######## valet_desk ########
Figure 1. Signal wires on met3 (valet_desk).
Scale: 4 px per um. Cells faint in the background.
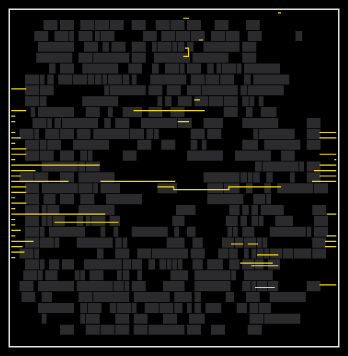

File: config.mk
export PLATFORM = sky130hd
export DESIGN_NAME = valet_desk
export DESIGN_NICKNAME = d
export VERILOG_FILES = /design/src/rtl/valet_desk.sv
export SDC_FILE = /design/constraint.sdc
export NUM_CORES = 1
export LEC_CHECK = 0
export CORE_AREA = 2 2 80 82
export CTS_CLUSTER_DIAMETER = 200
export CTS_CLUSTER_SIZE = 40
export DETAILED_ROUTE_END_ITERATION = 10
export DIE_AREA = 0 0 82 84
export PLACE_DENSITY = 0.78
export SYNTH_ARGS = -nofsm -noshare
export SYNTH_HDL_FRONTEND = slang
export SYNTH_SLANG_ARGS = --single-unit
export TNS_END_PERCENT = 10
File: constraint.sdc
create_clock -name clk -period 3.4 [get_ports clk]
set_clock_uncertainty 0.1 [all_clocks]
set_input_delay 0.68 -clock clk [delete_from_list [all_inputs] [get_ports clk]]
set_output_delay 0.68 -clock clk [all_outputs]
set_load 0.02 [all_outputs]
File: src/rtl/valet_desk.sv
// Front-desk sequencer for the cam_lot tag store: arbitrates park/retrieve
// requests, probes the CAM, issues at most one strobe and returns a coded response.
module valet_desk #(
  parameter int TAG_WIDTH = 16,
  parameter int DEPTH     = 8
) (
  input  logic                       clk,
  input  logic                       rst,
  input  logic                       park_valid,
  output logic                       park_ready,
  input  logic [TAG_WIDTH-1:0]       park_tag,
  input  logic                       ret_valid,
  output logic                       ret_ready,
  input  logic [TAG_WIDTH-1:0]       ret_tag,
  output logic                       cam_write_en,
  output logic                       cam_read_en,
  output logic [TAG_WIDTH-1:0]       cam_tag,
  input  logic [TAG_WIDTH-1:0]       cam_tag_out,
  input  logic                       cam_match_found,
  input  logic [$clog2(DEPTH)-1:0]   cam_match_index,
  output logic                       resp_valid,
  input  logic                       resp_ready,
  output logic [1:0]                 resp_code,
  output logic [$clog2(DEPTH)-1:0]   resp_index,
  output logic [TAG_WIDTH-1:0]       resp_tag,
  output logic [$clog2(DEPTH+1)-1:0] occupancy
);

  localparam int IDX_W = $clog2(DEPTH);
  localparam int OCC_W = $clog2(DEPTH+1);
  localparam logic [OCC_W-1:0] OCC_FULL = OCC_W'(DEPTH);

  localparam logic [1:0] CODE_OK   = 2'd0;
  localparam logic [1:0] CODE_DUP  = 2'd1;
  localparam logic [1:0] CODE_MISS = 2'd2;
  localparam logic [1:0] CODE_FULL = 2'd3;

  typedef enum logic [1:0] {IDLE, PROBE, ACT, RESP} state_t;

  state_t           state, state_next;
  logic             op_ret;
  logic             hit;
  logic [IDX_W-1:0] idx;
  logic             ret_pri;
  logic             grant_ret, grant_park, accept;
  logic             lot_full;

  // Round-robin grant: ret_pri says which channel wins the next contention.
  always_comb begin
    grant_ret    = ret_valid && (!park_valid || ret_pri);
    grant_park   = park_valid && !grant_ret;
    park_ready   = (state == IDLE) && grant_park;
    ret_ready    = (state == IDLE) && grant_ret;
    accept       = park_ready || ret_ready;
    lot_full     = (occupancy == OCC_FULL);
    cam_write_en = (state == ACT) && !op_ret && !hit && !lot_full;
    cam_read_en  = (state == ACT) && op_ret && hit;
    resp_valid   = (state == RESP);
    state_next   = state;
    case (state)
      IDLE:    if (accept) state_next = PROBE;
      PROBE:   state_next = ACT;
      ACT:     state_next = RESP;
      RESP:    if (resp_ready) state_next = IDLE;
      default: state_next = IDLE;
    endcase
  end

  always_ff @(posedge clk or negedge rst) begin
    if (!rst) begin
      state      <= IDLE;
      cam_tag    <= '0;
      op_ret     <= 1'b0;
      hit        <= 1'b0;
      idx        <= '0;
      ret_pri    <= 1'b1;
      resp_code  <= CODE_OK;
      resp_index <= '0;
      resp_tag   <= '0;
      occupancy  <= '0;
    end else begin
      state <= state_next;
      if (accept) begin
        cam_tag <= ret_ready ? ret_tag : park_tag;
        op_ret  <= ret_ready;
        ret_pri <= !ret_ready;
      end
      if (state == PROBE) begin
        hit <= cam_match_found;
        idx <= cam_match_index;
      end
      // The response fields are loaded once in ACT and held through RESP.
      if (state == ACT) begin
        resp_tag   <= cam_tag;
        resp_index <= '0;
        if (op_ret) begin
          if (hit) begin
            resp_code  <= CODE_OK;
            resp_index <= idx;
            resp_tag   <= cam_tag_out;
          end else begin
            resp_code <= CODE_MISS;
          end
        end else if (hit) begin
          resp_code  <= CODE_DUP;
          resp_index <= idx;
        end else if (lot_full) begin
          resp_code <= CODE_FULL;
        end else begin
          resp_code <= CODE_OK;
        end
        if (cam_write_en && !lot_full) begin
          occupancy <= occupancy + OCC_W'(1);
        end else if (cam_read_en && occupancy != '0) begin
          occupancy <= occupancy - OCC_W'(1);
        end
      end
    end
  end

endmodule

######## bin_to_digits_flat ########
## src/rtl/bin_to_digits_if.sv

```systemverilog
// Start/value request and BCD digit result bundle for bin_to_digits.
// The master drives start/bin; the slave (converter) drives status and digits.
interface bin_to_digits_if #(
  parameter int W = 27
);
  logic         start;
  logic [W-1:0] bin;
  logic         busy;
  logic         done;
  logic         ovf;
  logic [3:0]   dig7;
  logic [3:0]   dig6;
  logic [3:0]   dig5;
  logic [3:0]   dig4;
  logic [3:0]   dig3;
  logic [3:0]   dig2;
  logic [3:0]   dig1;
  logic [3:0]   dig0;

  modport master (
    output start, bin,
    input  busy, done, ovf,
    input  dig7, dig6, dig5, dig4, dig3, dig2, dig1, dig0
  );

  modport slave (
    input  start, bin,
    output busy, done, ovf,
    output dig7, dig6, dig5, dig4, dig3, dig2, dig1, dig0
  );
endinterface

```

## src/rtl/bin_to_digits.sv

```systemverilog
// Serial double-dabble binary-to-BCD converter, one input bit per clock, W+1 cycles per result.
// Optional macro BCD_OVERFLOW_CLAMP_EN: values above 99,999,999 display as all 9s with ovf set.
//
// state | meaning
// IDLE  | waiting for start; digits hold the last result
// SHIFT | add-3 correction then shift one input bit into the BCD scratch
// LOAD  | publish scratch to the digit registers and pulse done
module bin_to_digits #(
  parameter int W = 27
) (
  input  logic            clk,
  input  logic            rst,
  bin_to_digits_if.slave  io
);

  localparam int CW = $clog2(W + 1);

  typedef enum logic [1:0] {
    IDLE  = 2'd0,
    SHIFT = 2'd1,
    LOAD  = 2'd2
  } state_t;

  state_t        state_q, state_d;
  logic [W-1:0]  shift_q, shift_d;
  logic [31:0]   scratch_q, scratch_d;
  logic [CW-1:0] cnt_q, cnt_d;
  logic [31:0]   dig_q, dig_d;
  logic          busy_q, busy_d;
  logic          done_q, done_d;
  logic [31:0]   adj;

`ifdef BCD_OVERFLOW_CLAMP_EN
  localparam logic [31:0] MAX_DEC = 32'd99_999_999;
  logic flag_q, flag_d;
  logic ovf_q, ovf_d;
`endif

  always_ff @(posedge clk) begin
    if (!rst) begin
      state_q   <= IDLE;
      shift_q   <= '0;
      scratch_q <= '0;
      cnt_q     <= '0;
      dig_q     <= '0;
      busy_q    <= 1'b0;
      done_q    <= 1'b0;
`ifdef BCD_OVERFLOW_CLAMP_EN
      flag_q    <= 1'b0;
      ovf_q     <= 1'b0;
`endif
    end else begin
      state_q   <= state_d;
      shift_q   <= shift_d;
      scratch_q <= scratch_d;
      cnt_q     <= cnt_d;
      dig_q     <= dig_d;
      busy_q    <= busy_d;
      done_q    <= done_d;
`ifdef BCD_OVERFLOW_CLAMP_EN
      flag_q    <= flag_d;
      ovf_q     <= ovf_d;
`endif
    end
  end

  always_comb begin
    state_d = state_q;
    case (state_q)
      IDLE:    if (io.start) state_d = SHIFT;
      SHIFT:   if (cnt_q == CW'(1)) state_d = LOAD;
      LOAD:    state_d = IDLE;
      default: state_d = IDLE;
    endcase
  end

  // Add-3 correction is applied to the current scratch before this cycle's shift.
  always_comb begin
    adj = scratch_q;
    for (int i = 0; i < 8; i++) begin
      if (scratch_q[4*i +: 4] >= 4'd5) adj[4*i +: 4] = scratch_q[4*i +: 4] + 4'd3;
    end
  end

  always_comb begin
    shift_d   = shift_q;
    scratch_d = scratch_q;
    cnt_d     = cnt_q;
    dig_d     = dig_q;
    busy_d    = (state_d != IDLE);
    done_d    = (state_q == LOAD);
`ifdef BCD_OVERFLOW_CLAMP_EN
    flag_d    = flag_q;
    ovf_d     = ovf_q;
`endif
    case (state_q)
      IDLE: begin
        if (io.start) begin
          shift_d   = io.bin;
          scratch_d = '0;
          cnt_d     = CW'(W);
`ifdef BCD_OVERFLOW_CLAMP_EN
          flag_d    = ({{(32 - W){1'b0}}, io.bin} > MAX_DEC);
`endif
        end
      end
      SHIFT: begin
        {scratch_d, shift_d} = {adj, shift_q} << 1;
        cnt_d                = cnt_q - CW'(1);
      end
      LOAD: begin
`ifdef BCD_OVERFLOW_CLAMP_EN
        if (flag_q) begin
          dig_d = 32'h9999_9999;
          ovf_d = 1'b1;
        end else begin
          dig_d = scratch_q;
          ovf_d = 1'b0;
        end
`else
        dig_d = scratch_q;
`endif
      end
      default: ;
    endcase
  end

  assign io.busy = busy_q;
  assign io.done = done_q;
  assign io.dig7 = dig_q[31:28];
  assign io.dig6 = dig_q[27:24];
  assign io.dig5 = dig_q[23:20];
  assign io.dig4 = dig_q[19:16];
  assign io.dig3 = dig_q[15:12];
  assign io.dig2 = dig_q[11:8];
  assign io.dig1 = dig_q[7:4];
  assign io.dig0 = dig_q[3:0];
`ifdef BCD_OVERFLOW_CLAMP_EN
  assign io.ovf  = ovf_q;
`else
  assign io.ovf  = 1'b0;
`endif

endmodule

```

## src/flat_wrapper.sv

```systemverilog
// flat-port wrapper written by rule: the top's interface ports become plain ports
module bin_to_digits_flat 
#(
  parameter int W = 27
)
  (clk, rst, io_start, io_bin, io_busy, io_done, io_ovf, io_dig7, io_dig6, io_dig5, io_dig4, io_dig3, io_dig2, io_dig1, io_dig0);
  bin_to_digits_if #(.W(W)) io_i ();
  input  logic clk;
  input  logic rst;
  input wire logic [$bits(io_i.start)-1:0] io_start;
  input wire logic [$bits(io_i.bin)-1:0] io_bin;
  output wire logic [$bits(io_i.busy)-1:0] io_busy;
  output wire logic [$bits(io_i.done)-1:0] io_done;
  output wire logic [$bits(io_i.ovf)-1:0] io_ovf;
  output wire logic [$bits(io_i.dig7)-1:0] io_dig7;
  output wire logic [$bits(io_i.dig6)-1:0] io_dig6;
  output wire logic [$bits(io_i.dig5)-1:0] io_dig5;
  output wire logic [$bits(io_i.dig4)-1:0] io_dig4;
  output wire logic [$bits(io_i.dig3)-1:0] io_dig3;
  output wire logic [$bits(io_i.dig2)-1:0] io_dig2;
  output wire logic [$bits(io_i.dig1)-1:0] io_dig1;
  output wire logic [$bits(io_i.dig0)-1:0] io_dig0;
  assign io_i.start = io_start;
  assign io_i.bin = io_bin;
  assign io_busy = io_i.busy;
  assign io_done = io_i.done;
  assign io_ovf = io_i.ovf;
  assign io_dig7 = io_i.dig7;
  assign io_dig6 = io_i.dig6;
  assign io_dig5 = io_i.dig5;
  assign io_dig4 = io_i.dig4;
  assign io_dig3 = io_i.dig3;
  assign io_dig2 = io_i.dig2;
  assign io_dig1 = io_i.dig1;
  assign io_dig0 = io_i.dig0;
  bin_to_digits #(.W(W)) u_core (.clk(clk), .rst(rst), .io(io_i));
endmodule
```

## config.mk

```make
export PLATFORM = sky130hd
export DESIGN_NAME = bin_to_digits_flat
export DESIGN_NICKNAME = d
export VERILOG_FILES = /design/src/rtl/bin_to_digits_if.sv /design/src/rtl/bin_to_digits.sv /design/src/flat_wrapper.sv
export SDC_FILE = /design/constraint.sdc
export NUM_CORES = 1
export LEC_CHECK = 0
export CAP_MARGIN = 30
export CORE_MARGIN = 1
export CORE_UTILIZATION = 35
export DETAILED_ROUTE_END_ITERATION = 7
export HOLD_SLACK_MARGIN = 0.15
export PLACE_DENSITY = 0.65
export SLEW_MARGIN = 20
export SYNTH_ARGS = -nofsm -noshare
export SYNTH_HDL_FRONTEND = slang
export SYNTH_SLANG_ARGS = --single-unit
```

## constraint.sdc

```tcl
create_clock -name clk -period 4.5 [get_ports clk]
set_input_delay 1.35 -clock clk [delete_from_list [all_inputs] [get_ports clk]]
set_output_delay 1.35 -clock clk [all_outputs]
set_load 0.03 [all_outputs]
```

######## dcache_ctrl ########
`config.mk`:
```
export PLATFORM = sky130hd
export DESIGN_NAME = dcache_ctrl
export DESIGN_NICKNAME = d
export VERILOG_FILES = /design/src/rtl/dcache_ctrl.sv
export SDC_FILE = /design/constraint.sdc
export NUM_CORES = 1
export LEC_CHECK = 0
export CORE_MARGIN = 5
export CORE_UTILIZATION = 57
export CTS_BUF_LIST = sky130_fd_sc_hd__clkbuf_4
export DETAILED_ROUTE_END_ITERATION = 6
export PLACE_DENSITY = 0.86
export SLEW_MARGIN = 20
export SYNTH_ARGS = -nofsm -noshare
export SYNTH_HDL_FRONTEND = slang
export SYNTH_SLANG_ARGS = --single-unit
```
`constraint.sdc`:
```
create_clock -name CLK -period 5.9 [get_ports CLK]
set_input_delay 1.18 -clock CLK [delete_from_list [all_inputs] [get_ports CLK]]
set_output_delay 1.18 -clock CLK [all_outputs]
set_load 0.005 [all_outputs]
```
`src/rtl/dcache_ctrl.sv`:
```
// dcache_ctrl: direct-mapped, write-through, no-write-allocate data cache
// controller between the core MEM stage and the shared data memory.
// Read hits are answered combinationally. Misses run a 4-word line fill and
// stores run a single-word write-through over a req/ready memory handshake.
//
// Optional feature macro: DCACHE_STATS_EN (load hit/miss counters).
//
// Ports:
//   CLK, RSTn             clock, synchronous active-low reset
//   cpu_req/we/addr/wdata MEM-stage access (held stable while cpu_stall=1)
//   cpu_rdata             load data (combinational)
//   cpu_stall             core must hold its state (combinational)
//   mem_req/we/addr/wdata registered memory request
//   mem_rdata, mem_ready  memory response
//   hit_cnt, miss_cnt     load hit / miss statistics (0 without the macro)
module dcache_ctrl #(
   parameter int unsigned NUM_LINES = 8,
   parameter int unsigned ADDR_W    = 12
) (
   input  logic              CLK,
   input  logic              RSTn,
   input  logic              cpu_req,
   input  logic              cpu_we,
   input  logic [ADDR_W-1:0] cpu_addr,
   input  logic [31:0]       cpu_wdata,
   output logic [31:0]       cpu_rdata,
   output logic              cpu_stall,
   output logic              mem_req,
   output logic              mem_we,
   output logic [ADDR_W-1:0] mem_addr,
   output logic [31:0]       mem_wdata,
   input  logic [31:0]       mem_rdata,
   input  logic              mem_ready,
   output logic [15:0]       hit_cnt,
   output logic [15:0]       miss_cnt
);

   localparam int unsigned IDX_W = $clog2(NUM_LINES);
   localparam int unsigned TAG_W = ADDR_W - 4 - IDX_W;
   localparam int unsigned WORDS = NUM_LINES * 4;

   typedef enum logic [1:0] {S_IDLE, S_FILL, S_WRITE} state_t;

   state_t                  state_q;
   logic [NUM_LINES-1:0]    valid_q;
   logic [TAG_W-1:0]        tag_q [NUM_LINES];
   logic [31:0]             data_q [WORDS];
   logic [1:0]              cnt_q;
   logic                    mem_req_q;
   logic                    mem_we_q;
   logic [ADDR_W-1:0]       mem_addr_q;
   logic [31:0]             mem_wdata_q;

   // CPU-side address decode and hit
   logic [1:0]              cpu_off;
   logic [IDX_W-1:0]        cpu_idx;
   logic [TAG_W-1:0]        cpu_tag;
   logic                    cpu_hit;
   logic                    load_hit;
   logic                    load_miss;
   logic                    unused_addr_lsb;

   assign cpu_off   = cpu_addr[3:2];
   assign cpu_idx   = cpu_addr[4 +: IDX_W];
   assign cpu_tag   = cpu_addr[ADDR_W-1 -: TAG_W];
   assign cpu_hit   = valid_q[cpu_idx] & (tag_q[cpu_idx] == cpu_tag);
   assign load_hit  = (state_q == S_IDLE) & cpu_req & ~cpu_we & cpu_hit;
   assign load_miss = (state_q == S_IDLE) & cpu_req & ~cpu_we & ~cpu_hit;
   assign unused_addr_lsb = ^cpu_addr[1:0];

   // Memory-side decode uses the registered request address, so an in-flight
   // transaction finishes correctly even if the core drops cpu_req.
   logic [1:0]              mem_off;
   logic [IDX_W-1:0]        mem_idx;
   logic [TAG_W-1:0]        mem_tag;
   logic                    mem_hit;
   logic                    fill_we;
   logic                    fill_last;
   logic                    wr_done;

   assign mem_off   = mem_addr_q[3:2];
   assign mem_idx   = mem_addr_q[4 +: IDX_W];
   assign mem_tag   = mem_addr_q[ADDR_W-1 -: TAG_W];
   assign mem_hit   = valid_q[mem_idx] & (tag_q[mem_idx] == mem_tag);
   assign fill_we   = (state_q == S_FILL) & mem_ready;
   assign fill_last = fill_we & (cnt_q == 2'd3);
   assign wr_done   = (state_q == S_WRITE) & mem_ready;

   assign cpu_rdata = data_q[{cpu_idx, cpu_off}];
   assign cpu_stall = cpu_req & ~load_hit & ~wr_done;

   assign mem_req   = mem_req_q;
   assign mem_we    = mem_we_q;
   assign mem_addr  = mem_addr_q;
   assign mem_wdata = mem_wdata_q;

   // Controller FSM with registered memory-request outputs
   always_ff @(posedge CLK) begin
      if (!RSTn) begin
         state_q     <= S_IDLE;
         valid_q     <= '0;
         cnt_q       <= 2'd0;
         mem_req_q   <= 1'b0;
         mem_we_q    <= 1'b0;
         mem_addr_q  <= '0;
         mem_wdata_q <= '0;
      end else begin
         case (state_q)
            S_IDLE: begin
               if (cpu_req & cpu_we) begin
                  state_q     <= S_WRITE;
                  mem_req_q   <= 1'b1;
                  mem_we_q    <= 1'b1;
                  mem_addr_q  <= {cpu_addr[ADDR_W-1:2], 2'b00};
                  mem_wdata_q <= cpu_wdata;
               end else if (load_miss) begin
                  state_q    <= S_FILL;
                  cnt_q      <= 2'd0;
                  mem_req_q  <= 1'b1;
                  mem_we_q   <= 1'b0;
                  mem_addr_q <= {cpu_addr[ADDR_W-1:4], 4'b0000};
               end
            end
            S_FILL: begin
               if (mem_ready) begin
                  cnt_q           <= cnt_q + 2'd1;
                  mem_addr_q[3:2] <= cnt_q + 2'd1;
                  // valid only after the last word lands
                  if (cnt_q == 2'd3) begin
                     valid_q[mem_idx] <= 1'b1;
                     mem_req_q        <= 1'b0;
                     state_q          <= S_IDLE;
                  end
               end
            end
            S_WRITE: begin
               if (mem_ready) begin
                  mem_req_q <= 1'b0;
                  mem_we_q  <= 1'b0;
                  state_q   <= S_IDLE;
               end
            end
            default: state_q <= S_IDLE;
         endcase
      end
   end

   // Tag and data arrays, not reset
   always_ff @(posedge CLK) begin
      if (fill_we) begin
         data_q[{mem_idx, cnt_q}] <= mem_rdata;
      end
      if (wr_done & mem_hit) begin
         data_q[{mem_idx, mem_off}] <= mem_wdata_q;
      end
      if (fill_last) begin
         tag_q[mem_idx] <= mem_tag;
      end
   end

`ifdef DCACHE_STATS_EN
   logic        replay_q;
   logic [15:0] hit_cnt_q;
   logic [15:0] miss_cnt_q;

   // Saturating load statistics; the post-fill replay hit is not counted
   always_ff @(posedge CLK) begin
      if (!RSTn) begin
         replay_q   <= 1'b0;
         hit_cnt_q  <= 16'd0;
         miss_cnt_q <= 16'd0;
      end else begin
         replay_q <= fill_last;
         if (load_hit & ~replay_q & (hit_cnt_q != 16'hFFFF)) begin
            hit_cnt_q <= hit_cnt_q + 16'd1;
         end
         if (load_miss & (miss_cnt_q != 16'hFFFF)) begin
            miss_cnt_q <= miss_cnt_q + 16'd1;
         end
      end
   end

   assign hit_cnt  = hit_cnt_q;
   assign miss_cnt = miss_cnt_q;
`else
   assign hit_cnt  = 16'd0;
   assign miss_cnt = 16'd0;
`endif

endmodule
```
######## pipeline_wb_regfile ########
[src/rtl/cpu_pipe_pkg.sv]
// Shared MEM/WB pipeline definitions: packed word layout, field bounds and
// write-back source encodings.
package cpu_pipe_pkg;

  localparam int MEMWB_W  = 69;
  localparam int ADDRC_HI = 68;
  localparam int ADDRC_LO = 64;
  localparam int RDATA_HI = 63;
  localparam int RDATA_LO = 32;
  localparam int ALU_HI   = 31;
  localparam int ALU_LO   = 0;

  localparam logic [1:0] WB_SEL_ALU  = 2'b00;
  localparam logic [1:0] WB_SEL_MEM  = 2'b01;
  localparam logic [1:0] WB_SEL_LINK = 2'b10;

  // Field order mirrors the bit bounds above, MSB first.
  typedef struct packed {
    logic [ADDRC_HI-ADDRC_LO:0] addr_c;
    logic [RDATA_HI-RDATA_LO:0] read_data;
    logic [ALU_HI-ALU_LO:0]     alu_out;
  } memwb_t;

  // Only a load selects ReadData; link and the reserved code both take ALUOut.
  function automatic logic [31:0] wb_select(input logic [1:0]  sel,
                                            input logic [31:0] alu_out,
                                            input logic [31:0] read_data);
    logic [31:0] res;
    res = alu_out;
    if (sel == WB_SEL_MEM) res = read_data;
    return res;
  endfunction

endpackage

[src/rtl/regfile_core.sv]
// 31-entry architectural storage with async clear, one write port and two raw
// read ports; register 0 is not stored and always reads as zero.
module regfile_core
  import cpu_pipe_pkg::*;
(
  input  logic        clk,
  input  logic        reset,
  input  logic        we,
  input  logic [4:0]  waddr,
  input  logic [31:0] wdata,
  input  logic [4:0]  raddr_a,
  input  logic [4:0]  raddr_b,
  output logic [31:0] rdata_a,
  output logic [31:0] rdata_b
);

  logic [31:0] mem [1:31];

  always_ff @(posedge clk or negedge reset) begin
    if (!reset) begin
      for (int i = 1; i < 32; i++) mem[i] <= '0;
    end else if (we && (waddr != '0)) begin
      mem[waddr] <= wdata;
    end
  end

  assign rdata_a = (raddr_a == '0) ? '0 : mem[raddr_a];
  assign rdata_b = (raddr_b == '0) ? '0 : mem[raddr_b];

endmodule

[src/rtl/pipeline_wb_regfile.sv]
// Write-back stage: unpacks MEM/WB, selects the write-back value, commits it to
// the register file and bypasses it onto the ID read ports in the same cycle.
module pipeline_wb_regfile
  import cpu_pipe_pkg::*;
(
  input  logic               clk,
  input  logic               reset,
  input  logic [MEMWB_W-1:0] MEMWB_data,
  input  logic               MEMWB_RegWr,
  input  logic [1:0]         MEMWB_MemToReg,
  input  logic [4:0]         rs_addr,
  input  logic [4:0]         rt_addr,
  output logic [31:0]        rs_data,
  output logic [31:0]        rt_data,
  output logic               wb_en,
  output logic [4:0]         wb_addr,
  output logic [31:0]        wb_data,
  output logic [31:0]        wb_count
);

  memwb_t      memwb;
  logic [31:0] raw_a;
  logic [31:0] raw_b;

  assign memwb   = memwb_t'(MEMWB_data);
  assign wb_addr = memwb.addr_c;
  assign wb_data = wb_select(MEMWB_MemToReg, memwb.alu_out, memwb.read_data);
  assign wb_en   = MEMWB_RegWr && (memwb.addr_c != '0);

  regfile_core u_core (
    .clk     (clk),
    .reset   (reset),
    .we      (wb_en),
    .waddr   (wb_addr),
    .wdata   (wb_data),
    .raddr_a (rs_addr),
    .raddr_b (rt_addr),
    .rdata_a (raw_a),
    .rdata_b (raw_b)
  );

  // wb_en is never set for register 0, so the bypass cannot leak a value there.
  assign rs_data = (wb_en && (rs_addr == wb_addr)) ? wb_data : raw_a;
  assign rt_data = (wb_en && (rt_addr == wb_addr)) ? wb_data : raw_b;

  always_ff @(posedge clk or negedge reset) begin
    if (!reset)     wb_count <= '0;
    else if (wb_en) wb_count <= wb_count + 32'd1;
  end

endmodule
[config.mk]
export PLATFORM = sky130hd
export DESIGN_NAME = pipeline_wb_regfile
export DESIGN_NICKNAME = d
export VERILOG_FILES = /design/src/rtl/cpu_pipe_pkg.sv /design/src/rtl/regfile_core.sv /design/src/rtl/pipeline_wb_regfile.sv
export SDC_FILE = /design/constraint.sdc
export NUM_CORES = 2
export LEC_CHECK = 0
export CORE_UTILIZATION = 42
export CTS_CLUSTER_DIAMETER = 120
export DETAILED_ROUTE_END_ITERATION = 8
export PLACE_DENSITY = 0.6
export SYNTH_ARGS = -nofsm -noshare
export SYNTH_HDL_FRONTEND = slang
export SYNTH_SLANG_ARGS = --single-unit
export TNS_END_PERCENT = 10
[constraint.sdc]
create_clock -name clk -period 3.9 [get_ports clk]
set_clock_uncertainty 0.1 [all_clocks]
set_input_delay 0.585 -clock clk [delete_from_list [all_inputs] [get_ports clk]]
set_output_delay 0.585 -clock clk [all_outputs]
set_load 0.03 [all_outputs]
######## multi_abstract_counter ########
<file path="src/rtl/multi_abstract_counter.sv">
// Bank of independent up/down occupancy counters with per-channel EMPTY/INTERMEDIATE/FULL
// tracking, occupancy flags and sticky overflow/underflow errors.
//
// state        | meaning
// -------------+-----------------------------------------------
// ST_EMPTY     | count == 0
// ST_INTER     | 0 < count < DEPTH
// ST_FULL      | count == DEPTH
// (2'b11)      | illegal; recovers to ST_EMPTY with count 0
module multi_abstract_counter #(
  parameter int unsigned CHANNELS           = 4,
  parameter int unsigned DEPTH              = 16,
  parameter bit          SATURATE           = 1'b0,
  parameter int unsigned ALMOST_FULL_LEVEL  = DEPTH - 2,
  parameter int unsigned ALMOST_EMPTY_LEVEL = 2,
  localparam int unsigned CW                = $clog2(DEPTH + 1)
) (
  input  logic                   clock,
  input  logic                   reset_n,
  input  logic [CHANNELS-1:0]    increment,
  input  logic [CHANNELS-1:0]    decrement,
  input  logic [CHANNELS-1:0]    clear,
  output logic [CHANNELS*CW-1:0] count,
  output logic [CHANNELS-1:0]    full,
  output logic [CHANNELS-1:0]    empty,
  output logic [CHANNELS-1:0]    almost_full,
  output logic [CHANNELS-1:0]    almost_empty,
  output logic [CHANNELS-1:0]    overflow,
  output logic [CHANNELS-1:0]    underflow,
  output logic                   error_any
);

  typedef enum logic [1:0] {
    ST_EMPTY = 2'b00,
    ST_INTER = 2'b01,
    ST_FULL  = 2'b10
  } state_t;

  localparam logic [CW-1:0] DEPTH_C  = CW'(DEPTH);
  localparam logic [CW-1:0] DEPTH_M1 = CW'(DEPTH - 1);
  localparam logic [CW-1:0] ONE      = CW'(1);

  state_t              st_q  [CHANNELS];
  logic   [CW-1:0]     cnt_q [CHANNELS];
  logic [CHANNELS-1:0] ovf_q;
  logic [CHANNELS-1:0] unf_q;
  logic [CHANNELS-1:0] inc_only;
  logic [CHANNELS-1:0] dec_only;

  // Simultaneous increment and decrement cancel out, so only the net request matters.
  assign inc_only = increment & ~decrement;
  assign dec_only = decrement & ~increment;

  always_ff @(posedge clock) begin
    for (int i = 0; i < CHANNELS; i++) begin
      if (!reset_n || clear[i]) begin
        st_q[i]  <= ST_EMPTY;
        cnt_q[i] <= '0;
        ovf_q[i] <= 1'b0;
        unf_q[i] <= 1'b0;
      end else begin
        case (st_q[i])
          ST_EMPTY: begin
            if (inc_only[i]) begin
              cnt_q[i] <= ONE;
              st_q[i]  <= (DEPTH == 1) ? ST_FULL : ST_INTER;
            end else if (dec_only[i]) begin
              unf_q[i] <= 1'b1;
              if (!SATURATE) begin
                cnt_q[i] <= DEPTH_C;
                st_q[i]  <= ST_FULL;
              end
            end
          end
          ST_INTER: begin
            if (inc_only[i]) begin
              cnt_q[i] <= cnt_q[i] + ONE;
              if (cnt_q[i] == DEPTH_M1) st_q[i] <= ST_FULL;
            end else if (dec_only[i]) begin
              cnt_q[i] <= cnt_q[i] - ONE;
              if (cnt_q[i] == ONE) st_q[i] <= ST_EMPTY;
            end
          end
          ST_FULL: begin
            if (inc_only[i]) begin
              ovf_q[i] <= 1'b1;
              if (!SATURATE) begin
                cnt_q[i] <= '0;
                st_q[i]  <= ST_EMPTY;
              end
            end else if (dec_only[i]) begin
              cnt_q[i] <= DEPTH_M1;
              st_q[i]  <= ST_INTER;
            end
          end
          default: begin
            st_q[i]  <= ST_EMPTY;
            cnt_q[i] <= '0;
          end
        endcase
      end
    end
  end

  always_comb begin
    count        = '0;
    full         = '0;
    empty        = '0;
    almost_full  = '0;
    almost_empty = '0;
    for (int i = 0; i < CHANNELS; i++) begin
      count[i*CW +: CW] = cnt_q[i];
      empty[i]          = (st_q[i] == ST_EMPTY);
      full[i]           = (st_q[i] == ST_FULL);
      almost_full[i]    = (32'(cnt_q[i]) >= ALMOST_FULL_LEVEL);
      almost_empty[i]   = (32'(cnt_q[i]) <= ALMOST_EMPTY_LEVEL);
    end
  end

  assign overflow  = ovf_q;
  assign underflow = unf_q;
  assign error_any = |{ovf_q, unf_q};

endmodule

</file>
<file path="config.mk">
export PLATFORM = sky130hd
export DESIGN_NAME = multi_abstract_counter
export DESIGN_NICKNAME = d
export VERILOG_FILES = /design/src/rtl/multi_abstract_counter.sv
export SDC_FILE = /design/constraint.sdc
export NUM_CORES = 1
export LEC_CHECK = 0
export CORE_MARGIN = 3
export CORE_UTILIZATION = 35
export DETAILED_ROUTE_END_ITERATION = 16
export GPL_TIMING_DRIVEN = 0
export PLACE_DENSITY_LB_ADDON = 0.05
export SLEW_MARGIN = 30
export SYNTH_ARGS = -nofsm -noshare
export SYNTH_HDL_FRONTEND = slang
export SYNTH_SLANG_ARGS = --single-unit
</file>
<file path="constraint.sdc">
create_clock -name clock -period 4.35 [get_ports clock]
set_input_delay 0.87 -clock clock [delete_from_list [all_inputs] [get_ports clock]]
set_output_delay 0.87 -clock clock [all_outputs]
set_load 0.1 [all_outputs]
</file>

## Gallery

Routed clock nets over the placement.
picture 1
Scale: 6 px per um.
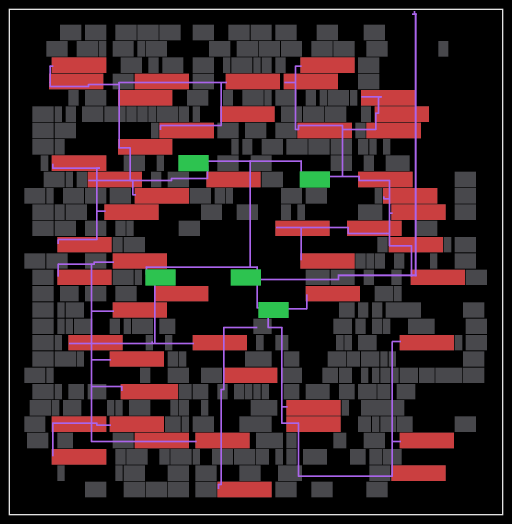
picture 2
Scale: 4 px per um.
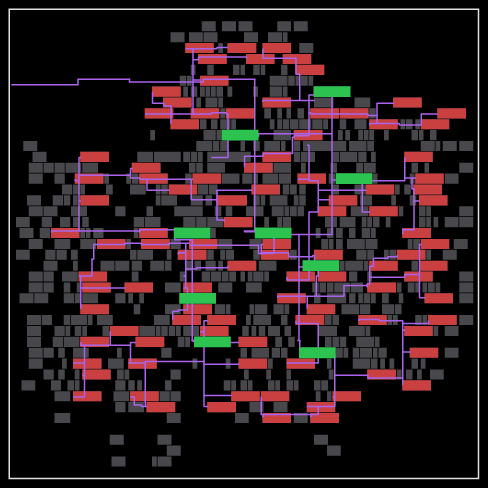
picture 3
Scale: 1.5 px per um.
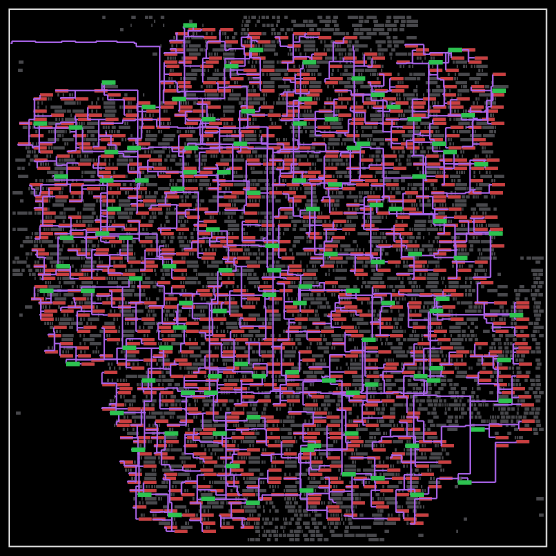
picture 4
Scale: 1.5 px per um.
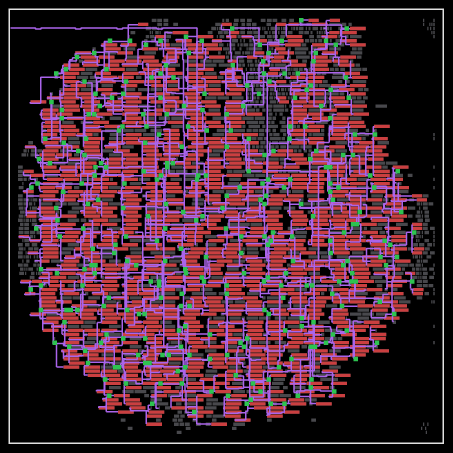
picture 5
Scale: 4 px per um.
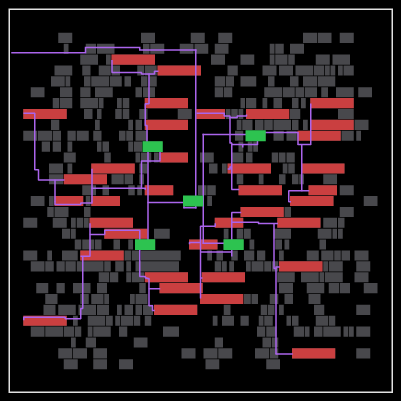
Of these, smallest die: picture 1
Of these, fewest sequential cells: picture 5
Picture 4 comes from dcache_ctrl.
Picture 1 comes from valet_desk.
Picture 2 comes from bin_to_digits_flat.
Picture 5 comes from multi_abstract_counter.
Picture 3 comes from pipeline_wb_regfile.

Figure 2. Clock wiring as the flow saved it (multi_abstract_counter).
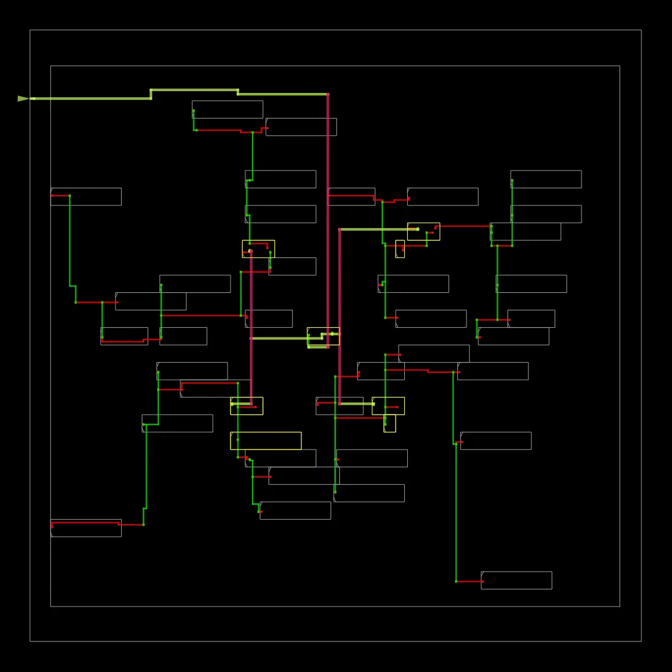
Clock Buffer Count: 6
Final Skew: 6.36 ps
clock-net power: 0.295 mW
Clock Sinks: 36
Latency at later pin: 290 ps

Figure 3. Signal wires on met3 (multi_abstract_counter).
Scale: 4 px per um. Cells faint in the background.
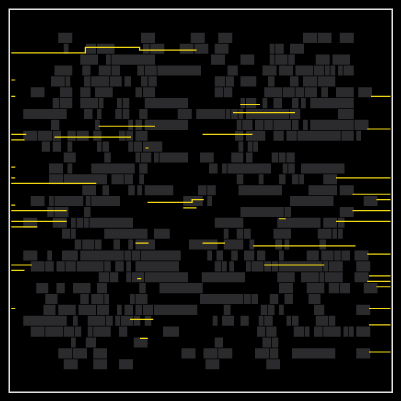
- share of all routed wire: 5.4%
- wire length on this layer: 353 um
- main direction: horizontal
- longest straight run: 25.3 um
global routing usage on met3: 3.16%
via count: 2,401

==> GITHUB_STEP_SUMMARY, multi_abstract_counter <==
### Metrics collected by this job

| Metric | Value |
|---|---|
| Most common cell in the netlist | a21oi_1 |
| EDFF count, synth | 28 |
| Reg area | 1000 um2 |
| Leakage | 1.37 nW |
| Diodes inserted | 0 |
| Root buffer cell | clkbuf_8 |
| Vias in the first global route | 2,197 |
| CTS tree | yes |
| Max_cap viols | 0 |
| Flop share of the area | 27.7% |
| Worst Path Required | 3480 ps |
| Worst min-delay path class | reg -> reg |
| Synth logic family | simple AND/OR/NAND/NOR gates |
| Area leader share | 30.1% |
| Fmax | 296 MHz |
| Row count | 31 |
| Finished Layout Cells | 475 |
| Dpl cells | 467 |
| R2r setup slk | 2590 ps |
| Status | complete, no violations |
| Mapped Avg Cell Area | 9.02 um2 |
| Via density | 5.05 |
| FILL cells | 719 |
| Slew headroom | 34.3% |
-- multi_abstract_counter: worst min-delay path: cells and delay by family (launching register included) --
family	cells	cell delay, ps
and+or+nand+nor	1	60
AOI/OAI and AO/OA	1	60
DFF	1	330
-- multi_abstract_counter: metal layers --
metal | vias to the layer above | track usage, % | wire length [um]
met3 | 10 | 3.16 | 353
met4 | 0 | 5.17 | 105
li1 | 1256 | - | -
met5 | - | 0 | 0
met1 | 1082 | 22.6 | 3310
met2 | 53 | 21.5 | 2830
-- multi_abstract_counter: sequential cells by signal (all words and copies together) (netlist names) --
register and flops:
cnt_q 20, overflow 4, st_q 8, underflow 4
Figure 4. Placed cells, one colour a class (valet_desk).
Scale: 3 px per um.
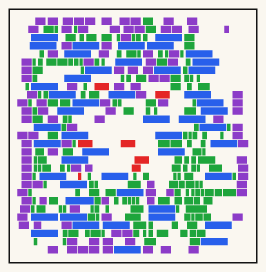
- green: combinational and other logic (cells 181)
- purple: other buffers and delay cells (cells 109)
- blue: flops (cells 49)
- red: clock drivers and dummy loads (cells 7)
design area: 3650 um2
flop share of the area: 33.6%
row count: 29

Figure 5. Clock wiring as the flow saved it (valet_desk).
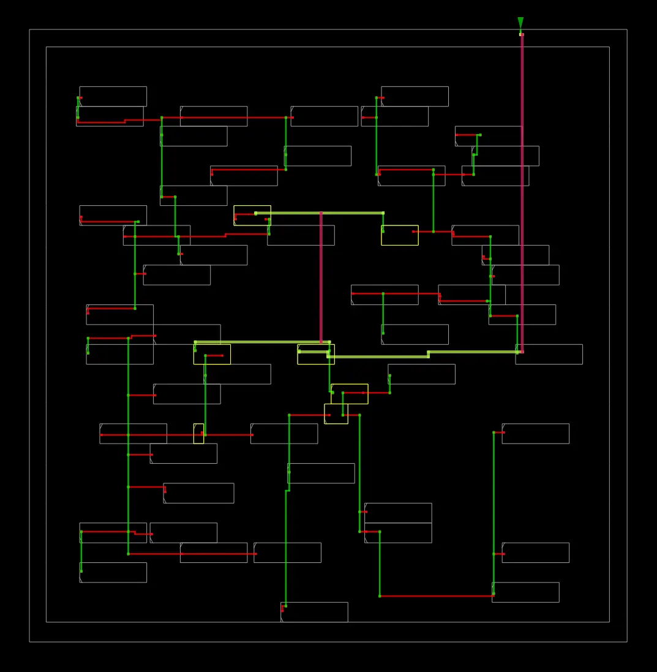
FFs & Latches: 49
Clock Sinks: 49
Clock Buffer Count: 6
Latency at later pin: 300 ps
clock-net power: 0.331 mW

About Figure 1:
- main direction: horizontal
- nets with wire on the layer: 53
- longest straight run: 23.2 um
- wire length on this layer: 280 um
- share of all routed wire: 4.6%
drt total wl: 6140 um
global routing usage on met3: 4.11%
via count: 2,163

==> GITHUB_STEP_SUMMARY, valet_desk <==
### Metrics collected by this job

| Metric | Value |
|---|---|
| Final ANT Viol Nets | 0 |
| Finished Layout Cells | 423 |
| Setup Slack @ Placement | 435 ps |
| Worst min-delay path class | reg -> reg |
| Clk pwr share | 9.7% |
| Flop pwr share | 32.6% |
| Most frequently placed logic cells in the final layout | clkdlybuf4s50_1 (101), dfrtp_1 (48), nand2_1 (32), mux2i_1 (28), a21oi_1 (21) |
| Count of tool warnings | 29 |
| # hold bufs at CTS | 0 |
| Clock-pin slew on the worst setup and hold paths | 90 ps |
| CP Launch Point | state[0] |
| Tap cells | 77 |
| Logic area | 1140 um2 |
| WHS Path Cells | 2 |
| Status | complete, no violations |
| Non-clock buffers | 109 |
| Port Buf Inserts | 102 |
| DRC | 0 |
| Worst Reg-to-Reg Cells | 10 |
| Maximum clock path buffer count | 2 |
| Largest net degree at the start of global routing | 54 |
| Non-clock buffers, area share | 29.3% |
## valet_desk: through the flow
stage	util [%]	total power, mW
floorplan	-	2.33
global placement	58.6	3.04
detailed placement	58.6	3.09
CTS	59.9	3.44
global route	59.9	3.67
finish	59.9	3.40
## valet_desk: routing by layer
layer | wire length [um] | share of wire (%)
met3 | 279 | 4.5
met2 | 3110 | 51
met1 | 2650 | 43
met5 | 0 | 0
met4 | 102 | 1.7
## valet_desk: critical path, cell delays in order (launching register included)
cell             delay, ps
dfrtp_1                420
inv_1                  100
ha_2                   180
or3b_4                 390
inv_1                   80
nand2_1                140
inv_1                   80
clkdlybuf4s50_1        590
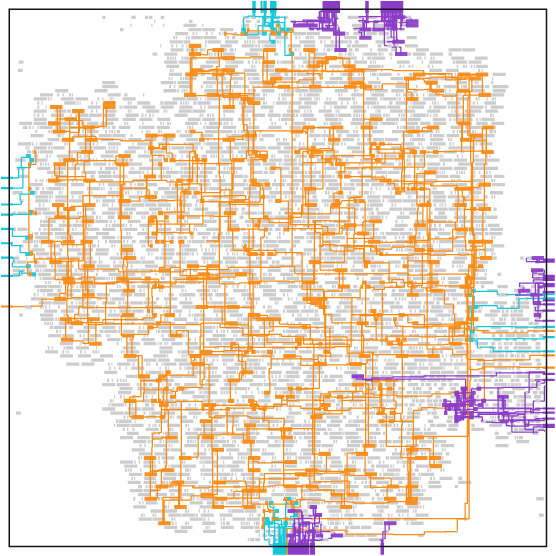
Figure 6: pipeline_wb_regfile, nets reached from selected ports.
Scale: 1.5 px per um.
- purple: MEMWB_data (bits 69; direction input; edge 30 top, 20 bottom, 19 right; end cells 67; buffers 81; wire 2,450 um)
- orange: rs_addr (bits 5; direction input; edge 3 right, 1 left, 1 bottom; end cells 464; buffers 53; wire 15,900 um)
- cyan: rs_data (bits 32; direction output; edge 10 bottom, 9 top, 8 left, 5 right; end cells 32; buffers 32; wire 940 um)
Port Buf Inserts: 217
num ports: 218

==> GITHUB_STEP_SUMMARY, pipeline_wb_regfile <==
### Metrics collected by this job

| Metric | Value |
|---|---|
| Status | complete, no violations |
| Die Span X | 357 um |
| Hold Fails Final Rpt | 0 |
| Seq share, synth | 48.4% |
| Slew headroom | 17.2% |
| Non-clock buffers, area share | 8.59% |
| CTS resizes | 0 |
| Psw | 10.0 mW |
| Post-synth top cells | dfrtp_1 (1,024), nand2_1 (877), o21ai_0 (576), mux4_2 (480), clkbuf_1 (359) |
| Logic area | 25,700 um2 |
| Worst min-delay path class | reg -> reg |
| Count of tool warnings | 27 |
| Via count | 40,400 |
| Global routing usage on met3 | 6.65% |
| Hpwl dp | 114,000 um |
| Clock-pin slew on the worst setup and hold paths | 60 ps |
| Mapped Cells | 4,741 |
| Final setup TNS | 0 ps |
| Setup ws final | 74.9 ps |
| Die Ht | 357 um |
| Yosys cell count | 4,741 |
| Met2 usage | 43.6% |
| Util after Layout | 50.4% |
| Synth Flop Type | dfrtp_1 |
| CTS tree | yes |
| Reg-to-Reg Start | wb_count[0] |
| Clock Sinks | 1,024 |
| Top Metal Used | met5 |
| Leading cell kind | multi-input combinational cells |
| Combinational share of cell area | 41.0% |
| Dpl cells | 6,354 |
## pipeline_wb_regfile: sequential cells by signal (all words and copies together) (netlist names)
signal      cells
u_core.mem    992
wb_count       32
## pipeline_wb_regfile: critical path, cell delays in order
cell and delay [ps]:
clkdlybuf4s50_1 530, buf_4 210, xnor2_1 140, nand4_1 130, or3_2 490, nand2_2 330, buf_12 260, o221ai_1 220
buf_12 210
## pipeline_wb_regfile: cells by family after synthesis
logic type | share of synthesized area, %
compound gates | 13.9
simple gates | 9.11
flops | 48.4
mux | 23.8
buf+inv | 4.18
xor+xnor | 0.678
fa+ha+maj | 0.0236
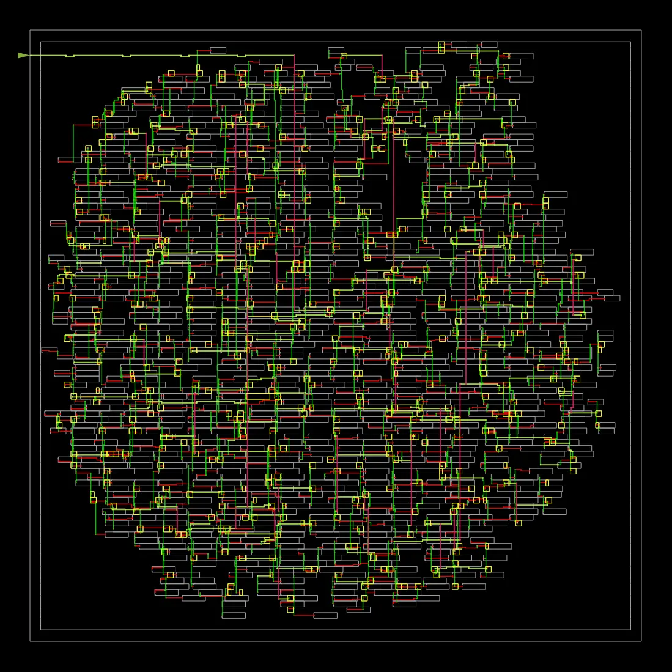
Figure 7: dcache_ctrl, clock wiring as the flow saved it.
clock-net power: 6.36 mW
Clock Sinks: 1,123

==> GITHUB_STEP_SUMMARY, dcache_ctrl <==
### Metrics collected by this job

| Metric | Value |
|---|---|
| Status | complete, no violations |
| Via density | 6.37 |
| FILL cells | 4,676 |
| Post-Synth AOI/OAI Area | 1.28% |
| Design area | 50,800 um2 |
| DRC | 0 |
| Worst Tran Pin Value | 1090 ps |
| Pwr Total | 16.1 mW |
| Reg area | 33,100 um2 |
| R2r setup slk | 1510 ps |
| Tap cells | 1,040 |
| Maximum clock path buffer count | 4 |
| Yosys cell count | 1,973 |
| Synth Flop Type | edfxtp_1 |
| Clock-cell share | 6.77% |
| Largest area contributor in the netlist | edfxtp_1 |
| Hold Fails Final Rpt | 0 |
| Inverters | 4 |
## dcache_ctrl: where the power goes
group          switching (mW)  leakage, nW  total, mW  internal (mW)
clock                    3.04         2.08       6.36           3.32
sequential             0.0498         10.1       8.81           8.76
combinational           0.504         4.22      0.977          0.473
## dcache_ctrl: critical path, delay by kind of cell
| kind | cells | cell delay [ps] |
|---|---|---|
| buffers and inverters | 3 | 1490 |
| multiplexers | 3 | 1180 |
## dcache_ctrl: routing by layer
metal | wire (um) | track usage [%]
met1 | 36500 | 34.0
met2 | 56300 | 44.6
met3 | 12800 | 6.92
met4 | 3830 | 9.93
met5 | 0 | 0
Figure 8. Placed cells, one colour a class (bin_to_digits_flat).
Scale: 2 px per um.
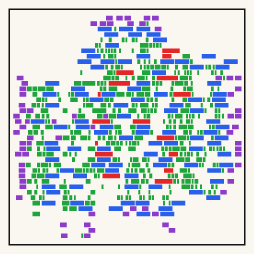
- green: combinational and other logic (cells 398)
- purple: other buffers and delay cells (cells 69)
- red: clock drivers and dummy loads (cells 16)
- blue: flops (cells 100)

Figure 9. Clock wiring as the flow saved it (bin_to_digits_flat).
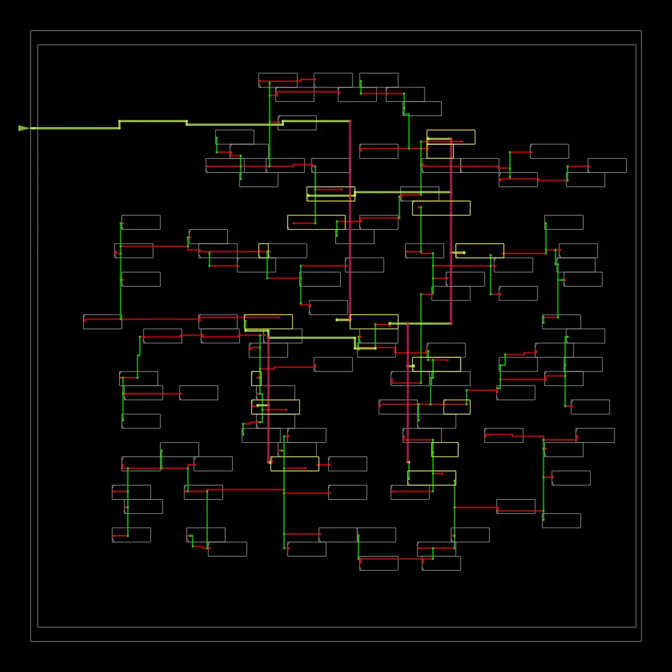
FFs & Latches: 100
Clock Buffer Count: 12
Final Skew: 8.09 ps

==> GITHUB_STEP_SUMMARY, bin_to_digits_flat <==
### Metrics collected by this job

| Metric | Value |
|---|---|
| Status | complete, no violations |
| Row count | 41 |
| Inverters | 45 |
| Wire per inst | 13.1 um |
| Logic area | 2220 um2 |
| Commonest non-fill, non-tap cell in the layout | dfxtp_1 |
| Non-clock buffers, area share | 12.0% |
| # hold bufs at CTS | 0 |
| Worst Tran Pin Value | 904 ps |
| Die Span X | 117 um |
| Synth cell types | 36 |
| Hpwl dp | 6350 um |
| Cycle use final | 65.3% |
| Via count | 3,755 |
| Die area | 13,700 um2 |
| FILL cells | 1,243 |
| TritonRoute pass-1 iters | 4 |
| Setup Slack @ Placement | 1220 ps |
| Max_cap viols | 0 |
| Hold Path Sink | u_core.dig_q[29] |
| Simple share | 17.3% |
| Slowest cell on the critical path | o21ba_1 |
| Post-layout net count | 626 |
| CP top delay family | buffers and inverters |
| Clock-pin slew on the worst setup and hold paths | 70 ps |
| Layout cells sized above 1 | 6.35% |
| Flop share of the area | 35.6% |
| Dpl cells | 739 |
| Die Ht | 117 um |
| Count of tool warnings | 35 |
bin_to_digits_flat: power breakdown:
part           internal (mW)  leakage, nW  switching, mW
sequential             0.918        0.815         0.0249
combinational         0.0821        0.934         0.0959
clock                  0.531        0.169          0.324
bin_to_digits_flat: state kept, by name, indices dropped and copies added, names as in the netlist:
register          count
u_core.scratch_q     32
u_core.io.done        1
u_core.state_q        2
u_core.cnt_q          5
u_core.shift_q       27
u_core.dig_q         32
u_core.io.busy        1

######## irom_responder ########
==> src/rtl/irom_responder_pkg.sv <==
// Shared constants and FSM encoding for the instruction-fetch responder.
//   Zero / Valid / Invalid / RomEnable / RomDisable : common literal values
//   InstW       : instruction and address width
//   irs_state_e : responder FSM states (IRS_IDLE, IRS_FILL)
package irom_responder_pkg;

  localparam int unsigned InstW = 32;

  localparam logic [InstW-1:0] Zero       = '0;
  localparam logic             Valid      = 1'b1;
  localparam logic             Invalid    = 1'b0;
  localparam logic             RomEnable  = 1'b1;
  localparam logic             RomDisable = 1'b0;

  typedef enum logic {
    IRS_IDLE = 1'b0,
    IRS_FILL = 1'b1
  } irs_state_e;

endpackage

==> src/rtl/irom_line_buf.sv <==
// One-line instruction buffer: LINE_WORDS x 32-bit register array.
//   clk   : rising-edge clock
//   we    : write enable (one refill beat)
//   waddr : word index written on we
//   wdata : refill data
//   raddr : word index read combinationally
//   rdata : word at raddr
// Contents are not reset; validity is tracked by the owner.
module irom_line_buf
  import irom_responder_pkg::*;
#(
  parameter int unsigned LINE_WORDS = 4,
  localparam int unsigned OFF_W = $clog2(LINE_WORDS)
) (
  input  logic             clk,
  input  logic             we,
  input  logic [OFF_W-1:0] waddr,
  input  logic [InstW-1:0] wdata,
  input  logic [OFF_W-1:0] raddr,
  output logic [InstW-1:0] rdata
);

  logic [InstW-1:0] mem_q [LINE_WORDS];

  always_ff @(posedge clk) begin
    if (we) begin
      mem_q[waddr] <= wdata;
    end
  end

  assign rdata = mem_q[raddr];

endmodule

==> src/rtl/irom_responder.sv <==
// Instruction-fetch responder backed by a single LINE_WORDS-word line buffer.
//   clk, rst    : clock; synchronous active-low reset
//   ce, addr    : fetch enable and PC from IF
//   flush       : kill the instruction returned next cycle (IDLE only)
//   invalidate  : drop the buffered line (deferred to fill end while filling)
//   inst, inst_valid, addr_err : registered outputs to ID
//   stall_req   : combinational hold request to IF
//   mem_req, mem_addr, mem_ack, mem_rdata : word-wide refill bus
// A miss refills the whole line, then the held PC hits on the next cycle.
module irom_responder
  import irom_responder_pkg::*;
#(
  parameter int unsigned LINE_WORDS = 4
) (
  input  logic             clk,
  input  logic             rst,
  input  logic             ce,
  input  logic [InstW-1:0] addr,
  input  logic             flush,
  input  logic             invalidate,
  output logic [InstW-1:0] inst,
  output logic             inst_valid,
  output logic             addr_err,
  output logic             stall_req,
  output logic             mem_req,
  output logic [InstW-1:0] mem_addr,
  input  logic             mem_ack,
  input  logic [InstW-1:0] mem_rdata
);

  localparam int unsigned OFF_W = $clog2(LINE_WORDS);
  localparam int unsigned TAG_W = InstW - OFF_W - 2;
  localparam logic [OFF_W-1:0] LastIdx = OFF_W'(LINE_WORDS - 1);

  irs_state_e       state_q, state_d;
  logic             line_valid_q, line_valid_d;
  logic [TAG_W-1:0] tag_q, tag_d;
  logic [OFF_W-1:0] count_q, count_d;
  logic             inv_pend_q, inv_pend_d;
  logic [InstW-1:0] inst_q, inst_d;
  logic             inst_valid_q, inst_valid_d;
  logic             addr_err_q, addr_err_d;
  logic             mem_req_q, mem_req_d;
  logic [InstW-1:0] mem_addr_q, mem_addr_d;

  logic [OFF_W-1:0] offset;
  logic [TAG_W-1:0] tag;
  logic             aligned;
  logic             hit;
  logic             buf_we;
  logic [InstW-1:0] buf_rdata;

  assign offset  = addr[OFF_W+1:2];
  assign tag     = addr[InstW-1:OFF_W+2];
  assign aligned = (addr[1:0] == 2'b00);
  assign hit     = line_valid_q && (tag_q == tag);

  irom_line_buf #(
    .LINE_WORDS(LINE_WORDS)
  ) u_line_buf (
    .clk  (clk),
    .we   (buf_we),
    .waddr(count_q),
    .wdata(mem_rdata),
    .raddr(offset),
    .rdata(buf_rdata)
  );

  always_comb begin
    state_d      = state_q;
    line_valid_d = line_valid_q;
    tag_d        = tag_q;
    count_d      = count_q;
    inv_pend_d   = inv_pend_q;
    inst_d       = Zero;
    inst_valid_d = Invalid;
    addr_err_d   = 1'b0;
    mem_req_d    = mem_req_q;
    mem_addr_d   = mem_addr_q;
    stall_req    = 1'b0;
    buf_we       = 1'b0;

    case (state_q)
      IRS_IDLE: begin
        // A hit in the same cycle still reads the old contents below.
        if (invalidate) begin
          line_valid_d = Invalid;
        end
        if (ce == RomEnable) begin
          if (!aligned) begin
            addr_err_d = 1'b1;
          end else if (hit) begin
            inst_d       = buf_rdata;
            inst_valid_d = !flush;
          end else begin
            stall_req    = 1'b1;
            state_d      = IRS_FILL;
            tag_d        = tag;
            line_valid_d = Invalid;
            count_d      = '0;
            inv_pend_d   = 1'b0;
            mem_req_d    = 1'b1;
            mem_addr_d   = {tag, {(OFF_W + 2){1'b0}}};
          end
        end
      end

      IRS_FILL: begin
        // flush is ignored here; the redirected PC is looked up after the fill.
        stall_req = 1'b1;
        if (invalidate) begin
          inv_pend_d = 1'b1;
        end
        if (mem_ack && mem_req_q) begin
          buf_we = 1'b1;
          if (count_q == LastIdx) begin
            mem_req_d    = 1'b0;
            state_d      = IRS_IDLE;
            line_valid_d = !(inv_pend_q || invalidate);
            inv_pend_d   = 1'b0;
          end else begin
            count_d    = count_q + OFF_W'(1);
            mem_addr_d = mem_addr_q + InstW'(4);
          end
        end
      end

      default: begin
        state_d = IRS_IDLE;
      end
    endcase
  end

  always_ff @(posedge clk) begin
    if (!rst) begin
      state_q      <= IRS_IDLE;
      line_valid_q <= Invalid;
      tag_q        <= '0;
      count_q      <= '0;
      inv_pend_q   <= 1'b0;
      inst_q       <= Zero;
      inst_valid_q <= Invalid;
      addr_err_q   <= 1'b0;
      mem_req_q    <= 1'b0;
      mem_addr_q   <= Zero;
    end else begin
      state_q      <= state_d;
      line_valid_q <= line_valid_d;
      tag_q        <= tag_d;
      count_q      <= count_d;
      inv_pend_q   <= inv_pend_d;
      inst_q       <= inst_d;
      inst_valid_q <= inst_valid_d;
      addr_err_q   <= addr_err_d;
      mem_req_q    <= mem_req_d;
      mem_addr_q   <= mem_addr_d;
    end
  end

  assign inst       = inst_q;
  assign inst_valid = inst_valid_q;
  assign addr_err   = addr_err_q;
  assign mem_req    = mem_req_q;
  assign mem_addr   = mem_addr_q;

endmodule

==> config.mk <==
export PLATFORM = sky130hd
export DESIGN_NAME = irom_responder
export DESIGN_NICKNAME = d
export VERILOG_FILES = /design/src/rtl/irom_responder_pkg.sv /design/src/rtl/irom_line_buf.sv /design/src/rtl/irom_responder.sv
export SDC_FILE = /design/constraint.sdc
export NUM_CORES = 1
export LEC_CHECK = 0
export ABC_AREA = 1
export CORE_MARGIN = 1
export CORE_UTILIZATION = 35
export DETAILED_ROUTE_END_ITERATION = 10
export PLACE_DENSITY_LB_ADDON = 0.25
export REMOVE_ABC_BUFFERS = 1
export SYNTH_ARGS = -nofsm -noshare
export SYNTH_HDL_FRONTEND = slang
export SYNTH_SLANG_ARGS = --single-unit
export TNS_END_PERCENT = 20
==> constraint.sdc <==
create_clock -name clk -period 6 [get_ports clk]
set_clock_uncertainty 0.1 [all_clocks]
set_input_delay 1.2 -clock clk [delete_from_list [all_inputs] [get_ports clk]]
set_output_delay 1.2 -clock clk [all_outputs]
set_load 0.02 [all_outputs]
######## sprite_ram_arbiter ########
### src/rtl/sprite_ram_arbiter_pkg.sv
// Shared types and constants for the sprite RAM arbiter.
package sprite_arb_pkg;

   localparam int SPR_ADDR_W   = 10;
   localparam int SPR_DATA_W   = 24;
   localparam int SPR_MAX_WAIT = 8;

   // Owner of the read issued in the previous cycle.
   typedef enum logic [1:0] {
      OWN_NONE = 2'd0,
      OWN_DRAW = 2'd1,
      OWN_COL  = 2'd2
   } owner_t;

   // ARB: normal arbitration; LD_LOCK: loader mid-burst keeps precedence over collision.
   typedef enum logic {
      ARB     = 1'b0,
      LD_LOCK = 1'b1
   } arb_state_t;

   // Encodes the read winner of this cycle as the tag captured for next cycle's return.
   function automatic owner_t owner_of(input logic draw_win, input logic col_win);
      owner_t own;
      own = OWN_NONE;
      if (draw_win) begin
         own = OWN_DRAW;
      end else if (col_win) begin
         own = OWN_COL;
      end
      return own;
   endfunction

endpackage

### src/rtl/sprite_ram_arbiter_rr_pick.sv
// Two-way round-robin picker between the collision reader and the loader.
// last_col remembers which of the two was granted most recently; the other
// one wins the next tie. Reset leaves collision as the next winner.
module sprite_rr_pick (
   input  logic clk,
   input  logic rst_n,
   input  logic col_elig,
   input  logic ld_elig,
   input  logic col_win,
   input  logic ld_win,
   output logic pick_col,
   output logic pick_ld
);

   logic last_col;

   // Record the most recent collision/loader grant, whichever arbiter state issued it.
   always_ff @(posedge clk or negedge rst_n) begin
      if (!rst_n) begin
         last_col <= 1'b0;
      end else if (col_win) begin
         last_col <= 1'b1;
      end else if (ld_win) begin
         last_col <= 1'b0;
      end
   end

   // Tie goes to whoever was not granted last; a lone eligible client always wins.
   always_comb begin
      pick_col = 1'b0;
      pick_ld  = 1'b0;
      if (col_elig && ld_elig) begin
         pick_col = !last_col;
         pick_ld  = last_col;
      end else begin
         pick_col = col_elig;
         pick_ld  = ld_elig;
      end
   end

endmodule

### src/rtl/sprite_ram_arbiter.sv
// Sprite RAM arbiter: shares one 1-cycle-latency RAM between the draw
// pipeline (read), the collision checker (read) and the sprite loader
// (write, vblank only). One access per cycle; read data is routed back to
// its owner one cycle after the grant.
//
// Handshake (all three clients): a transfer happens in a cycle where req and
// gnt are both high. A client holds req and its address/data stable until it
// sees gnt. gnt is combinational, at most one is high, and all are forced low
// while Reset is low.
module sprite_ram_arbiter
   import sprite_arb_pkg::*;
#(
   parameter int ADDR_W   = SPR_ADDR_W,
   parameter int DATA_W   = SPR_DATA_W,
   parameter int MAX_WAIT = SPR_MAX_WAIT
) (
   input  logic              Clk,
   input  logic              Reset,
   input  logic              vblank,
   input  logic              draw_req,
   input  logic [ADDR_W-1:0] draw_addr,
   output logic              draw_gnt,
   output logic              draw_rvalid,
   output logic [DATA_W-1:0] draw_rdata,
   input  logic              col_req,
   input  logic [ADDR_W-1:0] col_addr,
   output logic              col_gnt,
   output logic              col_rvalid,
   output logic [DATA_W-1:0] col_rdata,
   input  logic              ld_req,
   input  logic [ADDR_W-1:0] ld_addr,
   input  logic [DATA_W-1:0] ld_data,
   input  logic              ld_last,
   output logic              ld_gnt,
   output logic              ram_we,
   output logic [ADDR_W-1:0] ram_waddr,
   output logic [ADDR_W-1:0] ram_raddr,
   output logic [DATA_W-1:0] ram_wdata,
   input  logic [DATA_W-1:0] ram_rdata,
   output arb_state_t        arb_state
);

   localparam int WAIT_W = $clog2(MAX_WAIT + 1);
   localparam logic [WAIT_W-1:0] WAIT_MAX = WAIT_W'(MAX_WAIT);

   arb_state_t        state;
   owner_t            tag;
   logic [WAIT_W-1:0] wait_cnt;
   logic              starved;
   logic              ld_ok;
   logic              rr_col;
   logic              rr_ld;

   // Collision has waited long enough to preempt draw once.
   assign starved = col_req && (wait_cnt == WAIT_MAX);
   // The loader may only write during vertical blanking.
   assign ld_ok   = ld_req && vblank;

   sprite_rr_pick u_rr (
      .clk      (Clk),
      .rst_n    (Reset),
      .col_elig (col_req),
      .ld_elig  (ld_ok),
      .col_win  (col_gnt),
      .ld_win   (ld_gnt),
      .pick_col (rr_col),
      .pick_ld  (rr_ld)
   );

   // Grant selection: starved collision, then draw, then either the burst
   // lock (loader ahead of collision) or the round-robin pick.
   always_comb begin
      draw_gnt = 1'b0;
      col_gnt  = 1'b0;
      ld_gnt   = 1'b0;
      if (Reset) begin
         if (starved) begin
            col_gnt = 1'b1;
         end else if (draw_req) begin
            draw_gnt = 1'b1;
         end else if (state == LD_LOCK) begin
            if (ld_ok) begin
               ld_gnt = 1'b1;
            end else if (col_req) begin
               col_gnt = 1'b1;
            end
         end else begin
            col_gnt = rr_col;
            ld_gnt  = rr_ld;
         end
      end
   end

   // RAM port drive: read address follows collision only when it wins,
   // otherwise it rests on the draw address; write port carries the loader word.
   always_comb begin
      ram_raddr = col_gnt ? col_addr : draw_addr;
      ram_we    = ld_gnt;
      ram_waddr = ld_addr;
      ram_wdata = ld_data;
   end

   // Burst lock: enter on a non-final loader word, leave on the final word or
   // as soon as vblank drops (the rest of the burst resumes later).
   always_ff @(posedge Clk or negedge Reset) begin
      if (!Reset) begin
         state <= ARB;
      end else begin
         case (state)
            ARB: begin
               if (ld_gnt && !ld_last) begin
                  state <= LD_LOCK;
               end
            end
            LD_LOCK: begin
               if (ld_gnt && ld_last) begin
                  state <= ARB;
               end else if (!vblank) begin
                  state <= ARB;
               end
            end
            default: state <= ARB;
         endcase
      end
   end

   // Starvation counter for the collision reader; saturates, clears on grant or withdrawal.
   always_ff @(posedge Clk or negedge Reset) begin
      if (!Reset) begin
         wait_cnt <= '0;
      end else if (col_gnt || !col_req) begin
         wait_cnt <= '0;
      end else if (wait_cnt != WAIT_MAX) begin
         wait_cnt <= wait_cnt + 1'b1;
      end
   end

   // Owner tag of the read issued this cycle; reset drops any read in flight.
   always_ff @(posedge Clk or negedge Reset) begin
      if (!Reset) begin
         tag <= OWN_NONE;
      end else begin
         tag <= owner_of(draw_gnt, col_gnt);
      end
   end

   // Return path: data always mirrors the RAM, valid goes only to the tagged owner.
   always_comb begin
      draw_rdata  = ram_rdata;
      col_rdata   = ram_rdata;
      draw_rvalid = (tag == OWN_DRAW);
      col_rvalid  = (tag == OWN_COL);
      arb_state   = state;
   end

endmodule

### config.mk
export PLATFORM = sky130hd
export DESIGN_NAME = sprite_ram_arbiter
export DESIGN_NICKNAME = d
export VERILOG_FILES = /design/src/rtl/sprite_ram_arbiter_pkg.sv /design/src/rtl/sprite_ram_arbiter_rr_pick.sv /design/src/rtl/sprite_ram_arbiter.sv
export SDC_FILE = /design/constraint.sdc
export NUM_CORES = 1
export LEC_CHECK = 0
export CELL_PAD_IN_SITES_DETAIL_PLACEMENT = 0
export CELL_PAD_IN_SITES_GLOBAL_PLACEMENT = 1
export CORE_UTILIZATION = 16
export CTS_BUF_LIST = sky130_fd_sc_hd__clkbuf_2 sky130_fd_sc_hd__clkbuf_4 sky130_fd_sc_hd__clkbuf_8
export CTS_CLUSTER_DIAMETER = 40
export DETAILED_ROUTE_END_ITERATION = 7
export HOLD_SLACK_MARGIN = 0.05
export PLACE_DENSITY_LB_ADDON = 0.1
export SYNTH_ARGS = -nofsm -noshare
export SYNTH_HDL_FRONTEND = slang
export SYNTH_SLANG_ARGS = --single-unit
### constraint.sdc
create_clock -name Clk -period 5.1 [get_ports Clk]
set_input_delay 0.51 -clock Clk [delete_from_list [all_inputs] [get_ports Clk]]
set_output_delay 0.51 -clock Clk [all_outputs]
set_load 0.005 [all_outputs]
######## flag_unit_flat ########
==> src/rtl/flag_unit_pkg.sv <==
// Shared CPU definitions used by the flag unit: opcodes, flag bit positions,
// branch condition encodings, flag update masks and the hazard FSM states.
package cpu_pkg;

  localparam logic [3:0] OP_ADD = 4'b0000;
  localparam logic [3:0] OP_SUB = 4'b0001;
  localparam logic [3:0] OP_XOR = 4'b0010;
  localparam logic [3:0] OP_SLL = 4'b0100;
  localparam logic [3:0] OP_SRA = 4'b0101;
  localparam logic [3:0] OP_ROR = 4'b0110;

  localparam int FLAG_Z = 2;
  localparam int FLAG_V = 1;
  localparam int FLAG_N = 0;

  localparam logic [2:0] COND_NEQ    = 3'b000;
  localparam logic [2:0] COND_EQ     = 3'b001;
  localparam logic [2:0] COND_GT     = 3'b010;
  localparam logic [2:0] COND_LT     = 3'b011;
  localparam logic [2:0] COND_GE     = 3'b100;
  localparam logic [2:0] COND_LE     = 3'b101;
  localparam logic [2:0] COND_OVFL   = 3'b110;
  localparam logic [2:0] COND_UNCOND = 3'b111;

  localparam logic [2:0] MASK_NONE = 3'b000;
  localparam logic [2:0] MASK_Z    = 3'b100;
  localparam logic [2:0] MASK_ZVN  = 3'b111;

  typedef enum logic {
    HZ_IDLE = 1'b0,
    HZ_WAIT = 1'b1
  } hz_state_t;

endpackage

==> src/rtl/flag_unit_if.sv <==
// Branch-condition interface between the EX/ID pipeline (master) and the
// flag unit (slave).
//   master drives : ex_valid, ex_op, ex_result, ex_ovfl, stall, flush,
//                   id_is_branch, id_cond
//   slave drives  : flags {Z,V,N}, flag_hazard, flags_busy
interface flag_unit_if #(
  parameter int DW = 16
);
  logic          ex_valid;
  logic [3:0]    ex_op;
  logic [DW-1:0] ex_result;
  logic          ex_ovfl;
  logic          stall;
  logic          flush;
  logic          id_is_branch;
  logic [2:0]    id_cond;
  logic [2:0]    flags;
  logic          flag_hazard;
  logic          flags_busy;

  modport master (
    output ex_valid, ex_op, ex_result, ex_ovfl, stall, flush,
           id_is_branch, id_cond,
    input  flags, flag_hazard, flags_busy
  );

  modport slave (
    input  ex_valid, ex_op, ex_result, ex_ovfl, stall, flush,
           id_is_branch, id_cond,
    output flags, flag_hazard, flags_busy
  );
endinterface

==> src/rtl/flag_unit_mask_dec.sv <==
// flag_mask_dec: maps an EX opcode to its {Z,V,N} flag update mask.
//   i_op   : EX-stage opcode
//   o_mask : bits set for flags the opcode writes
module flag_mask_dec
  import cpu_pkg::*;
(
  input  logic [3:0] i_op,
  output logic [2:0] o_mask
);

  always_comb begin
    o_mask = MASK_NONE;
    case (i_op)
      OP_ADD, OP_SUB:                 o_mask = MASK_ZVN;
      OP_XOR, OP_SLL, OP_SRA, OP_ROR: o_mask = MASK_Z;
      default:                        o_mask = MASK_NONE;
    endcase
  end

endmodule

==> src/rtl/flag_unit.sv <==
// flag_unit: architectural Z/V/N flag register plus the one-cycle branch
// hazard generator for flag-reading branches in ID.
//   clk, rst : clock, synchronous active-high reset
//   bus      : flag_unit_if slave (EX result/opcode, pipeline control,
//              ID branch info in; flags, flag_hazard, flags_busy out)
// DW must match the DW of the connected interface.
//
// state   | meaning
// HZ_IDLE | no flag write awaiting a dependent branch
// HZ_WAIT | flags just updated; the stalled branch evaluates now
module flag_unit
  import cpu_pkg::*;
#(
  parameter int DW = 16
) (
  input  logic       clk,
  input  logic       rst,
  flag_unit_if.slave bus
);

  logic [2:0] w_mask;
  logic [2:0] w_new;
  logic       w_we;
  logic       w_hazard;
  logic [2:0] r_flags;
  logic       r_busy;
  hz_state_t  r_state;

  flag_mask_dec u_mask_dec (
    .i_op   (bus.ex_op),
    .o_mask (w_mask)
  );

  always_comb begin
    w_new         = 3'b000;
    w_new[FLAG_Z] = (bus.ex_result == '0);
    w_new[FLAG_V] = bus.ex_ovfl;
    w_new[FLAG_N] = bus.ex_result[DW-1];
  end

  assign w_we = bus.ex_valid & ~bus.stall & ~bus.flush & (|w_mask);

  // Conservative: any non-unconditional branch stalls behind any flag write,
  // regardless of which flags the condition actually reads. Identical in
  // IDLE and WAIT, so back-to-back writers re-stall a following branch.
  assign w_hazard = ~rst & w_we & bus.id_is_branch & (bus.id_cond != COND_UNCOND);

  always_ff @(posedge clk) begin
    if (rst) begin
      r_flags <= 3'b000;
      r_state <= HZ_IDLE;
      r_busy  <= 1'b0;
    end else begin
      if (w_we) begin
        r_flags <= (r_flags & ~w_mask) | (w_new & w_mask);
      end
      case (r_state)
        HZ_IDLE: begin
          if (w_hazard) begin
            r_state <= HZ_WAIT;
            r_busy  <= 1'b1;
          end
        end
        HZ_WAIT: begin
          // A frozen pipeline keeps the branch in ID, so WAIT is held.
          if (w_hazard || bus.stall) begin
            r_state <= HZ_WAIT;
            r_busy  <= 1'b1;
          end else begin
            r_state <= HZ_IDLE;
            r_busy  <= 1'b0;
          end
        end
        default: begin
          r_state <= HZ_IDLE;
          r_busy  <= 1'b0;
        end
      endcase
    end
  end

  assign bus.flags       = r_flags;
  assign bus.flag_hazard = w_hazard;
  assign bus.flags_busy  = r_busy;

endmodule

==> src/flat_wrapper.sv <==
// flat-port wrapper written by rule: the top's interface ports become plain ports
module flag_unit_flat import cpu_pkg::*;
#(
  parameter int DW = 16
)
  (clk, rst, bus_ex_valid, bus_ex_op, bus_ex_result, bus_ex_ovfl, bus_stall, bus_flush, bus_id_is_branch, bus_id_cond, bus_flags, bus_flag_hazard, bus_flags_busy);
  flag_unit_if #(.DW(DW)) bus_i ();
  input  logic clk;
  input  logic rst;
  input wire logic [$bits(bus_i.ex_valid)-1:0] bus_ex_valid;
  input wire logic [$bits(bus_i.ex_op)-1:0] bus_ex_op;
  input wire logic [$bits(bus_i.ex_result)-1:0] bus_ex_result;
  input wire logic [$bits(bus_i.ex_ovfl)-1:0] bus_ex_ovfl;
  input wire logic [$bits(bus_i.stall)-1:0] bus_stall;
  input wire logic [$bits(bus_i.flush)-1:0] bus_flush;
  input wire logic [$bits(bus_i.id_is_branch)-1:0] bus_id_is_branch;
  input wire logic [$bits(bus_i.id_cond)-1:0] bus_id_cond;
  output wire logic [$bits(bus_i.flags)-1:0] bus_flags;
  output wire logic [$bits(bus_i.flag_hazard)-1:0] bus_flag_hazard;
  output wire logic [$bits(bus_i.flags_busy)-1:0] bus_flags_busy;
  assign bus_i.ex_valid = bus_ex_valid;
  assign bus_i.ex_op = bus_ex_op;
  assign bus_i.ex_result = bus_ex_result;
  assign bus_i.ex_ovfl = bus_ex_ovfl;
  assign bus_i.stall = bus_stall;
  assign bus_i.flush = bus_flush;
  assign bus_i.id_is_branch = bus_id_is_branch;
  assign bus_i.id_cond = bus_id_cond;
  assign bus_flags = bus_i.flags;
  assign bus_flag_hazard = bus_i.flag_hazard;
  assign bus_flags_busy = bus_i.flags_busy;
  flag_unit #(.DW(DW)) u_core (.clk(clk), .rst(rst), .bus(bus_i));
endmodule
==> config.mk <==
export PLATFORM = sky130hd
export DESIGN_NAME = flag_unit_flat
export DESIGN_NICKNAME = d
export VERILOG_FILES = /design/src/rtl/flag_unit_pkg.sv /design/src/rtl/flag_unit_if.sv /design/src/rtl/flag_unit_mask_dec.sv /design/src/rtl/flag_unit.sv /design/src/flat_wrapper.sv
export SDC_FILE = /design/constraint.sdc
export NUM_CORES = 1
export LEC_CHECK = 0
export ABC_AREA = 0
export CORE_AREA = 2 2 39 41
export DETAILED_ROUTE_END_ITERATION = 10
export DIE_AREA = 0 0 41 43
export PLACE_DENSITY_LB_ADDON = 0.08
export SYNTH_ARGS = -nofsm -noshare
export SYNTH_HDL_FRONTEND = slang
export SYNTH_HIERARCHICAL = 1
export SYNTH_SLANG_ARGS = --single-unit
==> constraint.sdc <==
create_clock -name clk -period 1.9 [get_ports clk]
set_input_delay 0.57 -clock clk [delete_from_list [all_inputs] [get_ports clk]]
set_output_delay 0.57 -clock clk [all_outputs]
set_load 0.05 [all_outputs]
######## muldiv_unit ########
==> src/rtl/muldiv_unit.sv <==
// ---------------------------------------------------------------------------
// muldiv_unit
//
// Iterative multiply / divide unit for the execute stage. One request is
// taken over a valid/ready handshake. Multiplies run a shift-add loop
// (multiplier LSB first) and divides run a restoring loop (quotient MSB
// first), one iteration per cycle for WIDTH cycles. The result is held until
// the consumer takes it with yumi_i.
//
// Optional feature macro: MULDIV_SIGNED_EN
//   defined   : signed_i=1 runs the loop on operand magnitudes and applies a
//               combinational sign fix-up to the selected result.
//   undefined : signed_i is ignored and every operation is unsigned.
//
// Ports
//   clk        : core clock, rising edge
//   reset      : synchronous active-high reset
//   valid_i    : request valid
//   ready_o    : unit idle, a request is accepted this cycle
//   op_i       : 00 MULLO, 01 MULHI, 10 DIV, 11 REM
//   signed_i   : two's complement operands (MULDIV_SIGNED_EN builds only)
//   rd_i       : multiplicand / dividend
//   rs_i       : multiplier / divisor
//   result_o   : result, qualified by valid_o
//   valid_o    : result available
//   yumi_i     : consumer takes the result this cycle
//   div_zero_o : result came from a DIV/REM with a zero divisor
// ---------------------------------------------------------------------------
module muldiv_unit #(
  parameter int WIDTH = 32
) (
  input  logic             clk,
  input  logic             reset,
  input  logic             valid_i,
  output logic             ready_o,
  input  logic [1:0]       op_i,
  input  logic             signed_i,
  input  logic [WIDTH-1:0] rd_i,
  input  logic [WIDTH-1:0] rs_i,
  output logic [WIDTH-1:0] result_o,
  output logic             valid_o,
  input  logic             yumi_i,
  output logic             div_zero_o
);

  localparam int CW = $clog2(WIDTH) + 1;

  typedef enum logic [1:0] {IDLE, BUSY, DONE} state_t;

  state_t             state;
  logic [1:0]         op;
  logic [CW-1:0]      cnt;
  // Multiply: multiplicand. Divide: divisor.
  logic [WIDTH-1:0]   mcand;
  // Multiply: {partial product, remaining multiplier bits}.
  // Divide: low half holds the dividend shifting out / quotient shifting in.
  logic [2*WIDTH-1:0] acc;
  // Partial remainder; always below the divisor, so WIDTH bits hold it
  // between iterations and the WIDTH+1 bit shifted value is formed below.
  logic [WIDTH-1:0]   rem;
  logic               dz;

`ifdef MULDIV_SIGNED_EN
  logic sa;
  logic sb;

  function automatic logic [WIDTH-1:0] neg_w(input logic [WIDTH-1:0] v);
    return ~v + 1'b1;
  endfunction

  function automatic logic [2*WIDTH-1:0] neg_2w(input logic [2*WIDTH-1:0] v);
    return ~v + 1'b1;
  endfunction
`endif

  // Operand magnitudes presented at accept time.
  logic [WIDTH-1:0] rd_mag;
  logic [WIDTH-1:0] rs_mag;
`ifdef MULDIV_SIGNED_EN
  logic rd_neg;
  logic rs_neg;

  always_comb begin
    rd_neg = signed_i & rd_i[WIDTH-1];
    rs_neg = signed_i & rs_i[WIDTH-1];
    rd_mag = rd_neg ? neg_w(rd_i) : rd_i;
    rs_mag = rs_neg ? neg_w(rs_i) : rs_i;
  end
`else
  logic unused_signed;

  assign unused_signed = signed_i;
  assign rd_mag        = rd_i;
  assign rs_mag        = rs_i;
`endif

  // One shift-add multiply step.
  logic [WIDTH:0]     mul_sum;
  logic [2*WIDTH-1:0] mul_next;
  // One restoring divide step.
  logic [WIDTH:0]     div_shift;
  logic               div_ge;
  logic [WIDTH-1:0]   rem_next;
  logic [WIDTH-1:0]   q_next;

  always_comb begin
    mul_sum   = {1'b0, acc[2*WIDTH-1:WIDTH]} + (acc[0] ? {1'b0, mcand} : '0);
    mul_next  = {mul_sum, acc[WIDTH-1:1]};
    div_shift = {rem, acc[WIDTH-1]};
    div_ge    = (div_shift >= {1'b0, mcand});
    // When div_ge holds the true difference is below the divisor, so the
    // low WIDTH bits of the subtraction are exact.
    rem_next  = div_ge ? (div_shift[WIDTH-1:0] - mcand) : div_shift[WIDTH-1:0];
    q_next    = {acc[WIDTH-2:0], div_ge};
  end

  always_ff @(posedge clk) begin
    if (reset) begin
      state <= IDLE;
      op    <= 2'b00;
      cnt   <= '0;
      mcand <= '0;
      acc   <= '0;
      rem   <= '0;
      dz    <= 1'b0;
`ifdef MULDIV_SIGNED_EN
      sa    <= 1'b0;
      sb    <= 1'b0;
`endif
    end else begin
      case (state)
        IDLE: begin
          if (valid_i) begin
            op  <= op_i;
            cnt <= '0;
            rem <= '0;
`ifdef MULDIV_SIGNED_EN
            sa  <= rd_neg;
            sb  <= rs_neg;
`endif
            if (op_i[1] && (rs_i == '0)) begin
              // Zero divisor: fixed answers, no iterations.
              acc   <= {{WIDTH{1'b0}}, {WIDTH{1'b1}}};
              rem   <= rd_i;
              mcand <= '0;
              dz    <= 1'b1;
              state <= DONE;
            end else if (op_i[1]) begin
              acc   <= {{WIDTH{1'b0}}, rd_mag};
              mcand <= rs_mag;
              dz    <= 1'b0;
              state <= BUSY;
            end else begin
              acc   <= {{WIDTH{1'b0}}, rs_mag};
              mcand <= rd_mag;
              dz    <= 1'b0;
              state <= BUSY;
            end
          end
        end
        BUSY: begin
          if (op[1]) begin
            acc[WIDTH-1:0] <= q_next;
            rem            <= rem_next;
          end else begin
            acc <= mul_next;
          end
          cnt <= cnt + CW'(1);
          if (cnt == CW'(WIDTH - 1)) begin
            state <= DONE;
          end
        end
        DONE: begin
          if (yumi_i) begin
            state <= IDLE;
          end
        end
        default: state <= IDLE;
      endcase
    end
  end

  assign ready_o    = (state == IDLE);
  assign valid_o    = (state == DONE);
  assign div_zero_o = dz;

  // Result selection with optional sign fix-up. Zero-divisor answers are
  // returned exactly as latched.
  logic [2*WIDTH-1:0] prod;
  logic [WIDTH-1:0]   quo;
  logic [WIDTH-1:0]   rmd;

  always_comb begin
    prod = acc;
    quo  = acc[WIDTH-1:0];
    rmd  = rem;
`ifdef MULDIV_SIGNED_EN
    if (!dz) begin
      if (sa ^ sb) begin
        prod = neg_2w(acc);
        quo  = neg_w(acc[WIDTH-1:0]);
      end
      if (sa) begin
        rmd = neg_w(rem);
      end
    end
`endif
    result_o = '0;
    case (op)
      2'b00:   result_o = prod[WIDTH-1:0];
      2'b01:   result_o = prod[2*WIDTH-1:WIDTH];
      2'b10:   result_o = quo;
      default: result_o = rmd;
    endcase
  end

endmodule

==> config.mk <==
export PLATFORM = sky130hd
export DESIGN_NAME = muldiv_unit
export DESIGN_NICKNAME = d
export VERILOG_FILES = /design/src/rtl/muldiv_unit.sv
export SDC_FILE = /design/constraint.sdc
export NUM_CORES = 1
export LEC_CHECK = 0
export CAP_MARGIN = 10
export CORE_MARGIN = 2
export CORE_UTILIZATION = 25
export DETAILED_ROUTE_END_ITERATION = 10
export DONT_BUFFER_PORTS = 1
export PLACE_DENSITY_LB_ADDON = 0.1
export SLEW_MARGIN = 20
export SYNTH_ARGS = -nofsm -noshare
export SYNTH_HDL_FRONTEND = slang
export SYNTH_SLANG_ARGS = --single-unit
==> constraint.sdc <==
create_clock -name clk -period 6.59 [get_ports clk]
set_input_delay 0.9885 -clock clk [delete_from_list [all_inputs] [get_ports clk]]
set_output_delay 0.9885 -clock clk [all_outputs]
set_load 0.05 [all_outputs]
Figure 10. Routed clock nets over the placement (irom_responder).
Scale: 3 px per um.
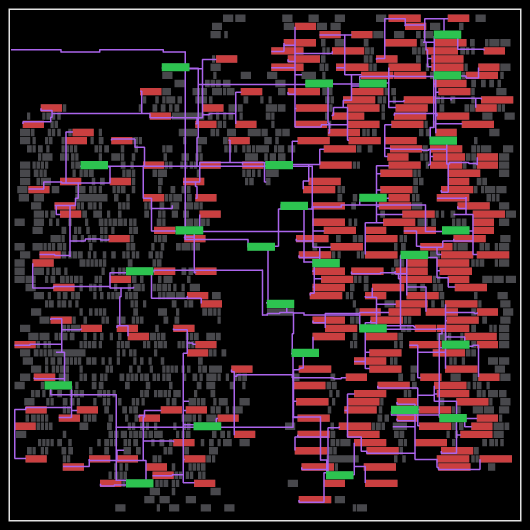
- red: flip-flops (count 226)
- green: clock drivers (count 26)
- purple: clock wires (length 3,080 um)
- flops lie: widely spread
- routed clock nets: 27

==> GITHUB_STEP_SUMMARY, irom_responder <==
### Metrics collected by this job

| Metric | Value |
|---|---|
| Status | complete, no violations |
| Synth Flop Type | edfxtp_1 |
| Combinational share of cell area | 28.4% |
| CP top delay family | buffers and inverters |
| Pwr Total | 3.63 mW |
| Post-layout net count | 1,345 |
| Setup Slack @ Placement | 1220 ps |
| Iteration-0 DRC Markers | 652 |
| Synth Warn # | 0 |
| Synth logic family | simple AND/OR/NAND/NOR gates |
| Floorplan utilization | 35.6% |
| Critical Path Sink | stall_req |
| Leading cell kind | flip-flops and latches |
| Hold Fails Final Rpt | 0 |
| Startpoint types | input port |
| Vias in the first global route | 7,499 |
| Synth cell types | 29 |
| CP Launch Point | addr[14] |
| Finished Layout Cells | 1,668 |
| Unrepaired setup endpoints after global routing | no |
| CP Capture Type | primary output |
| Hold Crit Start | tag_q[1] |
| # setup viols final | 0 |
| RePlAce Congestion | 0.934 |
| Pint | 2.79 mW |
| Number of buffers and inverters on the critical path | 4 |
| Tap cells | 378 |
| Most common cell in the netlist | nand2_1 |
| Area leader share | 38.9% |
| Clk pwr share | 45.9% |
| Comb pwr share | 7.8% |
| Asr flop ratio synth | 0% |
| Leakage | 4.64 nW |
| Max_cap viols | 0 |
| Worst Tran Pin Value | 1120 ps |
| Main area contributors | edfxtp_1 (39%), dfxtp_1 (20%), nand2_1 (9.3%) |
| Core area | 27,800 um2 |
| Largest area contributor in the netlist | edfxtp_1 |
| TritonRoute pass-1 iters | 5 |
| FILL cells | 2,725 |
| Post-synthesis mux area share | 0% |
irom_responder: power groups by stage:
stage | sequential [mW] | clock [mW] | combinational (mW)
after floorplan | 1.73 | 0 | 0.124
after global placement | 1.71 | 0 | 0.282
after detailed placement | 1.71 | 0 | 0.284
after CTS | 1.68 | 1.70 | 0.286
after global routing | 1.68 | 1.78 | 0.318
final | 1.68 | 1.67 | 0.284
irom_responder: routing by layer:
metal  vias up  track usage (%)  part of all wire [%]
li1       4011                -                     -
met1      3767             23.3                    46
met2       208             29.6                    47
met3        42             2.74                   5.5
met4         0             5.01                   2.1
met5         -                0                     0
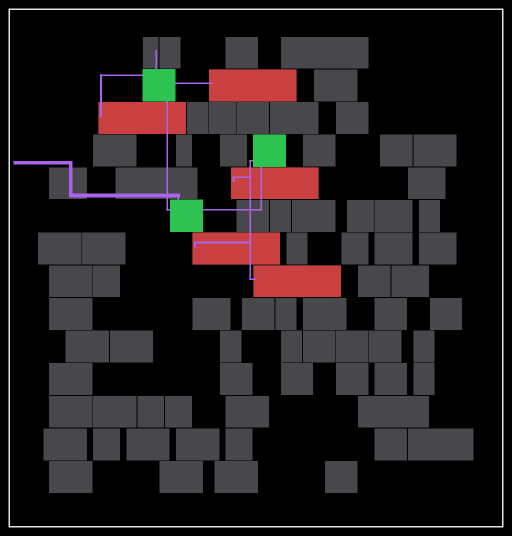
Figure 11: flag_unit_flat, routed clock nets over the placement.
Scale: 12 px per um.
- red: flip-flops (count 5)
- green: clock drivers (count 3)
- purple: clock wires (length 74.4 um)
- routed clock nets: 4

==> GITHUB_STEP_SUMMARY, flag_unit_flat <==
### Metrics collected by this job

| Metric | Value |
|---|---|
| Status | finished, violations left |
| Failing checks | negative setup slack |
| Minimum clock period | 2020 ps |
| Flop pwr share | 32.7% |
| Global routing usage on met3 | 6.28% |
| Area delta synth->final | 180% |
| Cycle use final | 106% |
| Unrepaired setup endpoints after global routing | yes |
| Hpwl dp | 737 um |
| Die Span X | 41 um |
| WHS Path Cells | 2 |
| Clock-pin slew on the worst setup and hold paths | 40 ps |
| Fmax | 495 MHz |
| Setup ws final | -119 ps |
| # setup viols final | 1 |
| Psw | 0.0729 mW |
| YS chip area | 269 um2 |
flag_unit_flat: worst min-delay path, stage by stage (launching register included):
cell and delay [ps]:
dfxtp_1 300, nand2_1 70, a21oi_1 60
flag_unit_flat: metal layers:
layer | up-vias | part of all wire (%) | wire (um)
met5 | - | 0 | 0
met4 | 0 | 0 | 0
met3 | 0 | 14 | 128
met2 | 24 | 50 | 465
met1 | 187 | 36 | 339
li1 | 222 | - | -
flag_unit_flat: area by class of cell:
cell class	count	area, um2	area share, %
tap	16	20.0	2.66
sequential	5	100	13.3
multi-input combinational	24	179	23.8
clock buffer	4	26.3	3.49
timing repair buffer	48	427	56.7
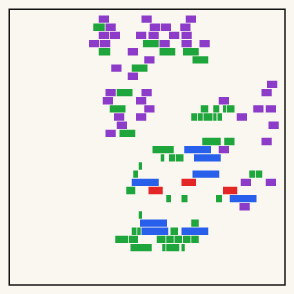
Figure 12: sprite_ram_arbiter, placed cells, one colour a class.
Scale: 3 px per um.
- green: combinational and other logic (cells 49)
- red: clock drivers (cells 3)
- purple: other buffers and delay cells (cells 43)
- blue: flops (cells 8)
row count: 32
design area: 1240 um2

==> GITHUB_STEP_SUMMARY, sprite_ram_arbiter <==
### Metrics collected by this job

| Metric | Value |
|---|---|
| Clock-pin slew on the worst setup and hold paths | 40 ps |
| Adder-Cell Fraction of Synth Area | 1.96% |
| Hold Crit Start | wait_cnt[2] |
| Clock Sinks | 8 |
| Final Hold Slack | 599 ps |
| Largest net degree at the start of global routing | 16 |
| Root buffer cell | clkbuf_8 |
| XOR-XNOR Cells, Area Fraction | 1.37% |
| Status | complete, no violations |
| Startpoint types | input port |
| RePlAce Congestion | 0.740 |
| # hold bufs at CTS | 0 |
| Post-synthesis mux area share | 11.1% |
| TritonRoute pass-1 iters | 4 |
| Mapped Cells | 141 |
| VDD IR-drop max | 0.0663 mV |
| Initial antenna violation count | 0 |
| Most frequently placed logic cells in the final layout | clkdlybuf4s50_1 (43), mux2_4 (8), dfrtp_1 (8) |
| Worst Tran Pin Value | 575 ps |
| Via density | 3.42 |
| Top Metal Used | met4 |
## sprite_ram_arbiter: state kept, by name (all words and copies together) (netlist names)
signal / cells
arb_state: 1
tag: 2
u_rr.last_col: 1
wait_cnt: 4
## sprite_ram_arbiter: cell families (layout without fill, tap and decap cells)
family,count (synthesis),in the layout
buf+inv,87,49
simple gates,18,18
compound gates,14,14
mux,10,10
flops,8,8
fa+ha+maj,2,2
xor+xnor,2,2
Figure 13. Clock wiring as the flow saved it (muldiv_unit).
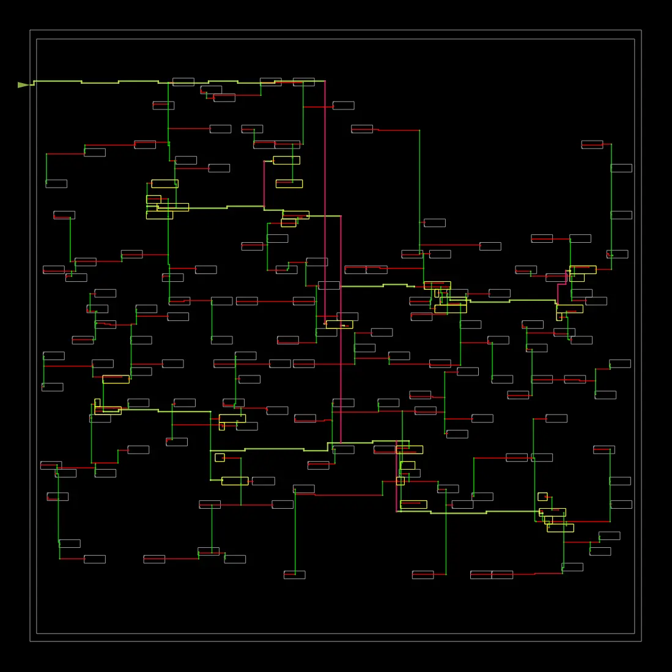
TritonCTS Buffers: 17
Clock Sinks: 139
clock-net power: 1.06 mW

==> GITHUB_STEP_SUMMARY, muldiv_unit <==
### Metrics collected by this job

| Metric | Value |
|---|---|
| Final ANT Viol Nets | 0 |
| Hold Crit Start | acc[34] |
| # hold bufs at CTS | 0 |
| TritonRoute pass-1 iters | 5 |
| Synth Warn # | 0 |
| Post-Place Cell Area | 11,500 um2 |
| Core area | 43,000 um2 |
| Worst min-delay path class | reg -> reg |
| Status | complete, no violations |
| YS chip area | 10,900 um2 |
| Initial antenna violation count | 0 |
| Most common cell in the netlist | a21oi_1 |
| Die Span X | 213 um |
| Cycle use final | 60.2% |
| Largest net degree at the start of global routing | 93 |
| Post-Synth AOI/OAI Area | 26.8% |
| Maximum clock path buffer count | 2 |
| Slowest cell on the critical path | o31ai_4 |
[muldiv_unit: worst reg2reg max path: stages, from the launching register on]
cell and delay [ps]:
dfxtp_1 340, inv_1 70, ha_1 410, and3_1 220
and4_1 330, o221ai_1 190, nand2_1 190, a211oi_4 140
o31ai_4 840, buf_4 450, mux2_2 420, a22oi_1 140
a211oi_1 100
[muldiv_unit: area by class of cell]
class	instances	area, um2
tap	585	732
inverter	50	188
sequential	139	2790
clock inverter	9	108
multi-input combinational	1089	7580
clock buffer	23	509
fill	4790	30900
timing repair buffer	30	225


==> screenshots <==
Placed cells, one colour a class.
shot_01.png
Scale: 1 px per um.
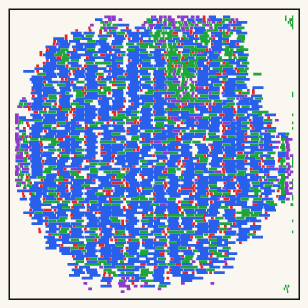
shot_02.png
Scale: 1 px per um.
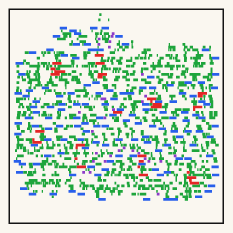
shot_03.png
Scale: 1.5 px per um.
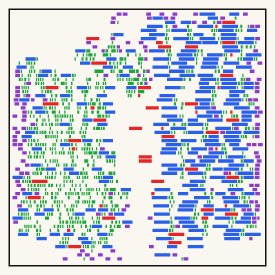
shot_04.png
Scale: 1 px per um.
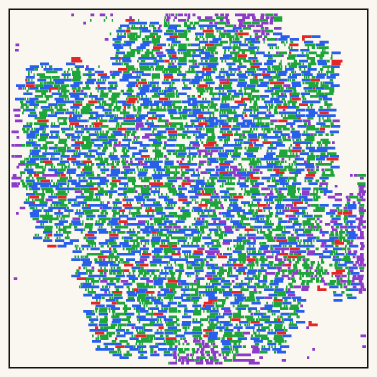
shot_05.png
Scale: 6 px per um.
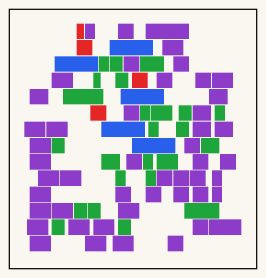
shot_06.png
Scale: 3 px per um.
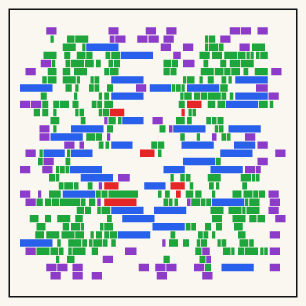
shot_03.png is irom_responder.
shot_06.png is multi_abstract_counter.
shot_04.png is pipeline_wb_regfile.
shot_02.png is muldiv_unit.
shot_01.png is dcache_ctrl.
shot_05.png is flag_unit_flat.
The one with the smallest die is shot_05.png.
The one with the fewest cells is shot_05.png.

Key to shot_03.png:
- green: combinational and other logic (cells 868)
- red: clock drivers and dummy loads (cells 48)
- blue: flops (cells 226)
- purple: other buffers and delay cells (cells 148)


==> layout pictures side by side <==
Signal wires on met3.
Plate I
Scale: 3 px per um. Cells faint in the background.
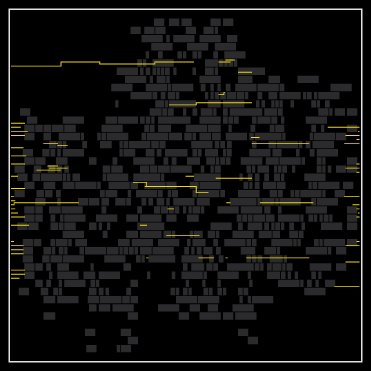
Plate II
Scale: 8 px per um. Cells faint in the background.
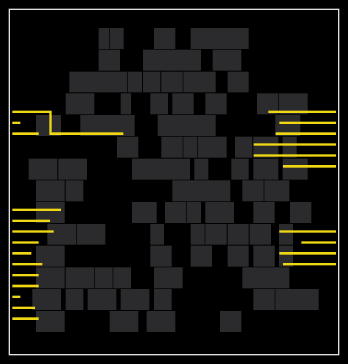
Plate III
Scale: 1 px per um. Cells faint in the background.
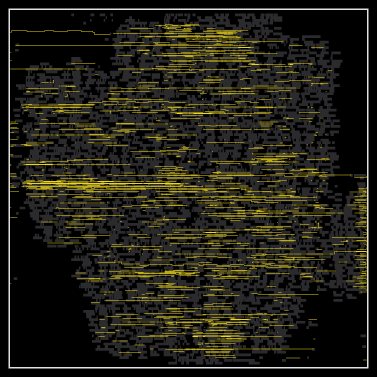
Plate IV
Scale: 2 px per um. Cells faint in the background.
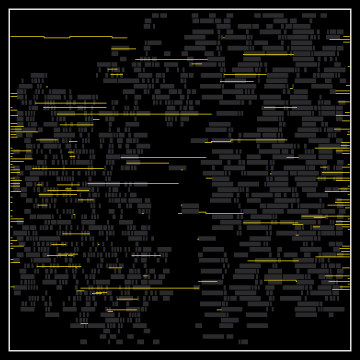
Plate V
Scale: 1 px per um. Cells faint in the background.
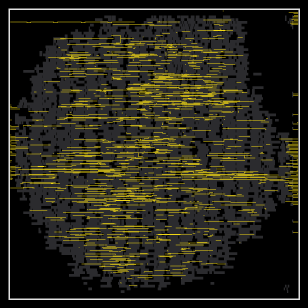
Plate VI
Scale: 4 px per um. Cells faint in the background.
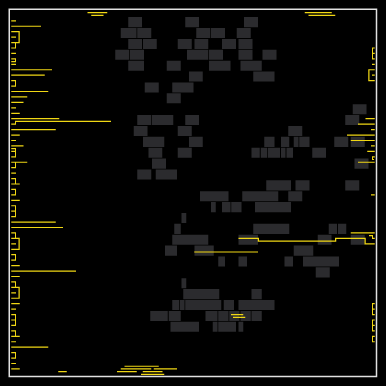
| picture | from |
|---|---|
| Plate III | pipeline_wb_regfile |
| Plate I | bin_to_digits_flat |
| Plate II | flag_unit_flat |
| Plate VI | sprite_ram_arbiter |
| Plate V | dcache_ctrl |
| Plate IV | irom_responder |
- largest die: Plate III
- smallest die: Plate II

Key to Plate I:
- nets with wire on the layer: 53
- share of all routed wire: 4.1%
- main direction: horizontal
- wire length on this layer: 404 um

Power is estimated from default activity; no workload was simulated.
